# ---- block 1 ----
<file path="src/rtl/pick_drop_sequencer.sv">
// Pick-and-place mission sequencer: drives the electromagnet state and move requests, all outputs registered.
// Defining MOVE_TIMEOUT_EN adds a move-state timeout that aborts the job and raises sticky o_timeout_err.
module pick_drop_sequencer #(
   parameter int SETTLE_CYC  = 50000,
   parameter int RELEASE_CYC = 25000,
   parameter int CNT_W       = 20,
   parameter int TIMEOUT_CYC = 1000000
) (
   input  logic       i_clk,
   input  logic       i_rst_n,
   input  logic       i_start,
   input  logic       i_abort,
   input  logic       i_at_pick,
   input  logic       i_at_drop,
   output logic       o_em_state,
   output logic [1:0] o_move_req,
   output logic       o_busy,
   output logic       o_pick_done,
   output logic       o_drop_done,
   output logic       o_abort_done
`ifdef MOVE_TIMEOUT_EN
   ,
   output logic       o_timeout_err
`endif
);

   typedef enum logic [2:0] {
      S_IDLE,
      S_GO_PICK,
      S_GRAB,
      S_GO_DROP,
      S_RELEASE
   } state_t;

   localparam logic [1:0]       MV_HOLD    = 2'b00;
   localparam logic [1:0]       MV_PICK    = 2'b01;
   localparam logic [1:0]       MV_DROP    = 2'b10;
   localparam logic [CNT_W-1:0] SETTLE_LD  = CNT_W'(SETTLE_CYC - 1);
   localparam logic [CNT_W-1:0] RELEASE_LD = CNT_W'(RELEASE_CYC - 1);
   localparam logic [CNT_W-1:0] TMO_LD     = CNT_W'(TIMEOUT_CYC - 1);
   localparam logic [CNT_W-1:0] CNT_ONE    = CNT_W'(1);

   state_t           r_state, w_state_nxt;
   logic [CNT_W-1:0] r_cnt, w_cnt_nxt;
   logic             r_aborted, w_aborted_nxt;
   logic             r_em_state, w_em_nxt;
   logic [1:0]       r_move_req, w_move_nxt;
   logic             r_busy, w_busy_nxt;
   logic             r_pick_done, w_pick_nxt;
   logic             r_drop_done, w_drop_nxt;
   logic             r_abort_done, w_abort_done_nxt;
   logic             w_move_tmo;

   // The dwell counter doubles as the move timer while in GO_PICK / GO_DROP.
`ifdef MOVE_TIMEOUT_EN
   logic r_timeout_err, w_tmo_err_nxt;
   assign w_move_tmo = (r_cnt == '0);
`else
   assign w_move_tmo = 1'b0;
`endif

   always_ff @(posedge i_clk or negedge i_rst_n) begin
      if (!i_rst_n) begin
         r_state       <= S_IDLE;
         r_cnt         <= '0;
         r_aborted     <= 1'b0;
         r_em_state    <= 1'b1;
         r_move_req    <= MV_HOLD;
         r_busy        <= 1'b0;
         r_pick_done   <= 1'b0;
         r_drop_done   <= 1'b0;
         r_abort_done  <= 1'b0;
`ifdef MOVE_TIMEOUT_EN
         r_timeout_err <= 1'b0;
`endif
      end else begin
         r_state       <= w_state_nxt;
         r_cnt         <= w_cnt_nxt;
         r_aborted     <= w_aborted_nxt;
         r_em_state    <= w_em_nxt;
         r_move_req    <= w_move_nxt;
         r_busy        <= w_busy_nxt;
         r_pick_done   <= w_pick_nxt;
         r_drop_done   <= w_drop_nxt;
         r_abort_done  <= w_abort_done_nxt;
`ifdef MOVE_TIMEOUT_EN
         r_timeout_err <= w_tmo_err_nxt;
`endif
      end
   end

   always_comb begin
      w_state_nxt      = r_state;
      w_cnt_nxt        = r_cnt;
      w_aborted_nxt    = r_aborted;
      w_em_nxt         = r_em_state;
      w_move_nxt       = r_move_req;
      w_busy_nxt       = r_busy;
      w_pick_nxt       = 1'b0;
      w_drop_nxt       = 1'b0;
      w_abort_done_nxt = 1'b0;
`ifdef MOVE_TIMEOUT_EN
      w_tmo_err_nxt    = r_timeout_err;
`endif
      case (r_state)
         S_IDLE: begin
            if (i_start && !i_abort) begin
               w_state_nxt = S_GO_PICK;
               w_move_nxt  = MV_PICK;
               w_busy_nxt  = 1'b1;
               w_cnt_nxt   = TMO_LD;
`ifdef MOVE_TIMEOUT_EN
               w_tmo_err_nxt = 1'b0;
`endif
            end
         end
         S_GO_PICK: begin
            // Nothing has been picked yet, so a cancel goes straight home.
            if (i_abort || (!i_at_pick && w_move_tmo)) begin
               w_state_nxt      = S_IDLE;
               w_move_nxt       = MV_HOLD;
               w_busy_nxt       = 1'b0;
               w_abort_done_nxt = 1'b1;
`ifdef MOVE_TIMEOUT_EN
               if (!i_abort) w_tmo_err_nxt = 1'b1;
`endif
            end else if (i_at_pick) begin
               w_state_nxt = S_GRAB;
               w_em_nxt    = 1'b0;
               w_move_nxt  = MV_HOLD;
               w_cnt_nxt   = SETTLE_LD;
            end
`ifdef MOVE_TIMEOUT_EN
            else begin
               w_cnt_nxt = r_cnt - CNT_ONE;
            end
`endif
         end
         S_GRAB: begin
            if (i_abort) begin
               w_state_nxt   = S_RELEASE;
               w_em_nxt      = 1'b1;
               w_move_nxt    = MV_HOLD;
               w_cnt_nxt     = RELEASE_LD;
               w_aborted_nxt = 1'b1;
            end else if (r_cnt == '0) begin
               w_state_nxt = S_GO_DROP;
               w_move_nxt  = MV_DROP;
               w_pick_nxt  = 1'b1;
               w_cnt_nxt   = TMO_LD;
            end else begin
               w_cnt_nxt = r_cnt - CNT_ONE;
            end
         end
         S_GO_DROP: begin
            if (i_abort || (!i_at_drop && w_move_tmo)) begin
               w_state_nxt   = S_RELEASE;
               w_em_nxt      = 1'b1;
               w_move_nxt    = MV_HOLD;
               w_cnt_nxt     = RELEASE_LD;
               w_aborted_nxt = 1'b1;
`ifdef MOVE_TIMEOUT_EN
               if (!i_abort) w_tmo_err_nxt = 1'b1;
`endif
            end else if (i_at_drop) begin
               w_state_nxt = S_RELEASE;
               w_em_nxt    = 1'b1;
               w_move_nxt  = MV_HOLD;
               w_cnt_nxt   = RELEASE_LD;
            end
`ifdef MOVE_TIMEOUT_EN
            else begin
               w_cnt_nxt = r_cnt - CNT_ONE;
            end
`endif
         end
         S_RELEASE: begin
            // Abort is deliberately ignored here: the release dwell always completes.
            if (r_cnt == '0) begin
               w_state_nxt      = S_IDLE;
               w_busy_nxt       = 1'b0;
               w_drop_nxt       = !r_aborted;
               w_abort_done_nxt = r_aborted;
               w_aborted_nxt    = 1'b0;
            end else begin
               w_cnt_nxt = r_cnt - CNT_ONE;
            end
         end
         default: begin
            w_state_nxt = S_IDLE;
            w_em_nxt    = 1'b1;
            w_move_nxt  = MV_HOLD;
            w_busy_nxt  = 1'b0;
         end
      endcase
   end

   assign o_em_state    = r_em_state;
   assign o_move_req    = r_move_req;
   assign o_busy        = r_busy;
   assign o_pick_done   = r_pick_done;
   assign o_drop_done   = r_drop_done;
   assign o_abort_done  = r_abort_done;
`ifdef MOVE_TIMEOUT_EN
   assign o_timeout_err = r_timeout_err;
`endif

endmodule

</file>
<file path="config.mk">
export PLATFORM = sky130hd
export DESIGN_NAME = pick_drop_sequencer
export DESIGN_NICKNAME = d
export VERILOG_FILES = /design/src/rtl/pick_drop_sequencer.sv
export SDC_FILE = /design/constraint.sdc
export NUM_CORES = 1
export LEC_CHECK = 0
export CORE_ASPECT_RATIO = 0.8
export CORE_UTILIZATION = 55
export DETAILED_ROUTE_END_ITERATION = 16
export PLACE_DENSITY_LB_ADDON = 0.1
export SLEW_MARGIN = 20
export SYNTH_ARGS = -nofsm -noshare
export SYNTH_HDL_FRONTEND = slang
export SYNTH_SLANG_ARGS = --single-unit
</file>
<file path="constraint.sdc">
create_clock -name i_clk -period 4.1 [get_ports i_clk]
set_clock_uncertainty 0.15 [all_clocks]
set_input_delay 0.82 -clock i_clk [delete_from_list [all_inputs] [get_ports i_clk]]
set_output_delay 0.82 -clock i_clk [all_outputs]
set_load 0.01 [all_outputs]
</file>
### PDN straps and rails, block 1

The bar under the picture is 20 um long. Pins as bars on the die edge.
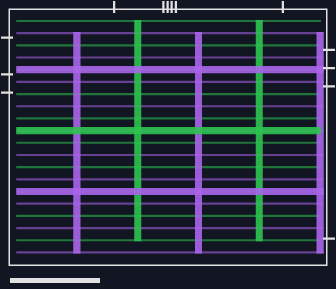
green -> VDD
purple -> VSS
met4 straps = 5
rows = 19
met5 straps = 3
met1 rails = 20
signal pins = 13
core area: 3520 sq um
die width: 70.6 um
worst vdd ir: 0.343 mV

### Placement by cell class, block 1

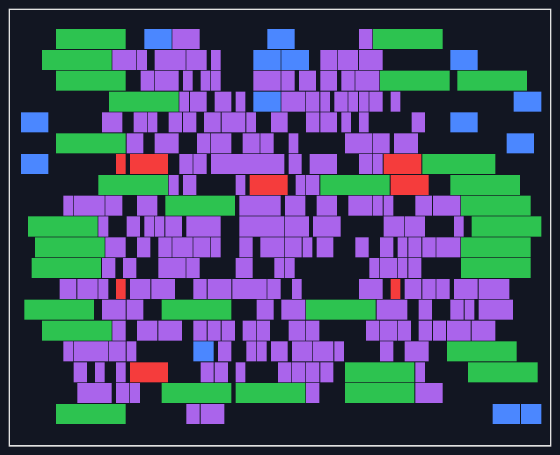
blue -> remaining buffers and delay cells  # cells 14
red -> clock drivers and dummy loads  # cells 8
purple -> remaining logic cells  # cells 194
green -> registers  # cells 31
Finished Cell Area: 2260 sq um
Seq/total area: 34.3%

==> results.yml <==
# yosys + openroad results
outcome:
  status: "finished, final reports clean"
logic_synthesis:
  synth_cell_types: 59
  async_reset_ff_share_pct: 100
  yosys-stat-cells: 239
grt:
  grt_usage_pct: 28.7
  grt_util_met2_pct: 42.0
detailed_routing:
  wl_met2_mm: 2.34
layout:
  nClkBuffers: 8
  flop-count: 31
  clockNetworkAreaShare_pct: 3.54
die:
  fp-utilization_pct: 58.8
  tap_cells: 42
worst_setup_path:
  crit_fanout: 13
pwr:
  netSwitchingFraction_pct: 46.7
worst_hold_path:
  hold_class: "reg -> reg"
final_timing:
  layout_setup_ws_ps: 1010
  setup_viol: 0
  rsz0062_at_grt: "no"
place:
  dp_cells: 281
### Clock wires, drivers and flops, block 1

The bar under the picture is 20 um long.
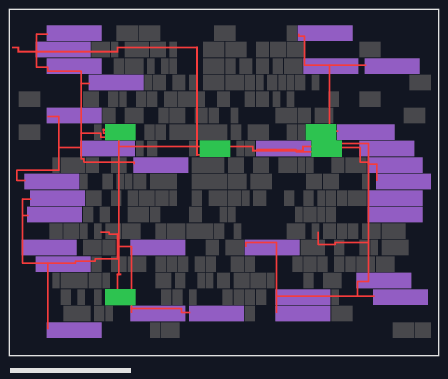
green -> clock-net drivers  # count 5
purple -> flip-flops  # count 31
red -> clock wires  # length 405 um
routed clock nets = 6
clk pwr: 227 uW
Insertion Delay late pin: 280 ps
Clock power frac: 13.7%


# ---- block 2 ----
### PDN straps and rails, block 2

The bar under the picture is 100 um long. Pins as bars on the die edge.
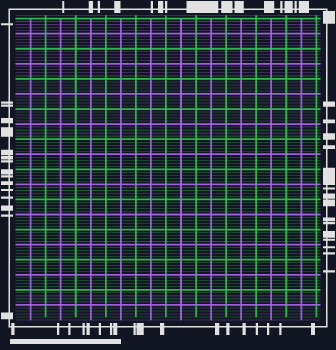
### Placement by cell class, block 2

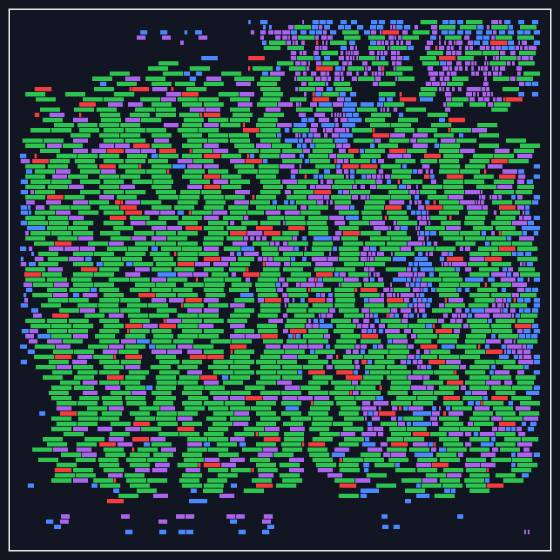
==> src/rtl/icache_direct_pkg.sv <==
// cpu_types_pkg: shared word, cache frame and cache state types.
package cpu_types_pkg;
    typedef logic [31:0] word_t;
    typedef logic [29:0] tag_t;
    typedef struct packed {
        logic  valid;
        tag_t  tag;
        word_t data;
    } icache_frame_t;
    typedef enum logic {COMPARE, FETCH} icache_state_t;
    localparam int ICACHE_SETS = 16;
endpackage

==> src/rtl/icache_direct_if.sv <==
// icache_direct_if: fetch-side and memory-side signals of the instruction cache.
interface icache_direct_if;
    import cpu_types_pkg::*;
    logic  imemREN;
    word_t imemaddr;
    logic  ihit;
    word_t imemload;
    logic  iREN;
    word_t iaddr;
    logic  iwait;
    word_t iload;
    logic  flush;
    word_t hit_count;
    word_t miss_count;
    modport slave (
        input  imemREN, imemaddr, iwait, iload, flush,
        output ihit, imemload, iREN, iaddr, hit_count, miss_count
    );
    modport master (
        output imemREN, imemaddr, iwait, iload, flush,
        input  ihit, imemload, iREN, iaddr, hit_count, miss_count
    );
endinterface

==> src/rtl/icache_direct_array.sv <==
// icache_array: valid/tag/data storage with one read port, one write port and flash-clear.
module icache_array
    import cpu_types_pkg::*;
#(
    parameter int SETS = ICACHE_SETS,
    localparam int IDX_W = $clog2(SETS)
) (
    input  logic             CLK,
    input  logic             nRST,
    input  logic [IDX_W-1:0] rindex,
    output icache_frame_t    rframe,
    input  logic [IDX_W-1:0] windex,
    input  icache_frame_t    wframe,
    input  logic             wen,
    input  logic             flush_all
);
    logic [SETS-1:0] valid;
    tag_t            tags [SETS];
    word_t           data [SETS];
    always_ff @(posedge CLK or negedge nRST)
        if (!nRST)
            valid <= '0;
        else if (flush_all)
            valid <= '0;
        else if (wen)
            valid[windex] <= wframe.valid;
    always_ff @(posedge CLK)
        if (wen && !flush_all) begin
            tags[windex] <= wframe.tag;
            data[windex] <= wframe.data;
        end
    assign rframe = {valid[rindex], tags[rindex], data[rindex]};
endmodule

==> src/rtl/icache_direct.sv <==
// icache_direct: direct-mapped one-word-per-line instruction cache with hit/miss counters.
module icache_direct
    import cpu_types_pkg::*;
#(
    parameter int SETS = ICACHE_SETS
) (
    input logic             CLK,
    input logic             nRST,
    icache_direct_if.slave  bus
);
    localparam int IDX_W = $clog2(SETS);
    icache_state_t    state;
    word_t            miss_addr;
    icache_frame_t    frame;
    logic [IDX_W-1:0] index;
    tag_t             tag;
    logic             hit, miss, fill;
    assign index = bus.imemaddr[IDX_W+1:2];
    assign tag   = tag_t'(bus.imemaddr[31:IDX_W+2]);
    assign hit   = state == COMPARE && bus.imemREN && frame.valid && frame.tag == tag;
    assign miss  = state == COMPARE && bus.imemREN && !hit && !bus.flush;
    // A flush drops the in-flight fill even if memory answers in the same cycle.
    assign fill  = state == FETCH && !bus.iwait && !bus.flush;
    assign bus.ihit     = hit && !bus.flush;
    assign bus.imemload = bus.ihit ? frame.data : '0;
    assign bus.iREN     = state == FETCH;
    assign bus.iaddr    = miss_addr;
    icache_array #(.SETS(SETS)) u_array (
        .CLK       (CLK),
        .nRST      (nRST),
        .rindex    (index),
        .rframe    (frame),
        .windex    (miss_addr[IDX_W+1:2]),
        .wframe    ({1'b1, tag_t'(miss_addr[31:IDX_W+2]), bus.iload}),
        .wen       (fill),
        .flush_all (bus.flush)
    );
    always_ff @(posedge CLK or negedge nRST)
        if (!nRST) begin
            state          <= COMPARE;
            miss_addr      <= '0;
            bus.hit_count  <= '0;
            bus.miss_count <= '0;
        end else begin
            state <= (bus.flush || fill) ? COMPARE : miss ? FETCH : state;
            if (miss)
                miss_addr <= {bus.imemaddr[31:2], 2'b00};
            if (bus.ihit && bus.hit_count != '1)
                bus.hit_count <= bus.hit_count + 1'b1;
            if (miss && bus.miss_count != '1)
                bus.miss_count <= bus.miss_count + 1'b1;
        end
endmodule

==> src/flat_wrapper.sv <==
// flat-port wrapper written by rule: the top's interface ports become plain ports
module icache_direct_flat import cpu_types_pkg::*;
#(
    parameter int SETS = ICACHE_SETS
)
  (CLK, nRST, bus_imemREN, bus_imemaddr, bus_iwait, bus_iload, bus_flush, bus_ihit, bus_imemload, bus_iREN, bus_iaddr, bus_hit_count, bus_miss_count);
  icache_direct_if bus_i ();
  input logic CLK;
  input logic nRST;
  input wire logic [$bits(bus_i.imemREN)-1:0] bus_imemREN;
  input wire logic [$bits(bus_i.imemaddr)-1:0] bus_imemaddr;
  input wire logic [$bits(bus_i.iwait)-1:0] bus_iwait;
  input wire logic [$bits(bus_i.iload)-1:0] bus_iload;
  input wire logic [$bits(bus_i.flush)-1:0] bus_flush;
  output wire logic [$bits(bus_i.ihit)-1:0] bus_ihit;
  output wire logic [$bits(bus_i.imemload)-1:0] bus_imemload;
  output wire logic [$bits(bus_i.iREN)-1:0] bus_iREN;
  output wire logic [$bits(bus_i.iaddr)-1:0] bus_iaddr;
  output wire logic [$bits(bus_i.hit_count)-1:0] bus_hit_count;
  output wire logic [$bits(bus_i.miss_count)-1:0] bus_miss_count;
  assign bus_i.imemREN = bus_imemREN;
  assign bus_i.imemaddr = bus_imemaddr;
  assign bus_i.iwait = bus_iwait;
  assign bus_i.iload = bus_iload;
  assign bus_i.flush = bus_flush;
  assign bus_ihit = bus_i.ihit;
  assign bus_imemload = bus_i.imemload;
  assign bus_iREN = bus_i.iREN;
  assign bus_iaddr = bus_i.iaddr;
  assign bus_hit_count = bus_i.hit_count;
  assign bus_miss_count = bus_i.miss_count;
  icache_direct #(.SETS(SETS)) u_core (.CLK(CLK), .nRST(nRST), .bus(bus_i));
endmodule
==> config.mk <==
export PLATFORM = sky130hd
export DESIGN_NAME = icache_direct_flat
export DESIGN_NICKNAME = d
export VERILOG_FILES = /design/src/rtl/icache_direct_pkg.sv /design/src/rtl/icache_direct_if.sv /design/src/rtl/icache_direct_array.sv /design/src/rtl/icache_direct.sv /design/src/flat_wrapper.sv
export SDC_FILE = /design/constraint.sdc
export NUM_CORES = 1
export LEC_CHECK = 0
export ABC_CLOCK_PERIOD_IN_PS = 5300
export CAP_MARGIN = 20
export CORE_MARGIN = 5
export CORE_UTILIZATION = 54
export CTS_BUF_LIST = sky130_fd_sc_hd__clkbuf_16
export CTS_CLUSTER_SIZE = 12
export DETAILED_ROUTE_END_ITERATION = 8
export GPL_ROUTABILITY_DRIVEN = 0
export PLACE_DENSITY = 0.76
export SETUP_SLACK_MARGIN = 0.5
export SYNTH_ARGS = -nofsm -noshare
export SYNTH_HDL_FRONTEND = slang
export SYNTH_SLANG_ARGS = --single-unit
==> constraint.sdc <==
create_clock -name CLK -period 5.3 [get_ports CLK]
set_input_delay 1.325 -clock CLK [delete_from_list [all_inputs] [get_ports CLK]]
set_output_delay 1.325 -clock CLK [all_outputs]
set_load 0.01 [all_outputs]
==> results.yml <==
# yosys + openroad results
detailed_routing:
  routed_wl_mm: 100
  drc: 0
  first_pass_iters: 6
  drt_iter0_markers: 2419
worst_setup_path:
  path_buffers: 7
  cpPeakStageDelay_ps: 560
  worstPathRequired_ps: 3970
layout:
  area_delta_synth_final_pct: 20.2
  lay_top_cells: "edfxtp_1 (928), mux4_2 (248), buf_4 (159), clkdlybuf4s50_1 (156), dfrtp_1 (111)"
  multi_input_comb_cells: 818
  postLayoutCellArea_sq_um: 49100
  bufAreaShareNonClock_pct: 8.33
  fillers: 4868
  regMostFlops: "u_core.u_array.data"
final_timing:
  post-route-period-util_pct: 112
  layout_setup_ws_ps: -644
  finClkSkew_ps: 19.7
  setup_viol: 33
cts:
  hold_buffers: 0
logic_synthesis:
  compound_area_share_pct: 1.64
  synth_cell_types: 70
  simple_gate_area_share_pct: 4.08
  yosys-top-cells-area: "edfxtp_1 (68%), mux4_2 (14%), dfrtp_1 (6.8%)"
  xor_share_pct: 1.93
  netlist.top_cell.by_area: "edfxtp_1"
  synth_flops: 1039
grt:
  grt_pass1_vias: 21937
  grt-busiest-layer: "met2"
  grt_max_degree: 129
  grt_pass1_wl_mm: 147
  use_met3_pct: 4.13
pwr:
  p_total_uw: 17000
  seq_power_share_pct: 55.3
place:
  dpl_worst_slack_ps: -1250
  dp_cells: 3219
outcome:
  status: "finished, violations left"
  violations: "setup timing"
worst_hold_path:
  min_to: "u_core.u_array.valid[15]"
  hold_depth: 1
## Picture notes: 'PDN straps and rails' of block 2
green -> VDD
purple -> VSS
met4 straps = 20
met1 rails = 102
met5 straps = 20
signal pins = 199
Die Y: 285 um
die width: 285 um
core area: 75,600 sq um
worst vdd ir: 0.289 mV

## Picture notes: 'Placement by cell class' of block 2
green -> registers  # cells 1,039
blue -> remaining buffers and delay cells  # cells 398
red -> clock drivers and dummy loads  # cells 176
purple -> remaining logic cells  # cells 837
Util after Layout: 65.0%
row count: 101


# ---- block 3 ----
## config.mk

```make
export PLATFORM = sky130hd
export DESIGN_NAME = hazard_ctrl
export DESIGN_NICKNAME = d
export VERILOG_FILES = /design/src/rtl/hazard_pkg.sv /design/src/rtl/hazard_ctrl.sv
export SDC_FILE = /design/constraint.sdc
export NUM_CORES = 1
export LEC_CHECK = 0
export CAP_MARGIN = 20
export CORE_AREA = 2 2 39 41
export CTS_CLUSTER_DIAMETER = 50
export DETAILED_ROUTE_END_ITERATION = 10
export DIE_AREA = 0 0 41 43
export PLACE_DENSITY = 0.66
export SLEW_MARGIN = 20
export SYNTH_ARGS = -nofsm -noshare
export SYNTH_HDL_FRONTEND = slang
export SYNTH_SLANG_ARGS = --single-unit
export TNS_END_PERCENT = 50
```

## constraint.sdc

```tcl
create_clock -name clk -period 1.3 [get_ports clk]
set_input_delay 0.195 -clock clk [delete_from_list [all_inputs] [get_ports clk]]
set_output_delay 0.195 -clock clk [all_outputs]
set_load 0.05 [all_outputs]
```

## src/rtl/hazard_pkg.sv

```systemverilog
// Shared types and constants for the pipeline hazard controller.
package hazard_pkg;

   // Memory-wait sequencer states.
   typedef enum logic [1:0] {
      HZ_IDLE    = 2'd0,
      HZ_WAIT    = 2'd1,
      HZ_RELEASE = 2'd2
   } hz_state_t;

   // One bit of the hard-wired zero register address. Replicate it to any
   // register-address width so the x0 comparison never has a width mismatch.
   localparam logic REG_ZERO = '0;

endpackage : hazard_pkg

```

## src/rtl/hazard_ctrl.sv

```systemverilog
// Pipeline hazard controller for the five-stage CPU. It produces the
// stall/clear signals for the pipeline registers. A small FSM sequences
// multi-cycle memory-stage waits. Load-use and taken-branch hazards are
// decoded combinationally from the current inputs.
module hazard_ctrl
   import hazard_pkg::*;
#(
   parameter int REG_ADDR_W = 4,
   parameter int MEM_LAT    = 3,
   parameter int CNT_W      = $clog2(MEM_LAT)
) (
   input  logic                  clk,
   input  logic                  reset,
   input  logic [REG_ADDR_W-1:0] rs1_d,
   input  logic [REG_ADDR_W-1:0] rs2_d,
   input  logic [REG_ADDR_W-1:0] rd_e,
   input  logic                  memtoreg_e,
   input  logic                  pcsrc_e,
   input  logic                  mem_req_m,
   output logic                  stall_f,
   output logic                  stall_d,
   output logic                  stall_e,
   output logic                  stall_m,
   output logic                  flush_d,
   output logic                  flush_e,
   output logic                  busy
);

   // The WAIT state is entered after the first stall cycle and ends after
   // MEM_LAT-1 stall cycles in total. So the counter is loaded with
   // MEM_LAT-2 and WAIT exits when it reads zero.
   localparam logic [CNT_W-1:0] CNT_LOAD = CNT_W'(MEM_LAT - 2);

   hz_state_t        state;
   hz_state_t        state_next;
   logic [CNT_W-1:0] cnt;
   logic [CNT_W-1:0] cnt_next;
   logic             mem_stall;
   logic             load_use;

   // Load-use detection. A load into x0 never creates a dependency.
   assign load_use = memtoreg_e
                     && (rd_e != {REG_ADDR_W{REG_ZERO}})
                     && ((rd_e == rs1_d) || (rd_e == rs2_d));

   // State and wait-counter register with synchronous reset.
   always_ff @(posedge clk) begin
      // NOTE: sequential state uses non-blocking assignments so every
      // register samples the pre-edge values, regardless of statement order.
      if (reset) begin
         state <= HZ_IDLE;
         cnt   <= '0;
      end else begin
         state <= state_next;
         cnt   <= cnt_next;
      end
   end

   // Next-state logic for the memory-wait sequencer.
   always_comb begin
      // NOTE: every signal gets a default before the case so that no path
      // leaves one unassigned, which would infer a latch.
      state_next = state;
      cnt_next   = cnt;
      mem_stall  = 1'b0;
      unique case (state)
         HZ_IDLE: begin
            if (mem_req_m) begin
               mem_stall  = 1'b1;
               state_next = HZ_WAIT;
               cnt_next   = CNT_LOAD;
            end
         end
         HZ_WAIT: begin
            mem_stall = 1'b1;
            if (cnt == '0) begin
               state_next = HZ_RELEASE;
            end else begin
               cnt_next = cnt - CNT_W'(1);
            end
         end
         HZ_RELEASE: begin
            // The instruction that was waiting is still on mem_req_m this
            // cycle. Ignore it and let the pipeline advance past it.
            state_next = HZ_IDLE;
         end
         default: begin
            state_next = HZ_IDLE;
            cnt_next   = '0;
         end
      endcase
   end

   // Hazard outputs, in priority order: memory stall, taken branch, load-use.
   // Reset forces every output low, even if state still holds WAIT.
   always_comb begin
      stall_f = 1'b0;
      stall_d = 1'b0;
      stall_e = 1'b0;
      stall_m = 1'b0;
      flush_d = 1'b0;
      flush_e = 1'b0;
      busy    = 1'b0;
      if (!reset) begin
         busy = (state != HZ_IDLE);
         if (mem_stall) begin
            // Freeze the whole front of the pipe. A branch held in E
            // presents pcsrc_e again once the stall ends.
            stall_f = 1'b1;
            stall_d = 1'b1;
            stall_e = 1'b1;
            stall_m = 1'b1;
         end else if (pcsrc_e) begin
            // A taken branch kills the wrong-path instructions in D and E.
            // This also covers any load-use bubble.
            flush_d = 1'b1;
            flush_e = 1'b1;
         end else if (load_use) begin
            // Hold F and D for one cycle and insert a bubble into E.
            stall_f = 1'b1;
            stall_d = 1'b1;
            flush_e = 1'b1;
         end
      end
   end

endmodule : hazard_ctrl

```

==> results.yml <==
# yosys + openroad results
layout:
  lay_top_cells: "buf_4 (13), dlygate4sd2_1 (7), buf_12 (7), buf_2 (5)"
  nNetsFinal: 106
  top_regs: "cnt (2), state (2)"
  inverters: 6
  seqCellArea_sq_um: 83.8
  nonClockBufferCount: 38
  instances_no_fill: 102
  clockNetworkAreaShare_pct: 2.46
  logic_area_sq_um: 377
  fillers: 124
worst_hold_path:
  hold_class: "in -> reg"
job:
  log.warning_count: 29
place:
  place_congestion: 0.709
  dp_cells: 100
  io_buffer_count: 23
cts:
  clk_latency_ps: 240
  cts_max_level: 1
  clkSlewWorstSetupHoldPaths_ps: 40
  cts_tree: "yes"
  clock_path_buffers: 2
grt:
  grt_pass1_wl_mm: 2.11
  met1_usage_pct: 19.0
  grt_max_degree: 9
  antenna_found_initial: 0
logic_synthesis:
  ys_area_sq_um: 364
  syn_area_sq_um: 364
  fa_ha_area_share_pct: 3.44
  yosys-top-cells-area: "dfxtp_1 (22%), xnor2_1 (9.6%), xor2_1 (9.6%)"
  xor_share_pct: 19.2
  logic_family: "AND-OR/OR-AND gates"
  top_cells_by_count: "inv_1 (6), nor2_1 (6), dfxtp_1 (4), xnor2_1 (4), xor2_1 (4)"
  synth_flops: 4
detailed_routing:
  first_pass_iters: 2
  routed.top_layer: "met4"
  antenna_left: 0
  vias: 472
  wl_met3_um: 135
final_timing:
  worst-slew-pin-transition_ps: 357
  relSlewSlack_pct: 76.2
  drv_slew: 0
  finClkSkew_ps: 2.81
  layout_setup_ws_ps: -330
  hold_viol: 0
  setup_viol: 4
worst_setup_path:
  critPathCapture: "stall_f"
  cp_top_family: "buffers and inverters"
  crit_path_start_kind: "input pin"
  worstPathArrival_ps: 1440
  cpPeakStageDelay_ps: 310
  crit_fanout: 2
  worst-path-stages: 7
pwr:
  power.share.clock_pct: 23.5
  power-top-group: "combinational logic"
outcome:
  status: "finished, violations left"
  violations: "setup timing"
die:
  fp-utilization_pct: 26.3
  ioPinCount: 24
### PDN straps and rails, block 3

The bar under the picture is 10 um long. Pins as bars on the die edge.
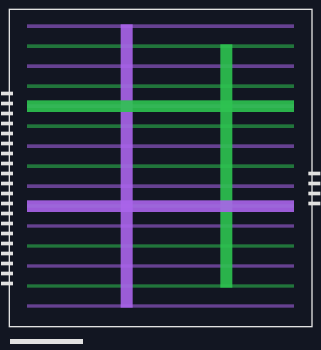
green -> VDD
purple -> VSS
met1 rails = 15
rows = 14
core area: 1380 sq um
die width: 41 um

### Placement by cell class, block 3

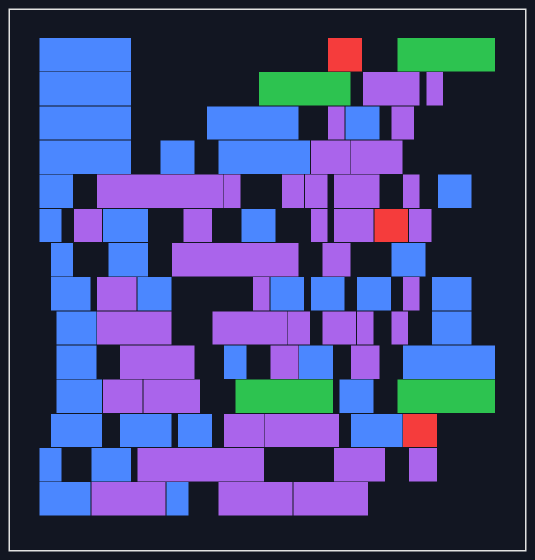
green -> registers  # cells 4
red -> clock-net drivers  # cells 3
purple -> remaining logic cells  # cells 41
blue -> remaining buffers and delay cells  # cells 38
Seq/total area: 9.14%
Util after Layout: 66.3%
row count: 14
Finished Cell Area: 917 sq um


# ---- block 4 ----
### PDN straps and rails, block 4

The bar under the picture is 20 um long. Pins as bars on the die edge.
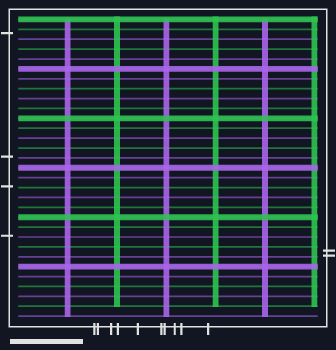
### Placement by cell class, block 4

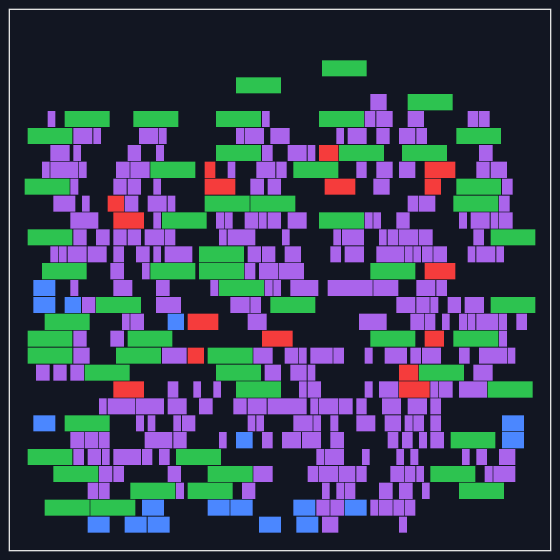
### Clock wires, drivers and flops, block 4

The bar under the picture is 20 um long.
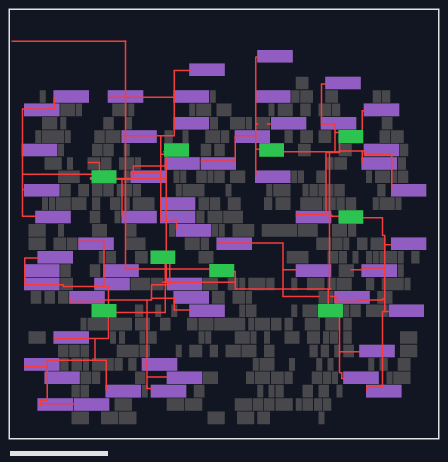
### config.mk
export PLATFORM = sky130hd
export DESIGN_NAME = wash_timer_ctrl
export DESIGN_NICKNAME = d
export VERILOG_FILES = /design/src/rtl/wash_timer_pkg.sv /design/src/rtl/wash_tick_gen.sv /design/src/rtl/wash_timer_ctrl.sv
export SDC_FILE = /design/constraint.sdc
export NUM_CORES = 1
export LEC_CHECK = 0
export CORE_MARGIN = 2
export CORE_UTILIZATION = 42
export DETAILED_ROUTE_END_ITERATION = 10
export GPL_ROUTABILITY_DRIVEN = 0
export SYNTH_ARGS = -nofsm -noshare
export SYNTH_HDL_FRONTEND = slang
export SYNTH_SLANG_ARGS = --single-unit
### constraint.sdc
create_clock -name clk -period 3.9 [get_ports clk]
set_clock_uncertainty 0.15 [all_clocks]
set_input_delay 0.78 -clock clk [delete_from_list [all_inputs] [get_ports clk]]
set_output_delay 0.78 -clock clk [all_outputs]
set_load 0.05 [all_outputs]
### src/rtl/wash_timer_pkg.sv
// Shared types, phase encoding and program duration tables for the wash timer.
// Durations are in timing ticks.
package wash_timer_pkg;

  typedef enum logic [3:0] {
    S_IDLE,
    S_ARMED,
    S_WASH,
    S_WASH_TO,
    S_WAIT_RINSE,
    S_RINSE,
    S_RINSE_TO,
    S_WAIT_SPIN,
    S_SPIN,
    S_SPIN_TO,
    S_FAULT
  } state_t;

  // Status code shown on the phase port; a phase and its timeout share a code.
  typedef enum logic [2:0] {
    PH_IDLE,
    PH_ARMED,
    PH_WASH,
    PH_WAIT_RINSE,
    PH_RINSE,
    PH_WAIT_SPIN,
    PH_SPIN,
    PH_FAULT
  } phase_t;

  typedef enum logic [1:0] {
    PROG_QUICK  = 2'd0,
    PROG_NORMAL = 2'd1,
    PROG_HEAVY  = 2'd2
  } prog_t;

  // Entry 3 mirrors normal so any 2-bit index stays in range.
  localparam logic [7:0] WASH_T  [4] = '{8'd20, 8'd40, 8'd60, 8'd40};
  localparam logic [7:0] RINSE_T [4] = '{8'd10, 8'd20, 8'd30, 8'd20};
  localparam logic [7:0] SPIN_T  [4] = '{8'd10, 8'd15, 8'd20, 8'd15};

  function automatic prog_t prog_decode(logic [1:0] sel);
    case (sel)
      2'd0:    return PROG_QUICK;
      2'd2:    return PROG_HEAVY;
      default: return PROG_NORMAL;
    endcase
  endfunction

  function automatic phase_t phase_of(state_t s);
    case (s)
      S_IDLE:                return PH_IDLE;
      S_ARMED:               return PH_ARMED;
      S_WASH, S_WASH_TO:     return PH_WASH;
      S_WAIT_RINSE:          return PH_WAIT_RINSE;
      S_RINSE, S_RINSE_TO:   return PH_RINSE;
      S_WAIT_SPIN:           return PH_WAIT_SPIN;
      S_SPIN, S_SPIN_TO:     return PH_SPIN;
      default:               return PH_FAULT;
    endcase
  endfunction

endpackage

### src/rtl/wash_tick_gen.sv
// Timing-tick prescaler: counts 0..TICK_DIV-1 while enabled and pulses tick on
// the last count. Held at zero while disabled or restarted.
module wash_tick_gen #(
  parameter int TICK_DIV = 1000
) (
  input  logic clk,
  input  logic rst,
  input  logic en,
  input  logic restart,
  output logic tick
);

  localparam int PW = (TICK_DIV > 1) ? $clog2(TICK_DIV) : 1;
  localparam logic [PW-1:0] LAST = PW'(TICK_DIV - 1);

  logic [PW-1:0] pre;

  // NOTE: sequential state uses non-blocking assignments so every flop samples
  // pre-edge values regardless of block evaluation order.
  always_ff @(posedge clk) begin
    if (rst || restart || !en) begin
      pre <= '0;
    end else if (pre == LAST) begin
      pre <= '0;
    end else begin
      pre <= pre + PW'(1);
    end
  end

  assign tick = en && (pre == LAST);

endmodule

### src/rtl/wash_timer_ctrl.sv
// Program-driven phase timer beside the washer FSM: times wash/rinse/spin,
// returns cycletout/spintout, and trips a sticky fault on an over-long fill.
module wash_timer_ctrl
  import wash_timer_pkg::*;
#(
  parameter int CNT_W    = 16,
  parameter int TICK_DIV = 1000,
  parameter int FILL_MAX = 600
) (
  input  logic       clk,
  input  logic       rst,
  input  logic [1:0] prog_sel,
  input  logic       doorlock,
  input  logic       motoron,
  input  logic       fillvalve,
  input  logic       drained,
  input  logic       done,
  output logic       cycletout,
  output logic       spintout,
  output logic       busy,
  output logic       fault,
  output logic [2:0] phase
);

  localparam logic [CNT_W-1:0] FILL_LIM = CNT_W'(FILL_MAX);

  state_t           state, state_nx;
  prog_t            prog_q;
  logic             doorlock_q, motoron_q;
  logic [CNT_W-1:0] cnt, wd;
  logic [CNT_W-1:0] load_val;
  logic [7:0]       dur_raw;
  logic             load, tick, busy_st, dec_en, fill_trip;

  wire doorlock_rise = doorlock & ~doorlock_q;
  wire motoron_rise  = motoron & ~motoron_q;

  assign busy_st   = (state != S_IDLE) && (state != S_FAULT);
  assign fill_trip = busy_st && (wd == FILL_LIM);
  assign dec_en    = (((state == S_WASH) || (state == S_RINSE)) && motoron)
                     || (state == S_SPIN);

  wash_tick_gen #(.TICK_DIV(TICK_DIV)) u_tick (
    .clk     (clk),
    .rst     (rst),
    .en      (busy_st),
    .restart (load),
    .tick    (tick)
  );

  // NOTE: every always_comb output gets a default first, so no path leaves a
  // signal unassigned and no latch is inferred.
  always_comb begin
    state_nx = state;
    load     = 1'b0;
    dur_raw  = '0;
    case (state)
      S_IDLE:       if (doorlock_rise) state_nx = S_ARMED;
      S_ARMED:      if (motoron_rise) begin
                      state_nx = S_WASH;
                      load     = 1'b1;
                      dur_raw  = WASH_T[prog_q];
                    end
      S_WASH:       if (cnt == '0) state_nx = S_WASH_TO;
      S_WASH_TO:    if (!motoron) state_nx = S_WAIT_RINSE;
      S_WAIT_RINSE: if (motoron_rise) begin
                      state_nx = S_RINSE;
                      load     = 1'b1;
                      dur_raw  = RINSE_T[prog_q];
                    end
      S_RINSE:      if (cnt == '0) state_nx = S_RINSE_TO;
      S_RINSE_TO:   if (!motoron) state_nx = S_WAIT_SPIN;
      S_WAIT_SPIN:  if (drained) begin
                      state_nx = S_SPIN;
                      load     = 1'b1;
                      dur_raw  = SPIN_T[prog_q];
                    end
      S_SPIN:       if (cnt == '0) state_nx = S_SPIN_TO;
      S_SPIN_TO:    if (done) state_nx = S_IDLE;
      S_FAULT:      state_nx = S_FAULT;
      default:      state_nx = S_IDLE;
    endcase
    // Fault entry overrides an abort, which overrides the normal sequence.
    if (busy_st && !doorlock) begin
      state_nx = S_IDLE;
      load     = 1'b0;
    end
    if (fill_trip) begin
      state_nx = S_FAULT;
      load     = 1'b0;
    end
  end

  assign load_val = (dur_raw == 8'd0) ? CNT_W'(1) : CNT_W'(dur_raw);

  always_ff @(posedge clk) begin
    if (rst) begin
      state      <= S_IDLE;
      prog_q     <= PROG_QUICK;
      doorlock_q <= 1'b0;
      motoron_q  <= 1'b0;
      cnt        <= '0;
      wd         <= '0;
    end else begin
      state      <= state_nx;
      doorlock_q <= doorlock;
      motoron_q  <= motoron;
      if (state == S_IDLE && doorlock_rise) prog_q <= prog_decode(prog_sel);
      if (load) begin
        cnt <= load_val;
      end else if (dec_en && tick && cnt != '0) begin
        cnt <= cnt - CNT_W'(1);
      end
      if (!fillvalve) begin
        wd <= '0;
      end else if (tick && wd < FILL_LIM) begin
        wd <= wd + CNT_W'(1);
      end
    end
  end

  // Outputs are decoded from the next state so they change with the state flop.
  always_ff @(posedge clk) begin
    if (rst) begin
      cycletout <= 1'b0;
      spintout  <= 1'b0;
      busy      <= 1'b0;
      fault     <= 1'b0;
      phase     <= PH_IDLE;
    end else begin
      cycletout <= (state_nx == S_WASH_TO) || (state_nx == S_RINSE_TO);
      spintout  <= (state_nx == S_SPIN_TO);
      busy      <= (state_nx != S_IDLE) && (state_nx != S_FAULT);
      fault     <= (state_nx == S_FAULT);
      phase     <= phase_of(state_nx);
    end
  end

endmodule

==> results.yml <==
# yosys + openroad results
outcome:
  status: "finished, final reports clean"
final_timing:
  hold_viol: 0
  layout_setup_ws_ps: 692
  relSlewSlack_pct: 57.6
  max_freq_mhz: 312
die:
  die_area_sq_um: 7560
logic_synthesis:
  yosys.stat.seqShare_pct: 39.5
  synth_cell_types: 52
  edf_count: 0
  logic_family: "simple AND/OR/NAND/NOR gates"
  synth_cells: 336
  yosys-stat-cells: 336
  netlist.top_cell.by_area: "dfxtp_1"
job:
  log.warning_count: 30
layout:
  flop-count: 57
  multi_input_comb_cells: 256
  layout_top_cell: "dfxtp_1"
  instances_no_fill: 439
place:
  dpl_worst_slack_ps: 370
grt:
  grt-busiest-layer: "met2"
  grt_util_met2_pct: 26.2
  use_met3_pct: 4.55
  grt_overflow: 0
worst_setup_path:
  cp-end-kind: "register"
  r2r-end: "phase[0]"
  cpPeakStageDelay_ps: 600
pwr:
  power_density_nw_per_um2: 510
  power.share.clock_pct: 29.6
  switchingPower_uw: 617
cts:
  cts_buffers: 9
detailed_routing:
  first_pass_iters: 4
  vias: 2371
About 'PDN straps and rails' of block 4:
green -> VDD
purple -> VSS
signal pins = 16
met5 straps = 6
rows = 30
met4 straps = 6
met1 rails = 31
Die Y: 86.9 um
worst vdd ir: 0.288 mV

About 'Placement by cell class' of block 4:
red -> clock drivers and dummy loads  # cells 16
blue -> remaining buffers and delay cells  # cells 18
purple -> remaining logic cells  # cells 268
green -> registers  # cells 57
row count: 30
Util after Layout: 48.8%
core area: 6720 sq um
Seq/total area: 34.8%

About 'Clock wires, drivers and flops' of block 4:
purple -> flip-flops  # count 57
red -> clock wires  # length 820 um
green -> clock-net drivers  # count 9
routed clock nets = 10
flops lie = widely spread
Insertion Delay late pin: 350 ps
clk pwr: 496 uW


# ---- block 5 ----
### PDN straps and rails, block 5

The bar under the picture is 20 um long. Pins as bars on the die edge.
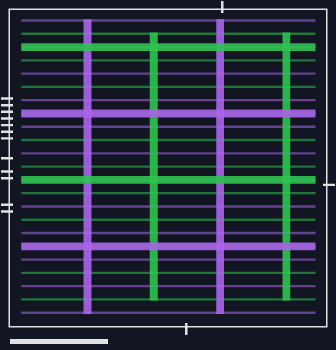
### Placement by cell class, block 5

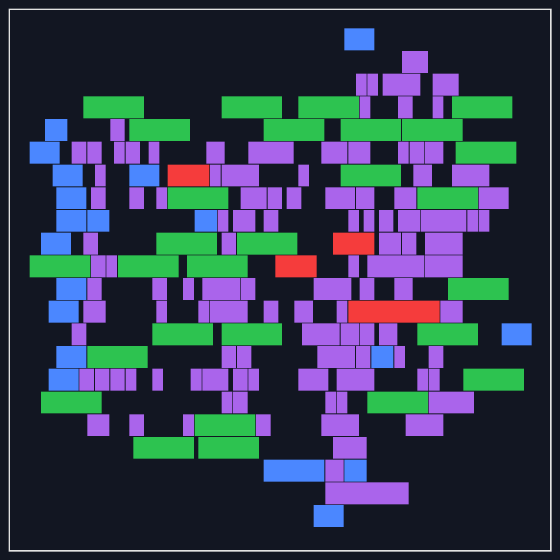
### Clock wires, drivers and flops, block 5

The bar under the picture is 20 um long.
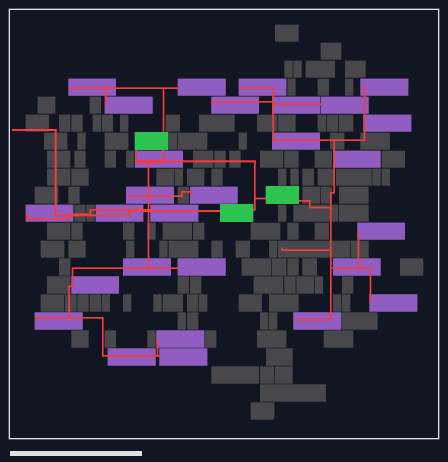
File: src/rtl/hamming_uart_tx.sv
// UART transmitter for 7-bit Hamming codewords: start bit, 7 data bits LSB first, one stop bit.
// A one-entry holding buffer lets the next codeword arrive mid-frame so frames run back to back.
module hamming_uart_tx #(
    parameter int unsigned CLKS_PER_BIT = 16
) (
    input  logic       clk,
    input  logic       rst,
    input  logic       ena,
    input  logic [6:0] code_in,
    input  logic       valid_in,
    output logic       ready,
    output logic       tx,
    output logic       busy,
    output logic       overrun
);

    localparam int unsigned CW = (CLKS_PER_BIT > 1) ? $clog2(CLKS_PER_BIT) : 1;
    localparam logic [CW-1:0] CNT_LAST = CW'(CLKS_PER_BIT - 1);

    typedef enum logic [1:0] {IDLE, START, DATA, STOP} state_e;

    state_e          state_q;
    logic [CW-1:0]   cnt_q;
    logic [2:0]      idx_q;
    logic [6:0]      shift_q;
    logic [6:0]      hold_data_q;
    logic            hold_valid_q;
    logic            hold_valid_d;
    logic            ready_q;
    logic            tx_q;
    logic            busy_q;
    logic            overrun_q;

    logic            cnt_last;
    logic            load;
    logic            accept;

    // Buffer handshake and frame-load decision; ready is registered, so a load edge never accepts.
    always_comb begin
        cnt_last     = (cnt_q == CNT_LAST);
        accept       = valid_in && ready_q;
        load         = hold_valid_q && ena &&
                       ((state_q == IDLE) || ((state_q == STOP) && cnt_last));
        hold_valid_d = hold_valid_q;
        if (accept) begin
            hold_valid_d = 1'b1;
        end else if (load) begin
            hold_valid_d = 1'b0;
        end
    end

    always_ff @(posedge clk) begin
        if (rst) begin
            state_q      <= IDLE;
            cnt_q        <= '0;
            idx_q        <= '0;
            shift_q      <= '0;
            hold_data_q  <= '0;
            hold_valid_q <= 1'b0;
            ready_q      <= 1'b1;
            tx_q         <= 1'b1;
            busy_q       <= 1'b0;
            overrun_q    <= 1'b0;
        end else begin
            hold_valid_q <= hold_valid_d;
            ready_q      <= !hold_valid_d;
            overrun_q    <= valid_in && !ready_q;
            if (accept) begin
                hold_data_q <= code_in;
            end

            if (load) begin
                state_q <= START;
                shift_q <= hold_data_q;
                cnt_q   <= '0;
                idx_q   <= '0;
                tx_q    <= 1'b0;
                busy_q  <= 1'b1;
            end else begin
                case (state_q)
                    IDLE: begin
                        cnt_q <= '0;
                    end
                    START: begin
                        if (cnt_last) begin
                            state_q <= DATA;
                            cnt_q   <= '0;
                            idx_q   <= '0;
                            tx_q    <= shift_q[0];
                        end else begin
                            cnt_q <= cnt_q + CW'(1);
                        end
                    end
                    DATA: begin
                        if (cnt_last) begin
                            cnt_q <= '0;
                            if (idx_q == 3'd6) begin
                                state_q <= STOP;
                                tx_q    <= 1'b1;
                            end else begin
                                // Present the next bit while shifting it into position 0.
                                shift_q <= {1'b0, shift_q[6:1]};
                                idx_q   <= idx_q + 3'd1;
                                tx_q    <= shift_q[1];
                            end
                        end else begin
                            cnt_q <= cnt_q + CW'(1);
                        end
                    end
                    STOP: begin
                        if (cnt_last) begin
                            state_q <= IDLE;
                            cnt_q   <= '0;
                            busy_q  <= 1'b0;
                        end else begin
                            cnt_q <= cnt_q + CW'(1);
                        end
                    end
                    default: begin
                        state_q <= IDLE;
                    end
                endcase
            end
        end
    end

    assign ready   = ready_q;
    assign tx      = tx_q;
    assign busy    = busy_q;
    assign overrun = overrun_q;

endmodule
File: config.mk
export PLATFORM = sky130hd
export DESIGN_NAME = hamming_uart_tx
export DESIGN_NICKNAME = d
export VERILOG_FILES = /design/src/rtl/hamming_uart_tx.sv
export SDC_FILE = /design/constraint.sdc
export NUM_CORES = 1
export LEC_CHECK = 0
export CAP_MARGIN = 5
export CORE_MARGIN = 2
export CORE_UTILIZATION = 37
export CTS_BUF_LIST = sky130_fd_sc_hd__clkbuf_8
export DETAILED_ROUTE_END_ITERATION = 16
export REMOVE_ABC_BUFFERS = 1
export SKIP_LAST_GASP = 1
export SLEW_MARGIN = 20
export SYNTH_ARGS = -nofsm -noshare
export SYNTH_HDL_FRONTEND = slang
export SYNTH_SLANG_ARGS = --single-unit
File: constraint.sdc
create_clock -name clk -period 2.27 [get_ports clk]
set_input_delay 0.681 -clock clk [delete_from_list [all_inputs] [get_ports clk]]
set_output_delay 0.681 -clock clk [all_outputs]
set_load 0.05 [all_outputs]
==> results.yml <==
# yosys + openroad results
layout:
  logic_area_sq_um: 731
  clockNetworkAreaShare_pct: 4.38
  layout_top_cell: "dfxtp_1"
  nNetsFinal: 183
  nonClockBufferCount: 19
  fillers: 370
detailed_routing:
  viasPerCell: 5.19
  wl_met2_mm: 1.36
  m1WireLength_mm: 1.32
worst_setup_path:
  crit_path_start_kind: "register"
  cp_top_family: "buffers and inverters"
  cp-end-kind: "output port"
  rr_worst_depth: 6
cts:
  cts_buffers: 3
  cts_max_level: 1
logic_synthesis:
  syn_area_sq_um: 1360
  edf_count: 0
  compound_area_share_pct: 23.0
  top_area_share_pct: 41.1
pwr:
  p_total_uw: 1050
  p_leak_uw: 0.000591
  power-top-group: "registers"
  intPower_uw: 808
final_timing:
  hold_viol: 0
  relSlewSlack_pct: 66.9
  setup_viol: 0
worst_hold_path:
  holdCritStartpoint: "cnt_q[0]"
outcome:
  status: "finished, final reports clean"
grt:
  grt_max_degree: 25
  use_met3_pct: 3.99
About 'PDN straps and rails' of block 5:
green -> VDD
purple -> VSS
signal pins = 15
rows = 22
met4 straps = 4
met5 straps = 4
worst vdd ir: 0.337 mV
core area: 3610 sq um
Die Y: 64.7 um
die width: 64.7 um

About 'Placement by cell class' of block 5:
blue -> remaining buffers and delay cells  # cells 19
green -> registers  # cells 28
red -> clock drivers and dummy loads  # cells 4
purple -> remaining logic cells  # cells 111
Finished Cell Area: 1630 sq um
row count: 22

About 'Clock wires, drivers and flops' of block 5:
red -> clock wires  # length 329 um
purple -> flip-flops  # count 28
green -> clock-net drivers  # count 3
routed clock nets = 4
Insertion Delay late pin: 270 ps
skew final: 2.39 ps
clk pwr: 391 uW


# ---- block 6 ----
### src/rtl/uart_pkg.sv
// Shared UART definitions: transmitter state encoding and the
// clock/baud/time conversion helpers used by both the rx and tx sides.
package uart_pkg;

  typedef enum logic [2:0] {
    IDLE,
    START,
    DATA,
    STOP,
    GAP
  } tx_state_t;

  // System clocks spent on one line bit.
  function automatic int unsigned clks_per_bit(input int unsigned clk_hz,
                                               input int unsigned baud);
    return clk_hz / baud;
  endfunction

  // Converts a duration in ns to a whole number of system clocks.
  function automatic int unsigned ns_to_cycles(input int unsigned ns,
                                               input int unsigned clk_hz);
    return ns / (32'd1_000_000_000 / clk_hz);
  endfunction

  function automatic int unsigned max_u(input int unsigned a,
                                        input int unsigned b);
    return (a > b) ? a : b;
  endfunction

endpackage

### src/rtl/uart_frame_tx_if.sv
// Parallel-frame handshake plus serial line between game logic (master)
// and the frame transmitter (slave).
interface uart_frame_tx_if #(
  parameter int unsigned FRAME_BITS = 162
);

  logic [FRAME_BITS-1:0] data_in;
  logic                  valid_in;
  logic                  ready_out;
  logic                  tx;

  modport master (
    output data_in,
    output valid_in,
    input  ready_out,
    input  tx
  );

  modport slave (
    input  data_in,
    input  valid_in,
    output ready_out,
    output tx
  );

endinterface

### src/rtl/uart_baud_timer.sv
// Loadable down-counter. done_o is high while the count sits at zero, so a
// load of N-1 gives a done indication after exactly N cycles. Used for both
// line-bit timing and the post-frame gap.
module uart_baud_timer #(
  parameter int unsigned W = 18
) (
  input  logic         clk_i,
  input  logic         rst_i,
  input  logic         load_i,
  input  logic [W-1:0] load_val_i,
  output logic         done_o
);

  logic [W-1:0] count_d;
  logic [W-1:0] count_q;

  // Next count: a load takes priority, otherwise count down and rest at zero.
  always_comb begin
    count_d = count_q;
    if (load_i) begin
      count_d = load_val_i;
    end else if (count_q != '0) begin
      count_d = count_q - 1'b1;
    end
  end

  // Counter register with synchronous reset to zero.
  always_ff @(posedge clk_i) begin
    if (rst_i) begin
      count_q <= '0;
    end else begin
      count_q <= count_d;
    end
  end

  assign done_o = (count_q == '0);

endmodule

### src/rtl/uart_frame_tx.sv
// Frame transmitter: latches a FRAME_BITS-wide frame, sends it as back-to-back
// 8N1 packets (LSB first, zero-padded past the frame end), then holds the line
// idle for the gap the peer receiver uses to delimit frames.
module uart_frame_tx
  import uart_pkg::*;
#(
  parameter int unsigned CLK_HZ     = 100_000_000,
  parameter int unsigned BAUD_RATE  = 9600,
  parameter int unsigned PKT_LEN    = 8,
  parameter int unsigned FRAME_BITS = 162,
  parameter int unsigned WAIT_TIME  = 2_000_000
) (
  input  logic             clk_in,
  input  logic             rst_in,
  uart_frame_tx_if.slave   bus
);

  localparam int unsigned CLK_PER_BIT = clks_per_bit(CLK_HZ, BAUD_RATE);
  localparam int unsigned NUM_PKTS    = (FRAME_BITS + PKT_LEN - 1) / PKT_LEN;
  localparam int unsigned GAP_COUNT   = ns_to_cycles(WAIT_TIME, CLK_HZ);
  localparam int unsigned TMR_W       = $clog2(max_u(CLK_PER_BIT, GAP_COUNT));
  localparam int unsigned PKT_W       = $clog2(NUM_PKTS + 1);
  localparam int unsigned BIT_W       = $clog2(PKT_LEN + 1);

  localparam logic [TMR_W-1:0] BIT_LOAD  = TMR_W'(CLK_PER_BIT - 1);
  localparam logic [TMR_W-1:0] GAP_LOAD  = TMR_W'(GAP_COUNT - 1);
  localparam logic [BIT_W-1:0] LAST_BIT  = BIT_W'(PKT_LEN - 1);
  localparam logic [PKT_W-1:0] PKTS_DONE = PKT_W'(NUM_PKTS);

  tx_state_t             state_q;
  logic [FRAME_BITS-1:0] shift_q;
  logic [PKT_W-1:0]      pkt_q;
  logic [BIT_W-1:0]      bit_q;
  logic                  tx_q;
  logic                  ready_q;

  logic                  accept;
  logic                  tmr_load;
  logic [TMR_W-1:0]      tmr_val;
  logic                  tmr_done;

  assign accept = bus.valid_in && ready_q;

  // Reload the shared timer whenever a timed state is entered: one bit time
  // for start/data/stop, the gap length only after the final stop bit.
  always_comb begin
    tmr_load = 1'b0;
    tmr_val  = BIT_LOAD;
    case (state_q)
      IDLE:  tmr_load = accept;
      START: tmr_load = tmr_done;
      DATA:  tmr_load = tmr_done;
      STOP: begin
        tmr_load = tmr_done;
        if (pkt_q == PKTS_DONE) begin
          tmr_val = GAP_LOAD;
        end
      end
      default: tmr_load = 1'b0;
    endcase
  end

  uart_baud_timer #(
    .W (TMR_W)
  ) u_timer (
    .clk_i      (clk_in),
    .rst_i      (rst_in),
    .load_i     (tmr_load),
    .load_val_i (tmr_val),
    .done_o     (tmr_done)
  );

  // Transmit FSM with registered line and ready outputs; the shift register
  // zero-fills so the tail of the last packet is padded with zeros.
  always_ff @(posedge clk_in) begin
    if (rst_in) begin
      state_q <= IDLE;
      shift_q <= '0;
      pkt_q   <= '0;
      bit_q   <= '0;
      tx_q    <= 1'b1;
      ready_q <= 1'b1;
    end else begin
      case (state_q)
        IDLE: begin
          if (accept) begin
            shift_q <= bus.data_in;
            pkt_q   <= '0;
            tx_q    <= 1'b0;
            ready_q <= 1'b0;
            state_q <= START;
          end
        end
        START: begin
          if (tmr_done) begin
            tx_q    <= shift_q[0];
            shift_q <= shift_q >> 1;
            bit_q   <= '0;
            state_q <= DATA;
          end
        end
        DATA: begin
          if (tmr_done) begin
            if (bit_q == LAST_BIT) begin
              tx_q    <= 1'b1;
              pkt_q   <= pkt_q + 1'b1;
              state_q <= STOP;
            end else begin
              tx_q    <= shift_q[0];
              shift_q <= shift_q >> 1;
              bit_q   <= bit_q + 1'b1;
            end
          end
        end
        STOP: begin
          if (tmr_done) begin
            if (pkt_q == PKTS_DONE) begin
              tx_q    <= 1'b1;
              state_q <= GAP;
            end else begin
              tx_q    <= 1'b0;
              state_q <= START;
            end
          end
        end
        GAP: begin
          if (tmr_done) begin
            ready_q <= 1'b1;
            state_q <= IDLE;
          end
        end
        default: begin
          tx_q    <= 1'b1;
          ready_q <= 1'b1;
          state_q <= IDLE;
        end
      endcase
    end
  end

  assign bus.tx        = tx_q;
  assign bus.ready_out = ready_q;

endmodule
### src/flat_wrapper.sv
// flat-port wrapper written by rule: the top's interface ports become plain ports
module uart_frame_tx_flat import uart_pkg::*;
#(
  parameter int unsigned CLK_HZ     = 100_000_000,
  parameter int unsigned BAUD_RATE  = 9600,
  parameter int unsigned PKT_LEN    = 8,
  parameter int unsigned FRAME_BITS = 162,
  parameter int unsigned WAIT_TIME  = 2_000_000
)
  (clk_in, rst_in, bus_data_in, bus_valid_in, bus_ready_out, bus_tx);
  uart_frame_tx_if #(.FRAME_BITS(FRAME_BITS)) bus_i ();
  input  logic clk_in;
  input  logic rst_in;
  input wire logic [$bits(bus_i.data_in)-1:0] bus_data_in;
  input wire logic [$bits(bus_i.valid_in)-1:0] bus_valid_in;
  output wire logic [$bits(bus_i.ready_out)-1:0] bus_ready_out;
  output wire logic [$bits(bus_i.tx)-1:0] bus_tx;
  assign bus_i.data_in = bus_data_in;
  assign bus_i.valid_in = bus_valid_in;
  assign bus_ready_out = bus_i.ready_out;
  assign bus_tx = bus_i.tx;
  uart_frame_tx #(.CLK_HZ(CLK_HZ), .BAUD_RATE(BAUD_RATE), .PKT_LEN(PKT_LEN), .FRAME_BITS(FRAME_BITS), .WAIT_TIME(WAIT_TIME)) u_core (.clk_in(clk_in), .rst_in(rst_in), .bus(bus_i));
endmodule
### config.mk
export PLATFORM = sky130hd
export DESIGN_NAME = uart_frame_tx_flat
export DESIGN_NICKNAME = d
export VERILOG_FILES = /design/src/rtl/uart_pkg.sv /design/src/rtl/uart_frame_tx_if.sv /design/src/rtl/uart_baud_timer.sv /design/src/rtl/uart_frame_tx.sv /design/src/flat_wrapper.sv
export SDC_FILE = /design/constraint.sdc
export NUM_CORES = 1
export LEC_CHECK = 0
export ABC_CLOCK_PERIOD_IN_PS = 4100
export CORE_AREA = 4 4 129 131
export CTS_BUF_LIST = sky130_fd_sc_hd__clkbuf_8
export DETAILED_ROUTE_END_ITERATION = 8
export DIE_AREA = 0 0 133 135
export PLACE_DENSITY = 0.84
export SYNTH_ARGS = -nofsm -noshare
export SYNTH_HDL_FRONTEND = slang
export SYNTH_SLANG_ARGS = --single-unit
### constraint.sdc
create_clock -name clk_in -period 4.1 [get_ports clk_in]
set_input_delay 0.41 -clock clk_in [delete_from_list [all_inputs] [get_ports clk_in]]
set_output_delay 0.41 -clock clk_in [all_outputs]
set_load 0.05 [all_outputs]
### PDN straps and rails, block 6

The bar under the picture is 50 um long. Pins as bars on the die edge.
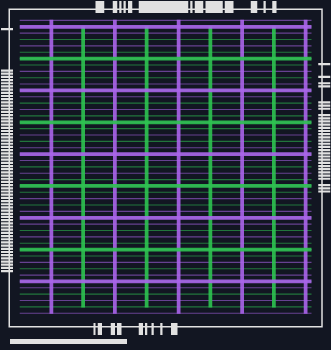
purple -> VSS
green -> VDD
signal pins = 167
met5 straps = 9
die width: 133 um
core area: 15,600 sq um
worst vdd ir: 0.377 mV

==> results.yml <==
# yosys + openroad results
worst_setup_path:
  worstSetupPathType: "reg -> reg"
layout:
  flop-count: 194
  nonClockBufferCount: 173
  clockNetworkAreaShare_pct: 3.88
  lay_top_cells: "dfxtp_1 (194), clkdlybuf4s50_1 (166), mux2i_1 (162), o2bb2ai_1 (161), a21oi_1 (21)"
  nNetsFinal: 1060
  instances_no_fill: 1120
final_timing:
  setup_viol: 0
  max_freq_mhz: 298
  worst-slew-pin-transition_ps: 815
logic_synthesis:
  xor_share_pct: 1.04
  fp_nets: 934
  synth_cells: 765
  synth_cell_types: 52
  synth_top_cell_by_count: "dfxtp_1"
job:
  log.warning_count: 33
  maxCapViolations: 0
pwr:
  intPower_uw: 3500
  seq_power_share_pct: 47.3
  comb_cell_power_uw: 1480
  powerClk_uw: 1260
  p_leak_uw: 0.00359
cts:
  cts_buffers: 17
  cts_tree: "yes"
  clock_sinks: 194
detailed_routing:
  antenna_left: 0
  drt_iter0_markers: 393
  m1WireLength_mm: 8.70
  routed.top_layer: "met4"
  vias: 6375
outcome:
  status: "finished, final reports clean"
grt:
  grt_usage_pct: 20.6
  grt_util_met2_pct: 31.6
  grt_max_degree: 162
place:
  hpwl_mm: 12.1

# ---- block 7 ----
### PDN straps and rails, block 7

The bar under the picture is 20 um long. Pins as bars on the die edge.
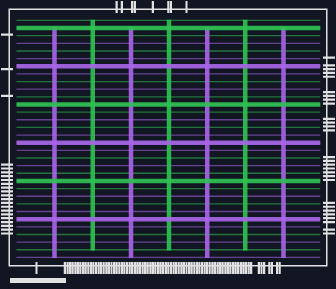
### Placement by cell class, block 7

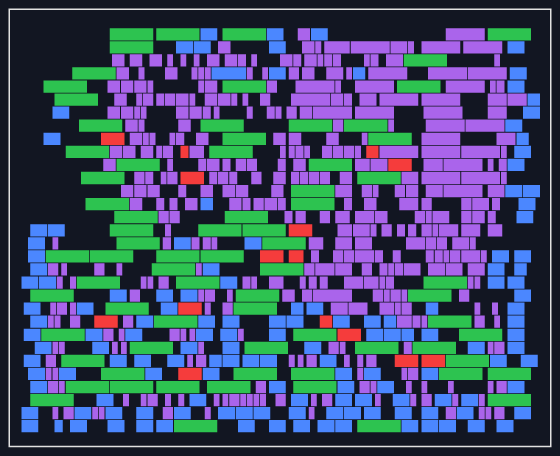
## config.mk

```make
export PLATFORM = sky130hd
export DESIGN_NAME = regfile_writeback_ctrl
export DESIGN_NICKNAME = d
export VERILOG_FILES = /design/src/rtl/regfile_pkg.sv /design/src/rtl/regfile_writeback_ctrl_rr_arbiter2.sv /design/src/rtl/regfile_writeback_ctrl.sv
export SDC_FILE = /design/constraint.sdc
export NUM_CORES = 1
export LEC_CHECK = 0
export CORE_ASPECT_RATIO = 0.8
export CORE_MARGIN = 2
export CORE_UTILIZATION = 50
export CTS_BUF_LIST = sky130_fd_sc_hd__clkbuf_4 sky130_fd_sc_hd__clkbuf_8
export CTS_CLUSTER_DIAMETER = 150
export DETAILED_ROUTE_END_ITERATION = 8
export PLACE_DENSITY_LB_ADDON = 0.15
export SLEW_MARGIN = 20
export SYNTH_ARGS = -nofsm -noshare
export SYNTH_HDL_FRONTEND = slang
export SYNTH_SLANG_ARGS = --single-unit
```

## constraint.sdc

```tcl
create_clock -name clk -period 4.3 [get_ports clk]
set_input_delay 0.43 -clock clk [delete_from_list [all_inputs] [get_ports clk]]
set_output_delay 0.43 -clock clk [all_outputs]
set_load 0.1 [all_outputs]
```

## src/rtl/regfile_pkg.sv

```systemverilog
// Shared constants and types for the register-file writeback path.
// Holds data/index widths, register count and the writeback source enum.
package regfile_pkg;

  localparam int XLEN = 32;
  localparam int AW   = 5;
  localparam int NREG = 32;

  typedef enum logic {
    WB_ALU = 1'b0,
    WB_LSU = 1'b1
  } wb_src_e;

endpackage

```

## src/rtl/regfile_writeback_ctrl_rr_arbiter2.sv

```systemverilog
// Two-requester round-robin arbiter; gnt[0]=ALU, gnt[1]=LSU, one-hot.
// Ports: clk, reset (async low), en, req[1:0] in; gnt[1:0] out.
module rr_arbiter2
  import regfile_pkg::*;
(
  input  logic       clk,
  input  logic       reset,
  input  logic       en,
  input  logic [1:0] req,
  output logic [1:0] gnt
);

  wb_src_e last_grant;

  always_comb begin
    gnt = 2'b00;
    if (en) begin
      unique case (1'b1)
        (req == 2'b11):
          gnt = (last_grant == WB_ALU) ? 2'b10 : 2'b01;
        (req == 2'b01): gnt = 2'b01;
        (req == 2'b10): gnt = 2'b10;
        default:        gnt = 2'b00;
      endcase
    end
  end

  always_ff @(posedge clk or negedge reset) begin
    if (!reset) begin
      last_grant <= WB_ALU;
    end else if (gnt[0]) begin
      last_grant <= WB_ALU;
    end else if (gnt[1]) begin
      last_grant <= WB_LSU;
    end
  end

endmodule

```

## src/rtl/regfile_writeback_ctrl.sv

```systemverilog
// Register-file write side: ALU/LSU result arbitration, one-stage write
// register, per-register busy scoreboard and sticky writeback error flag.
// Ports: clk, reset, flush; alloc_*; alu_*; lsu_*; wb_*; q_rs1/2, rs1/2_busy.
module regfile_writeback_ctrl
  import regfile_pkg::*;
(
  input  logic            clk,
  input  logic            reset,
  input  logic            flush,
  input  logic            alloc_valid,
  input  logic [AW-1:0]   alloc_rd,
  output logic            alloc_ready,
  input  logic            alu_valid,
  input  logic [AW-1:0]   alu_rd,
  input  logic [XLEN-1:0] alu_data,
  output logic            alu_ready,
  input  logic            lsu_valid,
  input  logic [AW-1:0]   lsu_rd,
  input  logic [XLEN-1:0] lsu_data,
  output logic            lsu_ready,
  output logic            wb_en,
  output logic [AW-1:0]   wb_rd,
  output logic [XLEN-1:0] wb_data,
  input  logic [AW-1:0]   q_rs1,
  input  logic [AW-1:0]   q_rs2,
  output logic            rs1_busy,
  output logic            rs2_busy,
  output logic            wb_err
);

  // Bit 0 is never set, so x0 always reads as idle.
  logic [NREG-1:0] busy;
  logic [1:0]      gnt;
  logic            accept;
  logic            alloc_fire;
  logic [AW-1:0]   res_rd;
  logic [XLEN-1:0] res_data;

  rr_arbiter2 u_arb (
    .clk   (clk),
    .reset (reset),
    .en    (~flush),
    .req   ({lsu_valid, alu_valid}),
    .gnt   (gnt)
  );

  assign alu_ready = gnt[0];
  assign lsu_ready = gnt[1];
  assign accept    = |gnt;
  assign res_rd    = gnt[1] ? lsu_rd : alu_rd;
  assign res_data  = gnt[1] ? lsu_data : alu_data;

  assign alloc_ready = ~flush &
                       ((alloc_rd == '0) | ~busy[alloc_rd]);
  assign alloc_fire  = alloc_valid & alloc_ready;

  assign rs1_busy = busy[q_rs1] & (q_rs1 != '0);
  assign rs2_busy = busy[q_rs2] & (q_rs2 != '0);

  always_ff @(posedge clk or negedge reset) begin
    if (!reset) begin
      busy <= '0;
    end else if (flush) begin
      busy <= '0;
    end else begin
      if (wb_en) busy[wb_rd] <= 1'b0;
      if (alloc_fire && alloc_rd != '0)
        busy[alloc_rd] <= 1'b1;
    end
  end

  always_ff @(posedge clk or negedge reset) begin
    if (!reset) begin
      wb_en   <= 1'b0;
      wb_rd   <= '0;
      wb_data <= '0;
    end else if (flush) begin
      wb_en <= 1'b0;
    end else begin
      wb_en <= accept & (res_rd != '0);
      if (accept) begin
        wb_rd   <= res_rd;
        wb_data <= res_data;
      end
    end
  end

  // A result for a register nobody allocated is still written.
  always_ff @(posedge clk or negedge reset) begin
    if (!reset) begin
      wb_err <= 1'b0;
    end else if (accept && res_rd != '0 && !busy[res_rd]) begin
      wb_err <= 1'b1;
    end
  end

endmodule

```

==> results.yml <==
# yosys + openroad results
layout:
  postLayoutCellArea_sq_um: 6280
  flop-count: 72
  lay_top_cells: "clkdlybuf4s50_1 (132), nor2_1 (76), dfrtp_1 (72), nand2_1 (44), o22ai_1 (36)"
  drive_gt1_share_pct: 12.3
outcome:
  status: "finished, final reports clean"
logic_synthesis:
  yosysWarnings: 0
  logic_family: "simple AND/OR/NAND/NOR gates"
  netlist.top_cell.by_area: "dfrtp_1"
  yosys.stat.seqShare_pct: 38.3
  fp_nets: 586
  simple_gate_area_share_pct: 20.8
  async_reset_ff_share_pct: 100
  synth_flops: 72
  ys_sh_mux_pct: 19.4
  ys_area_sq_um: 4700
  edf_count: 0
  avgSynthCellArea_sq_um: 9.58
  synth_top_cell_by_count: "nor2_1"
final_timing:
  tns_ps: 0
  layout_setup_ws_ps: 819
  whs_ps: 101
  drv_slew: 0
  post-route-period-util_pct: 81.0
  rsz0062_at_grt: "no"
detailed_routing:
  routed_wl_mm: 15.6
  viasPerCell: 6.35
  first_pass_iters: 6
  drt_iter0_markers: 502
worst_setup_path:
  worst-path-stages: 9
  crit_slowest_cell: "clkdlybuf4s50_1"
  worstPathArrival_ps: 3050
  cpPeakStageDelay_ps: 880
  crit_path_start_kind: "input pin"
  worstSetupPathType: "in -> out"
  worstPathRequired_ps: 3870
  r2r-end: "wb_err"
cts:
  clkSlewWorstSetupHoldPaths_ps: 80
  postCtsSetupBuffers: 0
  cts_tree: "yes"
  clk_latency_ps: 360
  cts_max_level: 3
  hold_buffers: 0
pwr:
  peakVddDrop_mv: 0.318
  p_leak_uw: 0.00245
  intPower_uw: 1230
  power-top-group: "combinational logic"
grt:
  grt_pass1_vias: 4674
  use_met3_pct: 10.6
  grt_pass1_wl_mm: 24.6
  grt_util_met2_pct: 47.4
place:
  hpwl_mm: 11.4
  place_congestion: 0.991
  dpl_worst_slack_ps: 860
job:
  maxCapViolations: 0
## Picture notes: 'PDN straps and rails' of block 7
purple -> VSS
green -> VDD
signal pins = 139
met1 rails = 32
met4 straps = 7
met5 straps = 6
rows = 31
Die Y: 90.7 um
die width: 112 um

## Picture notes: 'Placement by cell class' of block 7
blue -> remaining buffers and delay cells  # cells 144
red -> clock drivers and dummy loads  # cells 15
green -> registers  # cells 72
purple -> remaining logic cells  # cells 386
row count: 31
Seq/total area: 28.7%


# ---- block 8 ----
### PDN straps and rails, block 8

The bar under the picture is 20 um long. Pins as bars on the die edge.
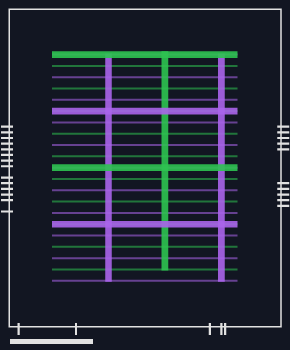
### Placement by cell class, block 8

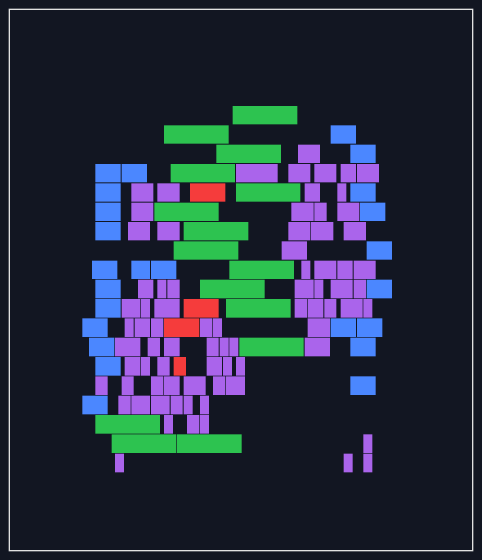
`config.mk`:
```
export PLATFORM = sky130hd
export DESIGN_NAME = hazard_ctrl
export DESIGN_NICKNAME = d
export VERILOG_FILES = /design/src/rtl/hazard_ctrl.sv
export SDC_FILE = /design/constraint.sdc
export NUM_CORES = 1
export LEC_CHECK = 0
export CAP_MARGIN = 40
export CORE_AREA = 10 10 55 66
export CTS_BUF_LIST = sky130_fd_sc_hd__clkbuf_8
export DETAILED_ROUTE_END_ITERATION = 10
export DIE_AREA = 0 0 65 76
export PLACE_DENSITY = 0.75
export SKIP_LAST_GASP = 1
export SYNTH_ARGS = -nofsm -noshare
export SYNTH_HDL_FRONTEND = slang
export SYNTH_SLANG_ARGS = --single-unit
```
`constraint.sdc`:
```
create_clock -name clk -period 4.05 [get_ports clk]
set_input_delay 0.81 -clock clk [delete_from_list [all_inputs] [get_ports clk]]
set_output_delay 0.81 -clock clk [all_outputs]
set_load 0.005 [all_outputs]
```
`src/rtl/hazard_ctrl.sv`:
```
// hazard_ctrl: ID-stage RAW/load-use detection, taken-branch flush and HLT drain.
// Define HAZARD_CTRL_FWD_EN to enable EX operand forwarding selects.
module hazard_ctrl #(
  parameter int unsigned FWD_LAT = 1
) (
  input  logic       clk,
  input  logic       rst_n,
  input  logic       id_valid,
  input  logic [3:0] id_rs0,
  input  logic [3:0] id_rs1,
  input  logic       id_rs0_used,
  input  logic       id_rs1_used,
  input  logic [3:0] id_rd,
  input  logic       id_regwrite,
  input  logic       id_load,
  input  logic       id_halt,
  input  logic       branch_taken,
  output logic       stall,
  output logic       bubble_ex,
  output logic       flush_ifid,
  output logic [1:0] fwd_reg0,
  output logic [1:0] fwd_reg1,
  output logic       halted
);
  localparam int unsigned REG_W = 4;
  localparam int unsigned SEL_W = 2;
  localparam int unsigned CNT_W = 2;
  localparam logic [SEL_W-1:0] SEL_RF  = SEL_W'(0);
  localparam logic [CNT_W-1:0] DRAIN_LAST = CNT_W'(2);

  typedef struct packed {
    logic [REG_W-1:0] rd;
    logic             regwrite;
    logic             load;
  } prod_t;

  typedef enum logic [2:0] {RUN, LDSTALL, BRFLUSH, DRAIN, HALTED} state_t;

  state_t           state_q, state_d;
  prod_t            ex_q, ex_d, mem_q;
  logic [CNT_W-1:0] cnt_q, cnt_d;
  logic             stall_c, bubble_c, flush_c;
  logic             id_act, raw_c;
  logic             ex_hit0, ex_hit1, mem_hit0, mem_hit1;
  logic             unused_load;

  function automatic logic hit(input logic used, input logic [REG_W-1:0] rs, input prod_t p);
    return used && (rs == p.rd) && p.regwrite && (p.rd != REG_W'(0));
  endfunction

  // ID content is only meaningful while the pipeline is running normally
  assign id_act   = id_valid && ((state_q == RUN) || (state_q == LDSTALL));
  assign ex_hit0  = id_act && hit(id_rs0_used, id_rs0, ex_q);
  assign ex_hit1  = id_act && hit(id_rs1_used, id_rs1, ex_q);
  assign mem_hit0 = id_act && hit(id_rs0_used, id_rs0, mem_q);
  assign mem_hit1 = id_act && hit(id_rs1_used, id_rs1, mem_q);

`ifdef HAZARD_CTRL_FWD_EN
  localparam state_t RAW_NEXT = LDSTALL;
  localparam int unsigned UNUSED_LAT = FWD_LAT;
  localparam logic [SEL_W-1:0] SEL_ALU = SEL_W'(1);
  localparam logic [SEL_W-1:0] SEL_WB  = SEL_W'(2);

  logic [SEL_W-1:0] fwd0_q, fwd0_d, fwd1_q, fwd1_d;

  function automatic logic [SEL_W-1:0] pick(input logic ex_hit, input logic mem_hit,
                                            input logic ex_load);
    if (ex_hit && !ex_load) return SEL_ALU;
    if (mem_hit) return SEL_WB;
    return SEL_RF;
  endfunction

  assign raw_c  = ex_q.load && (ex_hit0 || ex_hit1);
  assign fwd0_d = bubble_c ? SEL_RF : pick(ex_hit0, mem_hit0, ex_q.load);
  assign fwd1_d = bubble_c ? SEL_RF : pick(ex_hit1, mem_hit1, ex_q.load);

  always_ff @(posedge clk or negedge rst_n) begin
    if (!rst_n) begin
      fwd0_q <= SEL_RF;
      fwd1_q <= SEL_RF;
    end else begin
      fwd0_q <= fwd0_d;
      fwd1_q <= fwd1_d;
    end
  end

  assign fwd_reg0    = fwd0_q;
  assign fwd_reg1    = fwd1_q;
  assign unused_load = mem_q.load;
`else
  localparam state_t RAW_NEXT = RUN;
  localparam int unsigned EXT_W = (FWD_LAT > 1) ? $clog2(FWD_LAT) : 1;
  localparam logic [EXT_W-1:0] EXT_INIT = EXT_W'(FWD_LAT - 1);

  logic [EXT_W-1:0] ext_q, ext_d;
  logic             dep_c;

  // Without forwarding, hold ID until the producer has left MEM, plus FWD_LAT-1 cycles
  assign dep_c = ex_hit0 || ex_hit1 || mem_hit0 || mem_hit1;
  assign raw_c = dep_c || (ext_q != '0);

  always_comb begin
    ext_d = ext_q;
    if (branch_taken || (state_q != RUN)) ext_d = '0;
    else if (dep_c)                       ext_d = EXT_INIT;
    else if (ext_q != '0)                 ext_d = ext_q - EXT_W'(1);
  end

  always_ff @(posedge clk or negedge rst_n) begin
    if (!rst_n) ext_q <= '0;
    else        ext_q <= ext_d;
  end

  assign fwd_reg0    = SEL_RF;
  assign fwd_reg1    = SEL_RF;
  assign unused_load = mem_q.load ^ ex_q.load;
`endif

  always_comb begin
    state_d  = state_q;
    cnt_d    = cnt_q;
    stall_c  = 1'b0;
    bubble_c = 1'b0;
    flush_c  = 1'b0;
    unique case (state_q)
      RUN, LDSTALL: begin
        state_d = RUN;
        if (branch_taken) begin
          flush_c  = 1'b1;
          bubble_c = 1'b1;
          state_d  = BRFLUSH;
        end else if (raw_c) begin
          stall_c  = 1'b1;
          bubble_c = 1'b1;
          state_d  = RAW_NEXT;
        end else if (id_valid && id_halt) begin
          stall_c  = 1'b1;
          bubble_c = 1'b1;
          cnt_d    = '0;
          state_d  = DRAIN;
        end
      end
      BRFLUSH: state_d = RUN;
      DRAIN: begin
        if (branch_taken) begin
          flush_c  = 1'b1;
          bubble_c = 1'b1;
          cnt_d    = '0;
          state_d  = BRFLUSH;
        end else begin
          stall_c  = 1'b1;
          bubble_c = 1'b1;
          if (cnt_q == DRAIN_LAST) begin
            cnt_d   = '0;
            state_d = HALTED;
          end else begin
            cnt_d = cnt_q + CNT_W'(1);
          end
        end
      end
      HALTED: begin
        stall_c  = 1'b1;
        bubble_c = 1'b1;
      end
      default: state_d = RUN;
    endcase
  end

  // Producer pipeline: a bubble or non-running ID enters EX as a non-writer
  assign ex_d = (bubble_c || !id_act) ? '0 : '{rd: id_rd, regwrite: id_regwrite, load: id_load};

  always_ff @(posedge clk or negedge rst_n) begin
    if (!rst_n) begin
      state_q <= RUN;
      cnt_q   <= '0;
      ex_q    <= '0;
      mem_q   <= '0;
    end else begin
      state_q <= state_d;
      cnt_q   <= cnt_d;
      ex_q    <= ex_d;
      mem_q   <= ex_q;
    end
  end

  assign stall      = rst_n && stall_c;
  assign bubble_ex  = rst_n && bubble_c;
  assign flush_ifid = rst_n && flush_c;
  assign halted     = (state_q == HALTED);

endmodule

```
==> results.yml <==
# yosys + openroad results
grt:
  met1_usage_pct: 11.1
  grt-busiest-layer: "met2"
  grt_util_met2_pct: 13.0
die:
  tap_cells: 33
  die_area_sq_um: 4940
layout:
  area_delta_synth_final_pct: 30.2
  fillers: 240
  nClkBuffers: 3
  comb_share_pct: 40.2
  flop-count: 15
  lay_top_cells: "clkdlybuf4s50_1 (23), dfrtp_1 (15), xor2_1 (10), nand2_1 (8), nor3_1 (7)"
  instances_no_fill: 154
  inverters: 4
  nNetsFinal: 143
  nonClockBufferCount: 24
worst_setup_path:
  cp-end-kind: "output port"
  crit_slowest_cell: "clkdlybuf4s50_1"
  cpPeakStageDelay_ps: 540
  r2r_slack_ps: 2340
final_timing:
  max_freq_mhz: 269
  hold_viol: 0
  tns_ps: 0
  drv_slew: 0
detailed_routing:
  wl_per_cell_um: 13.8
logic_synthesis:
  compound_area_share_pct: 16.8
  fa_ha_area_share_pct: 0
  synth_flops: 15
  flop_cell: "dfrtp_1"
  simple_gate_area_share_pct: 21.5
worst_hold_path:
  holdCritStartpoint: "ex_q[1]"
cts:
  postCtsSetupBuffers: 0
  clkSlewWorstSetupHoldPaths_ps: 60
  cts_buffers: 3
  cts_tree: "yes"
  clk_latency_ps: 240
place:
  dp_cells: 150
  dpl_worst_slack_ps: 322
  place_congestion: 0.783
  postPlaceCellArea_sq_um: 1150
pwr:
  power-top-group: "registers"
  seq_power_share_pct: 45.3
  netSwitchingFraction_pct: 28.9
outcome:
  status: "finished, final reports clean"
Notes on 'PDN straps and rails' of block 8 above:
green -> VDD
purple -> VSS
signal pins = 29
met1 rails = 21
met4 straps = 3
rows = 20
worst vdd ir: 0.242 mV
die width: 65 um
Die Y: 76 um
core area: 2430 sq um

Notes on 'Placement by cell class' of block 8 above:
green -> registers  # cells 15
blue -> remaining buffers and delay cells  # cells 24
purple -> remaining logic cells  # cells 78
red -> clock drivers and dummy loads  # cells 4
Seq/total area: 31.4%
row count: 20


# ---- block 9 ----
## src/rtl/cpu_out_capture_fifo_if.sv

```systemverilog
// cpu_out_capture_fifo_if: capture input and valid/ready read port of the cpu output capture fifo
interface cpu_out_capture_fifo_if #(parameter int DATA_W = 2);
  logic [DATA_W-1:0] cpu_out;
  logic capture_en;
  logic [DATA_W-1:0] rd_data;
  logic rd_valid;
  logic rd_ready;
  modport master(output cpu_out, capture_en, rd_ready, input rd_data, rd_valid);
  modport slave(input cpu_out, capture_en, rd_ready, output rd_data, rd_valid);
endinterface

```

## src/rtl/cpu_out_capture_fifo.sv

```systemverilog
// cpu_out_capture_fifo: queues cpu output samples (optionally change-only) with sticky drop tracking
module cpu_out_capture_fifo #(
  parameter int DATA_W = 2,
  parameter int DEPTH = 8,
  parameter int CHANGE_ONLY = 1,
  parameter int CNT_W = 8
) (
  input logic clk,
  input logic reset,
  cpu_out_capture_fifo_if.slave bus,
  output logic [$clog2(DEPTH):0] count,
  output logic full,
  output logic overflow,
  output logic [CNT_W-1:0] drop_count,
  input logic clr_ovf
);
  localparam int AW = $clog2(DEPTH);
  logic [DATA_W-1:0] mem [DEPTH];
  logic [AW-1:0] wr_ptr, rd_ptr;
  logic [DATA_W-1:0] last_val;
  logic first_flag, push_req, push, pop, drop;
  always_comb begin
    push_req = bus.capture_en && (CHANGE_ONLY == 0 || first_flag || bus.cpu_out != last_val);
    pop = bus.rd_valid && bus.rd_ready;
    push = push_req && (!full || pop);
    drop = push_req && !push;
  end
  assign bus.rd_valid = count != '0;
  assign full = count == (AW+1)'(DEPTH);
  assign bus.rd_data = bus.rd_valid ? mem[rd_ptr] : '0;
  always_ff @(posedge clk)
    if (push) mem[wr_ptr] <= bus.cpu_out;
  always_ff @(posedge clk or posedge reset)
    if (reset) begin
      wr_ptr <= '0;
      rd_ptr <= '0;
      count <= '0;
      last_val <= '0;
      first_flag <= 1'b1;
      overflow <= 1'b0;
      drop_count <= '0;
    end else begin
      if (push) begin
        wr_ptr <= wr_ptr + 1'b1;
        last_val <= bus.cpu_out;
        first_flag <= 1'b0;
      end
      if (pop) rd_ptr <= rd_ptr + 1'b1;
      count <= push && !pop ? count + 1'b1 : pop && !push ? count - 1'b1 : count;
      overflow <= clr_ovf ? 1'b0 : drop ? 1'b1 : overflow;
      drop_count <= clr_ovf ? '0 : drop && !(&drop_count) ? drop_count + 1'b1 : drop_count;
    end
endmodule

```

## src/flat_wrapper.sv

```systemverilog
// flat-port wrapper written by rule: the top's interface ports become plain ports
module cpu_out_capture_fifo_flat 
#(
  parameter int DATA_W = 2,
  parameter int DEPTH = 8,
  parameter int CHANGE_ONLY = 1,
  parameter int CNT_W = 8
)
  (clk, reset, count, full, overflow, drop_count, clr_ovf, bus_cpu_out, bus_capture_en, bus_rd_ready, bus_rd_data, bus_rd_valid);
  cpu_out_capture_fifo_if #(.DATA_W(DATA_W)) bus_i ();
  input logic clk;
  input logic reset;
  output logic [$clog2(DEPTH):0] count;
  output logic full;
  output logic overflow;
  output logic [CNT_W-1:0] drop_count;
  input logic clr_ovf;
  input wire logic [$bits(bus_i.cpu_out)-1:0] bus_cpu_out;
  input wire logic [$bits(bus_i.capture_en)-1:0] bus_capture_en;
  input wire logic [$bits(bus_i.rd_ready)-1:0] bus_rd_ready;
  output wire logic [$bits(bus_i.rd_data)-1:0] bus_rd_data;
  output wire logic [$bits(bus_i.rd_valid)-1:0] bus_rd_valid;
  assign bus_i.cpu_out = bus_cpu_out;
  assign bus_i.capture_en = bus_capture_en;
  assign bus_i.rd_ready = bus_rd_ready;
  assign bus_rd_data = bus_i.rd_data;
  assign bus_rd_valid = bus_i.rd_valid;
  cpu_out_capture_fifo #(.DATA_W(DATA_W), .DEPTH(DEPTH), .CHANGE_ONLY(CHANGE_ONLY), .CNT_W(CNT_W)) u_core (.clk(clk), .reset(reset), .bus(bus_i), .count(count), .full(full), .overflow(overflow), .drop_count(drop_count), .clr_ovf(clr_ovf));
endmodule
```

## config.mk

```make
export PLATFORM = sky130hd
export DESIGN_NAME = cpu_out_capture_fifo_flat
export DESIGN_NICKNAME = d
export VERILOG_FILES = /design/src/rtl/cpu_out_capture_fifo_if.sv /design/src/rtl/cpu_out_capture_fifo.sv /design/src/flat_wrapper.sv
export SDC_FILE = /design/constraint.sdc
export NUM_CORES = 1
export LEC_CHECK = 0
export CAP_MARGIN = 20
export CORE_UTILIZATION = 45
export DETAILED_ROUTE_END_ITERATION = 7
export GPL_ROUTABILITY_DRIVEN = 0
export PLACE_DENSITY = 0.69
export SLEW_MARGIN = 10
export SYNTH_ARGS = -nofsm -noshare
export SYNTH_HDL_FRONTEND = slang
export SYNTH_SLANG_ARGS = --single-unit
```

## constraint.sdc

```tcl
create_clock -name clk -period 3.2 [get_ports clk]
set_input_delay 0.64 -clock clk [delete_from_list [all_inputs] [get_ports clk]]
set_output_delay 0.64 -clock clk [all_outputs]
set_load 0.005 [all_outputs]
```

==> results.yml <==
# yosys + openroad results
worst_hold_path:
  holdCritStartpoint: "u_core.first_flag"
outcome:
  status: "finished, final reports clean"
pwr:
  power.share.clock_pct: 21.7
  p_total_uw: 1810
  powerClk_uw: 393
layout:
  flop-count: 38
  lay_top_cells: "clkdlybuf4s50_1 (23), dfrtp_1 (21), edfxtp_1 (16), nor2_1 (14), buf_4 (8)"
  nonClockBufferCount: 31
detailed_routing:
  vias: 1272
  wl_met3_um: 113
  wl_per_cell_um: 15.4
  drt_iter0_markers: 30
final_timing:
  layout_setup_ws_ps: 373
  finClkSkew_ps: 6.22
cts:
  clock_sinks: 38
  cts_tree: "yes"
logic_synthesis:
  yosys-stat-cells: 148
  top_area_share_pct: 28.2
grt:
  grt-busiest-layer: "met2"
  use_met3_pct: 5.69
die:
  ioPinCount: 24
place:
  io_buffer_count: 23
worst_setup_path:
  cp-end-kind: "register"
### PDN straps and rails, block 9

The bar under the picture is 20 um long. Pins as bars on the die edge.
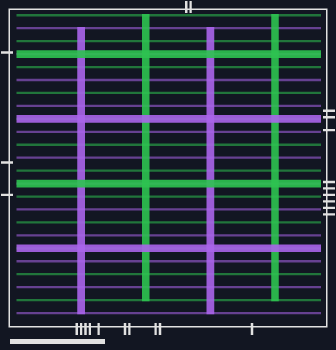
green -> VDD
purple -> VSS
met5 straps = 4
rows = 23
met1 rails = 24
signal pins = 24
met4 straps = 4
core area: 4000 sq um
Die Y: 66.4 um
die width: 66.4 um
worst vdd ir: 0.314 mV

### Placement by cell class, block 9

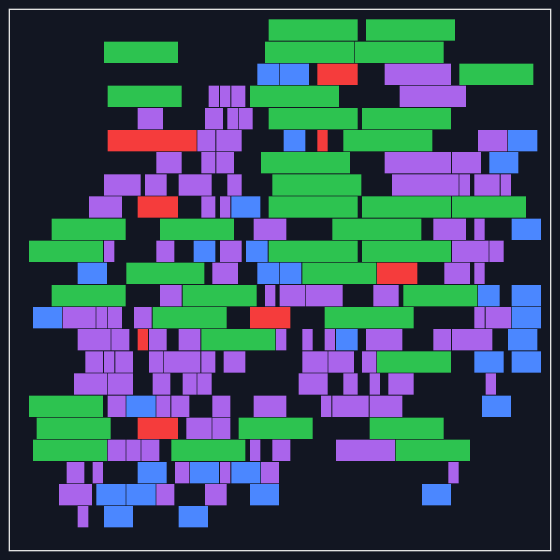
red -> clock drivers and dummy loads  # cells 8
blue -> remaining buffers and delay cells  # cells 31
green -> registers  # cells 38
purple -> remaining logic cells  # cells 106
Util after Layout: 57.6%
Finished Cell Area: 2300 sq um
row count: 23
Seq/total area: 44.8%


# ---- block 10 ----
**src/rtl/song_sequencer.sv**
```systemverilog
// -----------------------------------------------------------------------------
// song_sequencer
//   Autoplay controller for the piano. Walks an internal melody ROM and drives
//   a note code into the switch/frequency mux. Each note is held for its beat
//   count, and a silent gap is inserted at the end of each note so that
//   repeated notes sound separately.
//
//   Optional feature: define SONG_LOOP_EN to restart from index 0 at the end of
//   the song (done still pulses once per pass) instead of returning to IDLE.
//
// Ports
//   CLK      in   system clock
//   RESET    in   asynchronous active-low reset
//   start    in   one-cycle pulse, begins playback from index 0 (IDLE only)
//   stop     in   one-cycle pulse, aborts playback from any state
//   pause    in   one-cycle pulse, toggles PLAY/GAP <-> PAUSED
//   note     out  note code (C4=0 .. C5=7, none=15)
//   playing  out  high in FETCH, PLAY, GAP and PAUSED
//   paused   out  high in PAUSED
//   index    out  ROM address of the current note
//   done     out  one-cycle pulse at end of song
// -----------------------------------------------------------------------------
module song_sequencer #(
    parameter int unsigned BEAT_CYCLES = 25_000_000,
    parameter int unsigned GAP_CYCLES  = 2_500_000,
    parameter int unsigned SONG_LEN    = 16
) (
    input  logic                        CLK,
    input  logic                        RESET,
    input  logic                        start,
    input  logic                        stop,
    input  logic                        pause,
    output logic [3:0]                  note,
    output logic                        playing,
    output logic                        paused,
    output logic [$clog2(SONG_LEN)-1:0] index,
    output logic                        done
);

    localparam int unsigned IDX_W  = $clog2(SONG_LEN);
    // One extra bit so the pointer can reach SONG_LEN, which reads as the end
    localparam int unsigned PTR_W  = IDX_W + 1;
    localparam int unsigned CNT_W  = 32;
    localparam int unsigned NOTE_W = 4;
    localparam logic [NOTE_W-1:0] NOTE_NONE = 4'hF;

    typedef enum logic [2:0] {
        S_IDLE,
        S_FETCH,
        S_PLAY,
        S_GAP,
        S_PAUSED
    } state_t;

    // Melody ROM: {dur[7:4], code[3:0]}; dur=0 marks the end of the song
    function automatic logic [7:0] rom_word(input logic [PTR_W-1:0] addr);
        logic [7:0] w;
        case (int'(addr))
            0:       w = 8'h12;  // E  1
            1:       w = 8'h12;  // E  1
            2:       w = 8'h13;  // F  1
            3:       w = 8'h14;  // G  1
            4:       w = 8'h14;  // G  1
            5:       w = 8'h13;  // F  1
            6:       w = 8'h12;  // E  1
            7:       w = 8'h11;  // D  1
            8:       w = 8'h10;  // C  1
            9:       w = 8'h10;  // C  1
            10:      w = 8'h11;  // D  1
            11:      w = 8'h12;  // E  1
            12:      w = 8'h22;  // E  2
            13:      w = 8'h11;  // D  1
            14:      w = 8'h21;  // D  2
            default: w = 8'h00;  // end marker
        endcase
        return w;
    endfunction

    state_t                  state, state_n;
    state_t                  resume_q, resume_n;
    logic [CNT_W-1:0]        cnt_q, cnt_n;
    logic [PTR_W-1:0]        ptr_q, ptr_n;
    logic [NOTE_W-1:0]       code_q, code_n;

    logic [7:0]              rom_q;
    logic [3:0]              rom_dur;
    logic [NOTE_W-1:0]       rom_code;
    logic                    end_hit;
    logic                    stop_act;
    logic [CNT_W-1:0]        play_load;

    logic [NOTE_W-1:0]       note_d;
    logic                    playing_d;
    logic                    paused_d;
    logic [IDX_W-1:0]        index_d;
    logic                    done_d;

    // ROM lookup and derived values for the FETCH decision
    always_comb begin
        rom_q     = rom_word(ptr_q);
        rom_dur   = rom_q[7:4];
        rom_code  = rom_q[3:0];
        end_hit   = (ptr_q >= PTR_W'(SONG_LEN)) || (rom_dur == 4'd0);
        // Gap is carved out of the note's beat time; -1 because cnt=0 is the last cycle
        play_load = CNT_W'(rom_dur) * CNT_W'(BEAT_CYCLES) - CNT_W'(GAP_CYCLES) - CNT_W'(1);
        stop_act  = stop && (state != S_IDLE);
    end

    // State and datapath registers
    always_ff @(posedge CLK or negedge RESET) begin
        if (!RESET) begin
            state    <= S_IDLE;
            resume_q <= S_PLAY;
            cnt_q    <= '0;
            ptr_q    <= '0;
            code_q   <= NOTE_NONE;
        end else begin
            state    <= state_n;
            resume_q <= resume_n;
            cnt_q    <= cnt_n;
            ptr_q    <= ptr_n;
            code_q   <= code_n;
        end
    end

    // Next-state, counter and pointer logic
    always_comb begin
        state_n  = state;
        resume_n = resume_q;
        cnt_n    = cnt_q;
        ptr_n    = ptr_q;
        code_n   = code_q;

        case (state)
            S_IDLE: begin
                if (start && !stop) begin
                    state_n = S_FETCH;
                    ptr_n   = '0;
                end
            end
            S_FETCH: begin
                if (end_hit) begin
                    ptr_n = '0;
`ifdef SONG_LOOP_EN
                    state_n = S_FETCH;
`else
                    state_n = S_IDLE;
`endif
                end else begin
                    code_n  = rom_code;
                    cnt_n   = play_load;
                    state_n = S_PLAY;
                end
            end
            S_PLAY: begin
                // Pause freezes cnt; the current cycle is not consumed
                if (pause) begin
                    resume_n = S_PLAY;
                    state_n  = S_PAUSED;
                end else if (cnt_q == '0) begin
                    cnt_n   = CNT_W'(GAP_CYCLES) - CNT_W'(1);
                    state_n = S_GAP;
                end else begin
                    cnt_n = cnt_q - CNT_W'(1);
                end
            end
            S_GAP: begin
                if (pause) begin
                    resume_n = S_GAP;
                    state_n  = S_PAUSED;
                end else if (cnt_q == '0) begin
                    ptr_n   = ptr_q + PTR_W'(1);
                    state_n = S_FETCH;
                end else begin
                    cnt_n = cnt_q - CNT_W'(1);
                end
            end
            S_PAUSED: begin
                if (pause) begin
                    state_n = resume_q;
                end
            end
            default: begin
                state_n = S_IDLE;
            end
        endcase

        // stop overrides everything outside IDLE
        if (stop_act) begin
            state_n = S_IDLE;
            cnt_n   = '0;
            ptr_n   = '0;
        end
    end

    // Output decode; stop and pause take effect in the same register update
    always_comb begin
        note_d    = NOTE_NONE;
        playing_d = 1'b0;
        paused_d  = 1'b0;
        index_d   = ptr_q[IDX_W-1:0];
        done_d    = 1'b0;

        if (stop_act) begin
            index_d = '0;
        end else begin
            case (state)
                S_FETCH: begin
                    playing_d = 1'b1;
                    done_d    = end_hit;
                end
                S_PLAY: begin
                    playing_d = 1'b1;
                    paused_d  = pause;
                    if (!pause) begin
                        note_d = code_q;
                    end
                end
                S_GAP: begin
                    playing_d = 1'b1;
                    paused_d  = pause;
                end
                S_PAUSED: begin
                    playing_d = 1'b1;
                    paused_d  = !pause;
                end
                default: begin
                    note_d = NOTE_NONE;
                end
            endcase
        end
    end

    // Registered outputs
    always_ff @(posedge CLK or negedge RESET) begin
        if (!RESET) begin
            note    <= NOTE_NONE;
            playing <= 1'b0;
            paused  <= 1'b0;
            index   <= '0;
            done    <= 1'b0;
        end else begin
            note    <= note_d;
            playing <= playing_d;
            paused  <= paused_d;
            index   <= index_d;
            done    <= done_d;
        end
    end

endmodule

```
**config.mk**
```make
export PLATFORM = sky130hd
export DESIGN_NAME = song_sequencer
export DESIGN_NICKNAME = d
export VERILOG_FILES = /design/src/rtl/song_sequencer.sv
export SDC_FILE = /design/constraint.sdc
export NUM_CORES = 1
export LEC_CHECK = 0
export ABC_CLOCK_PERIOD_IN_PS = 4200
export CAP_MARGIN = 40
export CORE_UTILIZATION = 49
export DETAILED_ROUTE_END_ITERATION = 12
export PLACE_DENSITY = 0.67
export SYNTH_ARGS = -nofsm -noshare
export SYNTH_HDL_FRONTEND = slang
export SYNTH_SLANG_ARGS = --single-unit
```
**constraint.sdc**
```tcl
create_clock -name CLK -period 4.2 [get_ports CLK]
set_input_delay 1.26 -clock CLK [delete_from_list [all_inputs] [get_ports CLK]]
set_output_delay 1.26 -clock CLK [all_outputs]
set_load 0.01 [all_outputs]
```
### PDN straps and rails, block 10

The bar under the picture is 20 um long. Pins as bars on the die edge.
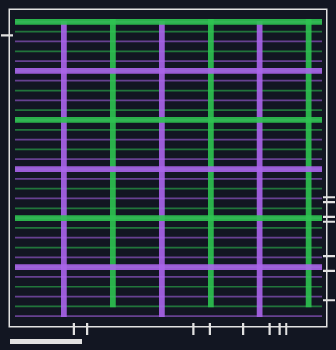
green -> VDD
purple -> VSS
rows = 30
met5 straps = 6
met4 straps = 6
worst vdd ir: 0.272 mV
core area: 6940 sq um
Die Y: 87.6 um

==> results.yml <==
# yosys + openroad results
pwr:
  seq_power_share_pct: 36.4
  powerClk_uw: 310
  p_total_uw: 2450
  power.share.clock_pct: 12.7
  switchingPower_uw: 1180
  pwr-share-comb_pct: 51.0
worst_setup_path:
  path_buffers: 1
  r2r-end: "cnt_q[6]"
  worst-path-stages: 11
  r2r_start: "ptr_q[0]"
  cpPeakStageDelay_ps: 570
place:
  dpl_worst_slack_ps: 818
  postPlaceCellArea_sq_um: 3820
  dp_cells: 526
  place_congestion: 1.01
layout:
  seq_share_pct: 36.1
  postLayoutCellArea_sq_um: 3910
  inverters: 19
  area_delta_synth_final_pct: 8.92
  nNetsFinal: 453
  largest_reg_flops: 32
  layout_top_cell: "dfrtp_1"
cts:
  cts_max_level: 2
  hold_buffers: 0
  cts_buffers: 5
  cts.repair.resized: 0
  clock_path_buffers: 2
detailed_routing:
  m1WireLength_mm: 4.43
  drt_iter0_markers: 303
  routed_wl_mm: 9.46
outcome:
  status: "finished, final reports clean"
logic_synthesis:
  edf_count: 0
  flop_cell: "dfrtp_1"
  synth_top_cell_by_count: "dfrtp_1"
  logic_family: "AND-OR/OR-AND gates"
  yosys-top-cells-area: "dfrtp_1 (33%), dfstp_2 (5.9%), o21ai_0 (5.2%)"
  ys_area_sq_um: 3590
final_timing:
  finClkSkew_ps: 7.95
  whs_ps: 481
  tns_ps: 0
  min_period_ps: 3360
grt:
  grt_overflow: 0
  grt_pass1_wl_mm: 15.6
  grt_pass1_vias: 3053
  grt_util_met2_pct: 39.6
die:
  die-width_um: 87.6
worst_hold_path:
  hold_class: "reg -> reg"
job:
  maxCapViolations: 0

# ---- block 11 ----
### Routed metal, one colour a layer, block 11

The bar under the picture is 10 um long.
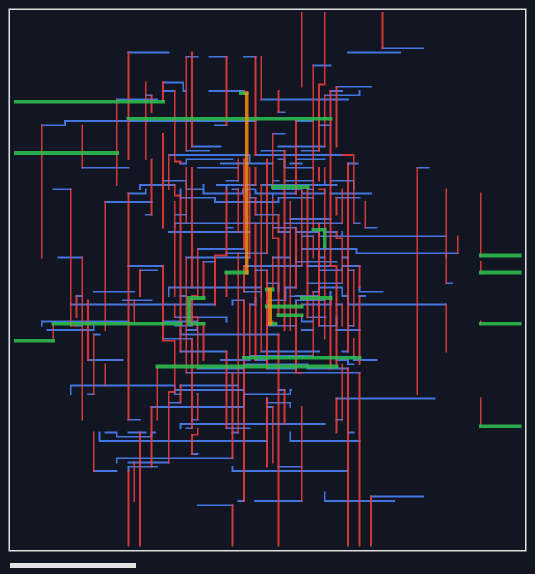
### Clock wiring as the flow saved it, block 11

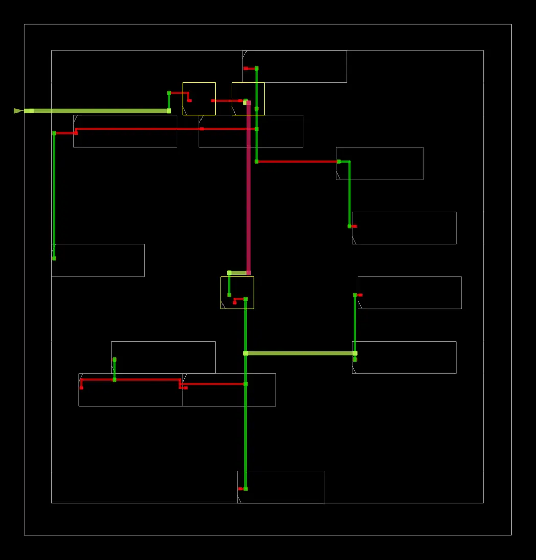
--- src/rtl/sr_latch.sv ---
// sr_latch: bank of WIDTH clocked SR bits with a selectable S=R=1 policy and collision flags.
// Latency: 1 clk from S/R/clr_err sampling to Q/Qn/err/err_sticky/err_cnt; all outputs registered.
// Backpressure: none; every edge is accepted and the inputs are not stalled.
module sr_latch #(
  parameter int WIDTH       = 1,
  parameter int FORBID_MODE = 0,  // 0: both outputs low, 1: set-dominant, 2: reset-dominant
  parameter int CNT_W       = 8
) (
  input  logic             clk,
  input  logic             rst_n,
  input  logic [WIDTH-1:0] S,
  input  logic [WIDTH-1:0] R,
  input  logic             clr_err,
  output logic [WIDTH-1:0] Q,
  output logic [WIDTH-1:0] Qn,
  output logic [WIDTH-1:0] err,
  output logic             err_sticky,
  output logic [CNT_W-1:0] err_cnt
);

  localparam logic [CNT_W-1:0] CNT_MAX = '1;

  // Q and Qn are stored separately: mode 0 needs the Q=0/Qn=0 invalid state,
  // which cannot be represented by a single bit.
  logic [WIDTH-1:0] r_q;
  logic [WIDTH-1:0] r_qn;
  logic [WIDTH-1:0] r_err;
  logic             r_sticky;
  logic [CNT_W-1:0] r_cnt;

  logic [WIDTH-1:0] w_q_nxt;
  logic [WIDTH-1:0] w_qn_nxt;
  logic [WIDTH-1:0] w_collide;
  logic             w_any;

  assign w_collide = S & R;
  assign w_any     = |w_collide;

  // Per-bit next state from the sampled {S,R} pair; bits never interact.
  always_comb begin
    w_q_nxt  = r_q;
    w_qn_nxt = r_qn;
    for (int i = 0; i < WIDTH; i++) begin
      case ({S[i], R[i]})
        2'b10: begin
          w_q_nxt[i]  = 1'b1;
          w_qn_nxt[i] = 1'b0;
        end
        2'b01: begin
          w_q_nxt[i]  = 1'b0;
          w_qn_nxt[i] = 1'b1;
        end
        2'b11: begin
          if (FORBID_MODE == 1) begin
            w_q_nxt[i]  = 1'b1;
            w_qn_nxt[i] = 1'b0;
          end else if (FORBID_MODE == 2) begin
            w_q_nxt[i]  = 1'b0;
            w_qn_nxt[i] = 1'b1;
          end else begin
            // Any unrecognised mode falls back to the NOR-latch behaviour.
            w_q_nxt[i]  = 1'b0;
            w_qn_nxt[i] = 1'b0;
          end
        end
        default: begin
          // Hold; an invalid (0/0) bit settles into the reset state.
          if (!r_q[i] && !r_qn[i]) begin
            w_qn_nxt[i] = 1'b1;
          end
        end
      endcase
    end
  end

  // Storage bits and per-bit collision flag; reset dominates everything.
  always_ff @(posedge clk) begin
    if (!rst_n) begin
      r_q   <= '0;
      r_qn  <= '1;
      r_err <= '0;
    end else begin
      r_q   <= w_q_nxt;
      r_qn  <= w_qn_nxt;
      r_err <= w_collide;
    end
  end

  // Sticky flag and saturating event counter; clr_err beats a same-edge collision.
  always_ff @(posedge clk) begin
    if (!rst_n) begin
      r_sticky <= 1'b0;
      r_cnt    <= '0;
    end else if (clr_err) begin
      r_sticky <= 1'b0;
      r_cnt    <= '0;
    end else if (w_any) begin
      r_sticky <= 1'b1;
      if (r_cnt != CNT_MAX) begin
        r_cnt <= r_cnt + 1'b1;
      end
    end
  end

  assign Q          = r_q;
  assign Qn         = r_qn;
  assign err        = r_err;
  assign err_sticky = r_sticky;
  assign err_cnt    = r_cnt;

endmodule

--- config.mk ---
export PLATFORM = sky130hd
export DESIGN_NAME = sr_latch
export DESIGN_NICKNAME = d
export VERILOG_FILES = /design/src/rtl/sr_latch.sv
export SDC_FILE = /design/constraint.sdc
export NUM_CORES = 1
export LEC_CHECK = 0
export CAP_MARGIN = 20
export CORE_AREA = 2 2 39 41
export CTS_CLUSTER_SIZE = 14
export DETAILED_ROUTE_END_ITERATION = 8
export DIE_AREA = 0 0 41 43
export DONT_BUFFER_PORTS = 1
export HOLD_SLACK_MARGIN = 0.05
export PLACE_DENSITY_LB_ADDON = 0.25
export SYNTH_ARGS = -nofsm -noshare
export SYNTH_HDL_FRONTEND = slang
export SYNTH_SLANG_ARGS = --single-unit
--- constraint.sdc ---
create_clock -name clk -period 1.3 [get_ports clk]
set_clock_uncertainty 0.1 [all_clocks]
set_input_delay 0.26 -clock clk [delete_from_list [all_inputs] [get_ports clk]]
set_output_delay 0.26 -clock clk [all_outputs]
set_load 0.1 [all_outputs]
==> results.yml <==
# yosys + openroad results
place:
  io_buffer_count: 0
pwr:
  seq_power_share_pct: 52.8
  netSwitchingFraction_pct: 27.2
  powerClk_uw: 220
  power_density_nw_per_um2: 796
  pwr-share-comb_pct: 15.6
  power.share.clock_pct: 31.7
die:
  die-width_um: 41
  row_count: 14
  tap_cells: 16
  die_y_um: 43
  fp-utilization_pct: 40.3
logic_synthesis:
  top_cells_by_count: "dfxtp_1 (12), nor3_1 (6), a21oi_1 (5), nand4_1 (4)"
  edf_count: 0
  syn_area_sq_um: 558
  synth_top_cell_by_count: "dfxtp_1"
  xor_share_pct: 0
  yosys-stat-cells: 60
  yosys.stat.seqShare_pct: 43.0
  logic_family: "simple AND/OR/NAND/NOR gates"
job:
  log.warning_count: 28
grt:
  antenna_found_initial: 0
  met1_usage_pct: 25.7
  grt_pass1_wl_mm: 2.27
  grt_max_degree: 10
  grt_util_met2_pct: 28.1
layout:
  layout.area.top_class: "logic gates"
  postLayoutCellArea_sq_um: 873
  largest_reg_flops: 8
  instances_no_fill: 94
  area_delta_synth_final_pct: 56.5
  nonClockBufferCount: 18
  clockNetworkAreaShare_pct: 2.58
  bufAreaShareNonClock_pct: 26.9
detailed_routing:
  drc: 0
  antenna_left: 0
  m1WireLength_um: 559
  viasPerCell: 6.13
outcome:
  status: "finished, final reports clean"
cts:
  clock_path_buffers: 2
  cts_buffers: 3
  clock_sinks: 12
  cts_max_level: 1
  postCtsSetupBuffers: 0
  cts.repair.resized: 4
  ctsRootBufferMaster: "clkbuf_4"
worst_setup_path:
  cp_top_family: "flip-flops"
  crit_slowest_cell: "dfxtp_4"
  critPathCapture: "err_cnt[1]"
  worstPathRequired_ps: 940
  cp-end-kind: "output port"
final_timing:
  hold_viol: 0
  rsz0062_at_grt: "yes"
  post-route-period-util_pct: 99.0
  relSlewSlack_pct: 74.8
  whs_ps: 55.3
  tns_ps: 0
worst_hold_path:
  hold_class: "in -> reg"
Notes on 'Routed metal, one colour a layer' of block 11 above:
green -> M3  # wire length 104 um
red -> M2  # wire length 747 um
orange -> M4  # wire length 17.0 um
blue -> M1  # wire length 560 um
Total Wirelength: 1.43 mm
via count: 576
wire per inst: 15.2 um

Notes on 'Clock wiring as the flow saved it' of block 11 above:
seq_cells: 12
clk_buf instances: 3


# ---- block 12 ----
### Routed metal, one colour a layer, block 12

The bar under the picture is 50 um long.
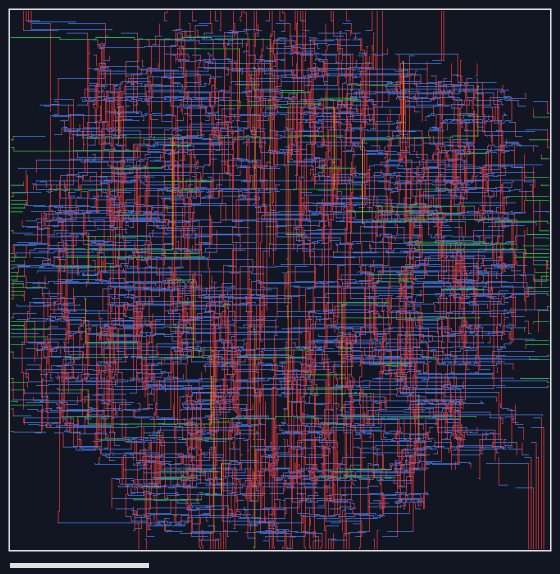
### Clock wires, drivers and flops, block 12

The bar under the picture is 50 um long.
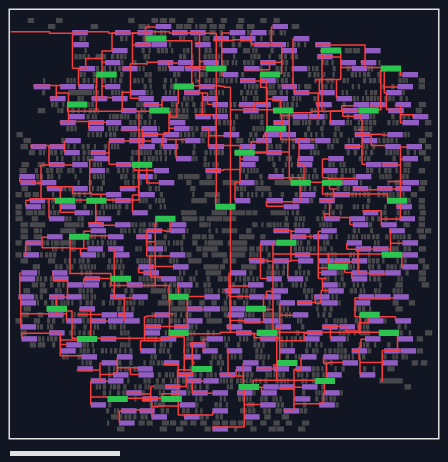
===== config.mk =====
export PLATFORM = sky130hd
export DESIGN_NAME = ram_72x4
export DESIGN_NICKNAME = d
export VERILOG_FILES = /design/src/rtl/ram_72x4_pkg.sv /design/src/rtl/ram_72x4_word.sv /design/src/rtl/ram_72x4.sv
export SDC_FILE = /design/constraint.sdc
export NUM_CORES = 1
export LEC_CHECK = 0
export ABC_AREA = 1
export ABC_CLOCK_PERIOD_IN_PS = 1930
export CORE_MARGIN = 2
export CORE_UTILIZATION = 40
export DETAILED_ROUTE_END_ITERATION = 8
export SYNTH_ARGS = -nofsm -noshare
export SYNTH_HDL_FRONTEND = slang
export SYNTH_SLANG_ARGS = --single-unit
export TNS_END_PERCENT = 20

===== constraint.sdc =====
create_clock -name clk -period 1.93 [get_ports clk]
set_clock_uncertainty 0.2 [all_clocks]
set_input_delay 0.4825 -clock clk [delete_from_list [all_inputs] [get_ports clk]]
set_output_delay 0.4825 -clock clk [all_outputs]
set_load 0.005 [all_outputs]

===== src/rtl/ram_72x4_pkg.sv =====
// ram_72x4_pkg: shared constants and the storage word type for the
// 4 x 72-bit flip-flop RAM.
//   DATA_W_DEF - default word width
//   DEPTH_DEF  - default number of words
//   ADDR_W_DEF - default address width
//   word_t     - one storage word at the default width
package ram_72x4_pkg;
   localparam int DATA_W_DEF = 72;
   localparam int DEPTH_DEF  = 4;
   localparam int ADDR_W_DEF = 2;

   typedef logic [DATA_W_DEF-1:0] word_t;
endpackage


===== src/rtl/ram_72x4_word.sv =====
// ram_72x4_word: one flip-flop storage word with synchronous clear.
// Optional macro RAM_72X4_PARITY_EN adds one stored even-parity bit.
//   clk  - rising-edge clock
//   rst  - synchronous active-high clear of the word (and parity bit)
//   we   - write enable, loads d on the rising edge
//   d    - write data
//   q    - stored word
//   p    - stored even parity of the last written d (parity build only)
module ram_72x4_word
   import ram_72x4_pkg::*;
#(
   parameter int DATA_W = DATA_W_DEF
) (
   input  logic              clk,
   input  logic              rst,
   input  logic              we,
   input  logic [DATA_W-1:0] d,
   output logic [DATA_W-1:0] q
`ifdef RAM_72X4_PARITY_EN
   ,
   output logic              p
`endif
);

   always_ff @(posedge clk) begin
      if (rst) begin
         q <= '0;
      end else if (we) begin
         q <= d;
      end
   end

`ifdef RAM_72X4_PARITY_EN
   // Even parity: p makes the total count of ones in {q, p} even.
   always_ff @(posedge clk) begin
      if (rst) begin
         p <= 1'b0;
      end else if (we) begin
         p <= ^d;
      end
   end
`endif

endmodule


===== src/rtl/ram_72x4.sv =====
// ram_72x4: single-port DEPTH x DATA_W RAM built from flip-flops.
// The read data is registered, so a read returns data one cycle after its edge.
// Optional macro RAM_72X4_PARITY_EN adds per-word parity and a parity_err output.
//   clk        - rising-edge clock
//   rst        - synchronous active-high reset; it overrides any access
//   en         - active-low chip enable
//   wr         - active-low write strobe (0 = write, 1 = read) when en = 0
//   address    - word select
//   data_in    - write data
//   data_out   - registered read data; it holds when no read occurs
//   parity_err - registered read parity mismatch (parity build only)
module ram_72x4
   import ram_72x4_pkg::*;
#(
   parameter int DATA_W = DATA_W_DEF,
   parameter int DEPTH  = DEPTH_DEF,
   parameter int ADDR_W = $clog2(DEPTH)
) (
   input  logic              clk,
   input  logic              rst,
   input  logic              en,
   input  logic              wr,
   input  logic [ADDR_W-1:0] address,
   input  logic [DATA_W-1:0] data_in,
   output logic [DATA_W-1:0] data_out
`ifdef RAM_72X4_PARITY_EN
   ,
   output logic              parity_err
`endif
);

   logic              wr_sel;
   logic              rd_sel;
   logic [DEPTH-1:0]  we;
   logic [DATA_W-1:0] q_arr [DEPTH];
   logic [DATA_W-1:0] rd_word;
`ifdef RAM_72X4_PARITY_EN
   logic [DEPTH-1:0]  p_arr;
   logic              rd_par;
`endif

   assign wr_sel = !en && !wr;
   assign rd_sel = !en && wr;

   always_comb begin
      we = '0;
      for (int i = 0; i < DEPTH; i++) begin
         we[i] = wr_sel && (address == ADDR_W'(i));
      end
   end

   for (genvar g = 0; g < DEPTH; g++) begin : g_word
      ram_72x4_word #(
         .DATA_W (DATA_W)
      ) u_word (
         .clk (clk),
         .rst (rst),
         .we  (we[g]),
         .d   (data_in),
         .q   (q_arr[g])
`ifdef RAM_72X4_PARITY_EN
         ,
         .p   (p_arr[g])
`endif
      );
   end

   // The mux uses a full compare, so an address value with no word
   // behind it reads as zero and never aliases onto another word.
   always_comb begin
      rd_word = '0;
`ifdef RAM_72X4_PARITY_EN
      rd_par  = 1'b0;
`endif
      for (int i = 0; i < DEPTH; i++) begin
         if (address == ADDR_W'(i)) begin
            rd_word = q_arr[i];
`ifdef RAM_72X4_PARITY_EN
            rd_par  = p_arr[i];
`endif
         end
      end
   end

   always_ff @(posedge clk) begin
      if (rst) begin
         data_out <= '0;
      end else if (rd_sel) begin
         data_out <= rd_word;
      end
   end

`ifdef RAM_72X4_PARITY_EN
   always_ff @(posedge clk) begin
      if (rst) begin
         parity_err <= 1'b0;
      end else if (rd_sel) begin
         parity_err <= (^rd_word) ^ rd_par;
      end
   end
`endif

endmodule


==> results.yml <==
# yosys + openroad results
outcome:
  status: "finished, final reports clean"
detailed_routing:
  wl_met3_mm: 1.98
  drc: 0
  wl_met2_mm: 19.3
worst_setup_path:
  crit_path_start_kind: "register"
  rr_worst_depth: 4
  cp_top_family: "flip-flops"
  worstPathArrival_ps: 1140
logic_synthesis:
  yosysWarnings: 0
  syn_area_sq_um: 14400
  edf_count: 0
  yosys-top-cells-area: "dfxtp_1 (50%), o21ai_0 (13%), nor2_1 (11%)"
  fp_nets: 2053
cts:
  cts_max_level: 2
  clkSlewWorstSetupHoldPaths_ps: 50
pwr:
  p_total_uw: 16800
  power_density_nw_per_um2: 946
  switchingPower_uw: 4050
job:
  log.warning_count: 26
  maxCapViolations: 0
final_timing:
  post-route-period-util_pct: 94.5
  layout_setup_ws_ps: 107
  tns_ps: 0
  min_period_ps: 1820
layout:
  flop-count: 360
  bufAreaShareNonClock_pct: 12.8
  postLayoutCellArea_sq_um: 17800
  area_delta_synth_final_pct: 23.5
  layout.area.top_class: "flip-flops and latches"
  drive_gt1_share_pct: 7.24
  regMostFlops: "g_word.u_word.q"
place:
  dpl_worst_slack_ps: -313
die:
  fp-utilization_pct: 40.6
  row_count: 69
grt:
  use_met3_pct: 3.36
  grt_pass1_vias: 12249
About 'Routed metal, one colour a layer' of block 12:
orange -> M4  # wire length 701 um
blue -> M1  # wire length 20.1 mm
green -> M3  # wire length 1,980 um
red -> M2  # wire length 19,300 um
GRT Overall Usage: 22.1%
via count: 13,067
wire per inst: 16.4 um

About 'Clock wires, drivers and flops' of block 12:
green -> clock-net drivers  # count 40
red -> clock wires  # length 4,500 um
purple -> flip-flops  # count 360
routed clock nets = 41
flops lie = widely spread
clk pwr: 7380 uW
Insertion Delay late pin: 530 ps
Clock power frac: 43.9%


# ---- block 13 ----
### PDN straps and rails, block 13

The bar under the picture is 10 um long. Pins as bars on the die edge.
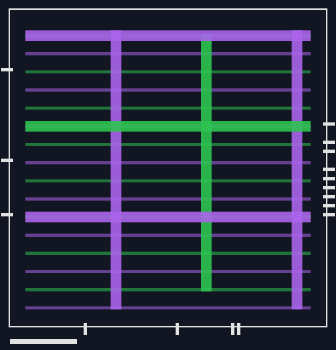
### Placement by cell class, block 13

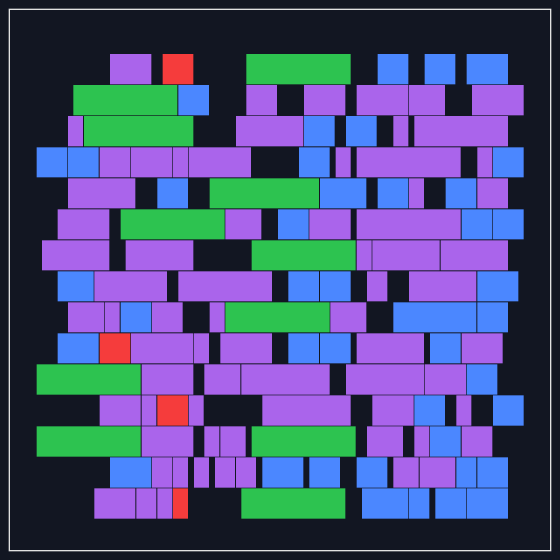
===== src/rtl/rvv_backend_mac_issue_sched.sv =====
// Issue scheduler between the MUL reservation-station FIFO and two MAC lanes.
// Issue is combinational from the FIFO flags; credits, pointer and flush drain are registered.
module rvv_backend_mac_issue_sched #(
  parameter  int MAC_LAT   = 3,
  parameter  int BUF_DEPTH = 4,
  localparam int CRD_W     = $clog2(BUF_DEPTH + 1)
) (
  input  logic       clk,
  input  logic       rst_n,
  input  logic       trap_flush_rvv,
  input  logic       rs2ex_fifo_empty,
  input  logic       rs2ex_fifo_1left_to_empty,
  output logic [1:0] ex2rs_fifo_pop,
  output logic [1:0] lane_issue_valid,
  output logic [1:0] lane_issue_sel,
  input  logic [1:0] lane_deq,
  output logic       lane_flush,
  output logic       sched_ptr,
  output logic       sched_busy
);

  localparam int DW = $clog2(MAC_LAT + 1);
  localparam logic [CRD_W-1:0] CRD_FULL   = CRD_W'(BUF_DEPTH);
  localparam logic [DW-1:0]    DRAIN_INIT = DW'(MAC_LAT);

  typedef enum logic [1:0] {IDLE, RUN, FLUSH} state_e;

  state_e           state_q, state_d;
  logic             sched_q, sched_d;
  logic [CRD_W-1:0] crd_q [2];
  logic [CRD_W-1:0] crd_d [2];
  logic [DW-1:0]    drain_q, drain_d;

  logic [1:0]       avail;
  logic             can_iss, iss0, iss1;
  logic [1:0]       lane_iss;
  logic [CRD_W:0]   crd_sum [2];

  // Head1 only issues behind head0, so the lane pair is always filled oldest-first.
  always_comb begin
    avail    = rs2ex_fifo_empty ? 2'd0 : (rs2ex_fifo_1left_to_empty ? 2'd1 : 2'd2);
    can_iss  = (state_q != FLUSH) && !trap_flush_rvv;
    iss0     = can_iss && (avail != 2'd0) && (crd_q[sched_q] != '0);
    iss1     = iss0 && (avail == 2'd2) && (crd_q[~sched_q] != '0);
    lane_iss = sched_q ? {iss0, iss1} : {iss1, iss0};
    for (int l = 0; l < 2; l++) begin
      crd_sum[l] = {1'b0, crd_q[l]} + {{CRD_W{1'b0}}, lane_deq[l]}
                 - {{CRD_W{1'b0}}, lane_iss[l]};
    end
  end

  always_ff @(posedge clk or negedge rst_n) begin
    if (!rst_n) begin
      state_q  <= IDLE;
      sched_q  <= 1'b0;
      crd_q[0] <= CRD_FULL;
      crd_q[1] <= CRD_FULL;
      drain_q  <= '0;
    end else begin
      state_q  <= state_d;
      sched_q  <= sched_d;
      crd_q    <= crd_d;
      drain_q  <= drain_d;
    end
  end

  always_comb begin
    state_d = state_q;
    sched_d = sched_q;
    crd_d   = crd_q;
    drain_d = drain_q;
    case (state_q)
      IDLE, RUN: begin
        if (trap_flush_rvv) begin
          state_d = FLUSH;
          drain_d = DRAIN_INIT;
        end else begin
          for (int l = 0; l < 2; l++) begin
            crd_d[l] = (crd_sum[l] > {1'b0, CRD_FULL}) ? CRD_FULL : crd_sum[l][CRD_W-1:0];
          end
          sched_d = sched_q ^ (iss0 & ~iss1);
          state_d = (crd_d[0] == CRD_FULL && crd_d[1] == CRD_FULL) ? IDLE : RUN;
        end
      end
      FLUSH: begin
        // Credits held by killed uops are recovered wholesale on exit.
        if (trap_flush_rvv) begin
          drain_d = DRAIN_INIT;
        end else if (drain_q == DW'(1)) begin
          state_d  = IDLE;
          drain_d  = '0;
          sched_d  = 1'b0;
          crd_d[0] = CRD_FULL;
          crd_d[1] = CRD_FULL;
        end else begin
          drain_d = drain_q - DW'(1);
        end
      end
      default: state_d = IDLE;
    endcase
  end

  always_comb begin
    ex2rs_fifo_pop   = {iss1, iss0};
    lane_issue_valid = lane_iss;
    lane_issue_sel   = sched_q ? {1'b0, iss1} : {iss1, 1'b0};
    lane_flush       = (state_q == FLUSH);
    sched_ptr        = sched_q;
    sched_busy       = (state_q != IDLE);
  end

  a_deq0_not_full: assert property (@(posedge clk) disable iff (!rst_n)
    (state_q != FLUSH) |-> !(lane_deq[0] && crd_q[0] == CRD_FULL));
  a_deq1_not_full: assert property (@(posedge clk) disable iff (!rst_n)
    (state_q != FLUSH) |-> !(lane_deq[1] && crd_q[1] == CRD_FULL));

endmodule

===== config.mk =====
export PLATFORM = sky130hd
export DESIGN_NAME = rvv_backend_mac_issue_sched
export DESIGN_NICKNAME = d
export VERILOG_FILES = /design/src/rtl/rvv_backend_mac_issue_sched.sv
export SDC_FILE = /design/constraint.sdc
export NUM_CORES = 1
export LEC_CHECK = 0
export CAP_MARGIN = 0
export CORE_MARGIN = 2
export CORE_UTILIZATION = 45
export DETAILED_ROUTE_END_ITERATION = 16
export PLACE_DENSITY = 0.69
export SLEW_MARGIN = 0
export SYNTH_ARGS = -nofsm -noshare
export SYNTH_HDL_FRONTEND = slang
export SYNTH_SLANG_ARGS = --single-unit

===== constraint.sdc =====
create_clock -name clk -period 2.7 [get_ports clk]
set_clock_uncertainty 0.2 [all_clocks]
set_input_delay 0.54 -clock clk [delete_from_list [all_inputs] [get_ports clk]]
set_output_delay 0.54 -clock clk [all_outputs]
set_load 0.03 [all_outputs]

==> results.yml <==
# yosys + openroad results
detailed_routing:
  viasPerCell: 5.18
  drt_iter0_markers: 7
  wl_met2_mm: 1.13
  wl_per_cell_um: 14.6
  vias: 787
  antenna_left: 0
pwr:
  comb_cell_power_uw: 713
  p_total_uw: 1090
  peakVddDrop_mv: 0.545
  power.share.clock_pct: 10.3
  power-top-group: "combinational logic"
logic_synthesis:
  fa_ha_area_share_pct: 18.0
  synth_cells: 85
  synth_top_cell_by_count: "inv_1"
  yosys-stat-cells: 85
  avgSynthCellArea_sq_um: 9.95
  edf_count: 0
  yosys-top-cells-area: "dfrtp_1 (27%), ha_1 (13%), dfstp_2 (6.2%)"
  netlist.top_cell.by_area: "dfrtp_1"
cts:
  clkSlewWorstSetupHoldPaths_ps: 70
  cts_tree: "yes"
  clk_latency_ps: 270
  cts_buffers: 3
  postCtsSetupBuffers: 5
  clock_sinks: 11
  cts_max_level: 1
  cts.repair.resized: 13
  ctsRootBufferMaster: "clkbuf_4"
job:
  log.warning_count: 29
layout:
  regMostFlops: "crd_q"
  nonClockBufferCount: 42
  drive_gt1_share_pct: 56.7
  largest_reg_flops: 6
  nClkBuffers: 4
outcome:
  status: "finished, violations left"
  violations: "setup timing"
worst_setup_path:
  crit_path_start_kind: "input pin"
  cp-end-kind: "register"
  crit_slowest_cell: "fa_2"
  worstPathRequired_ps: 2710
  critPathCapture: "crd_q[1]"
final_timing:
  layout_setup_ws_ps: -110
  max_freq_mhz: 356
  setup_viol: 4
grt:
  met1_usage_pct: 25.9
  use_met3_pct: 3.46
worst_hold_path:
  min_to: "drain_q[1]"
place:
  place_congestion: 0.832
die:
  tap_cells: 25
  die_area_sq_um: 2240
About 'PDN straps and rails' of block 13:
purple -> VSS
green -> VDD
signal pins = 16
met5 straps = 3
met1 rails = 16
rows = 15
Die Y: 47.4 um
die width: 47.4 um

About 'Placement by cell class' of block 13:
blue -> remaining buffers and delay cells  # cells 42
purple -> remaining logic cells  # cells 70
red -> clock drivers and dummy loads  # cells 4
green -> registers  # cells 11
core area: 1750 sq um
Finished Cell Area: 1390 sq um
Seq/total area: 20.1%
Util after Layout: 79.4%
row count: 15



==> gallery <==
Clock wiring as the flow saved it.
Plate I
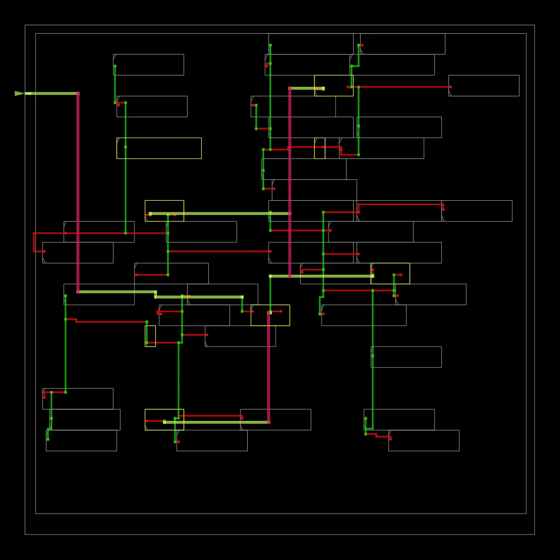
Plate II
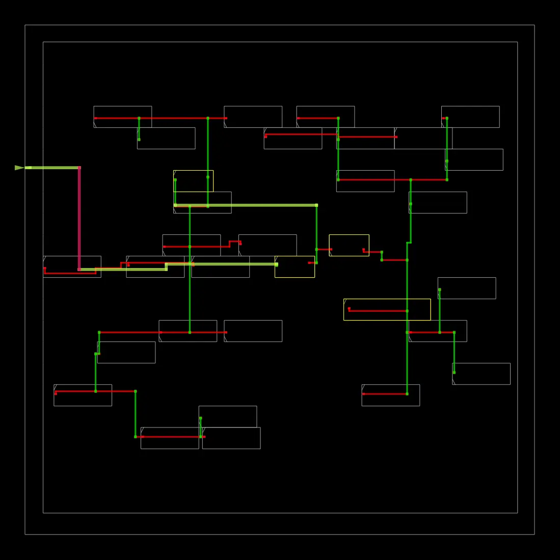
Plate III
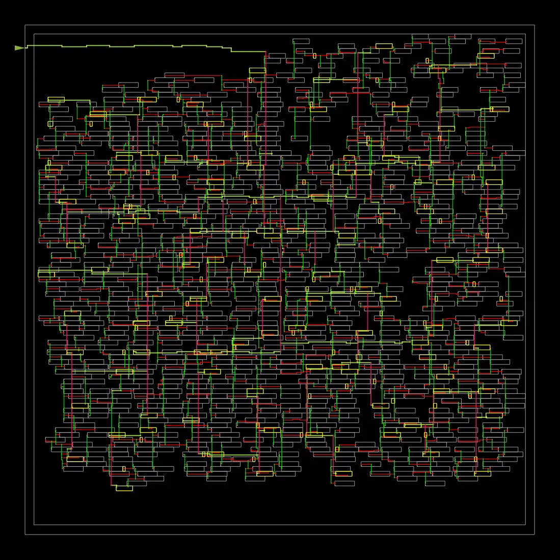
Plate IV
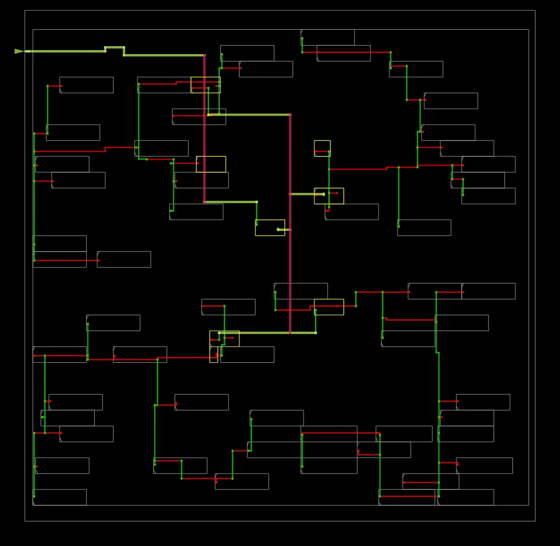
Plate V
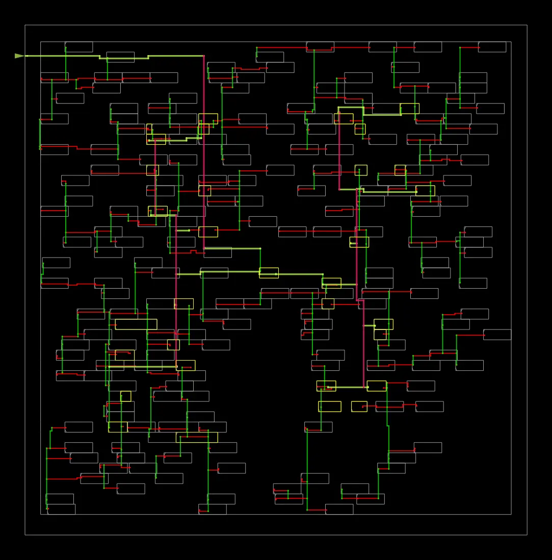
Plate VI
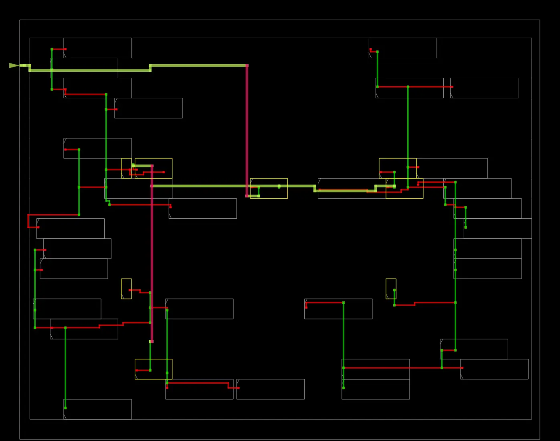
The one with the most sequential cells is Plate III.
The one with the fewest clock buffers is Plate II.
Block 1 is Plate VI.
Block 2 is Plate III.
Block 6 is Plate V.
Block 9 is Plate I.
Block 10 is Plate IV.
Block 5 is Plate II.


==> gallery <==
Clock wires, drivers and flops.
image #1
The bar under the picture is 100 um long.
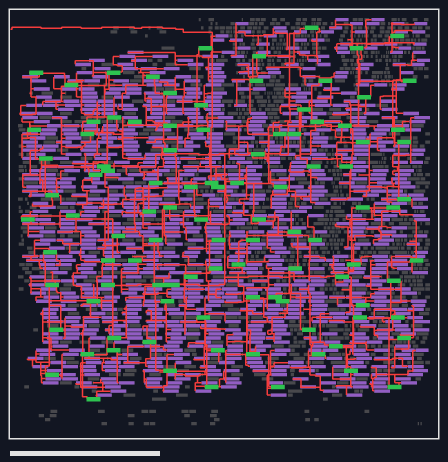
image #2
The bar under the picture is 20 um long.
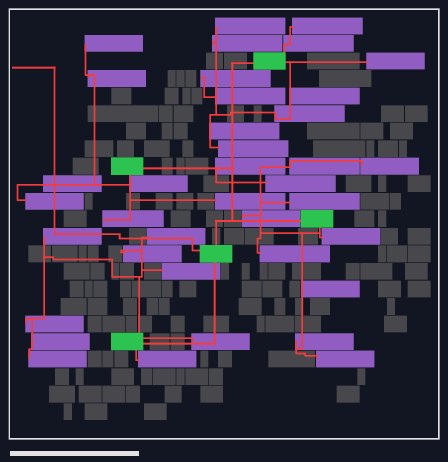
image #3
The bar under the picture is 20 um long.
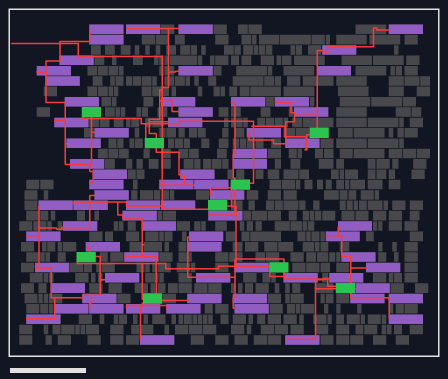
image #4
The bar under the picture is 10 um long.
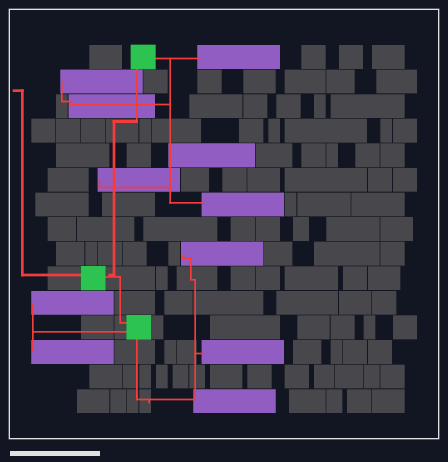
image #5
The bar under the picture is 20 um long.
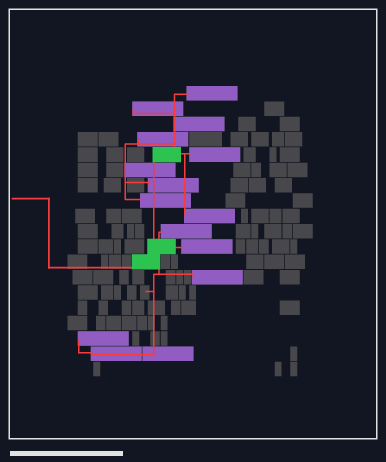
image #6
The bar under the picture is 10 um long.
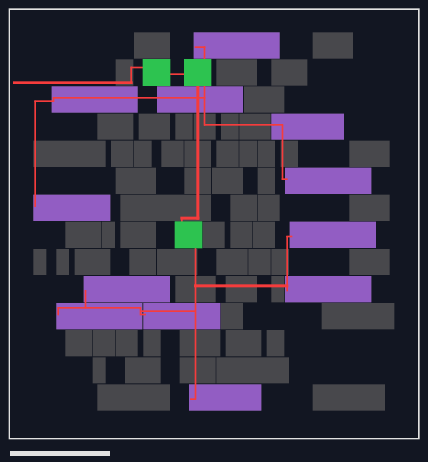
block 7: image #3
block 2: image #1
block 13: image #4
block 8: image #5
block 9: image #2
block 11: image #6

Key to image #6:
purple -> flip-flops  # count 12
green -> clock-net drivers  # count 3
red -> clock wires  # length 137 um
routed clock nets = 4

Power is estimated from default activity; no workload was simulated.
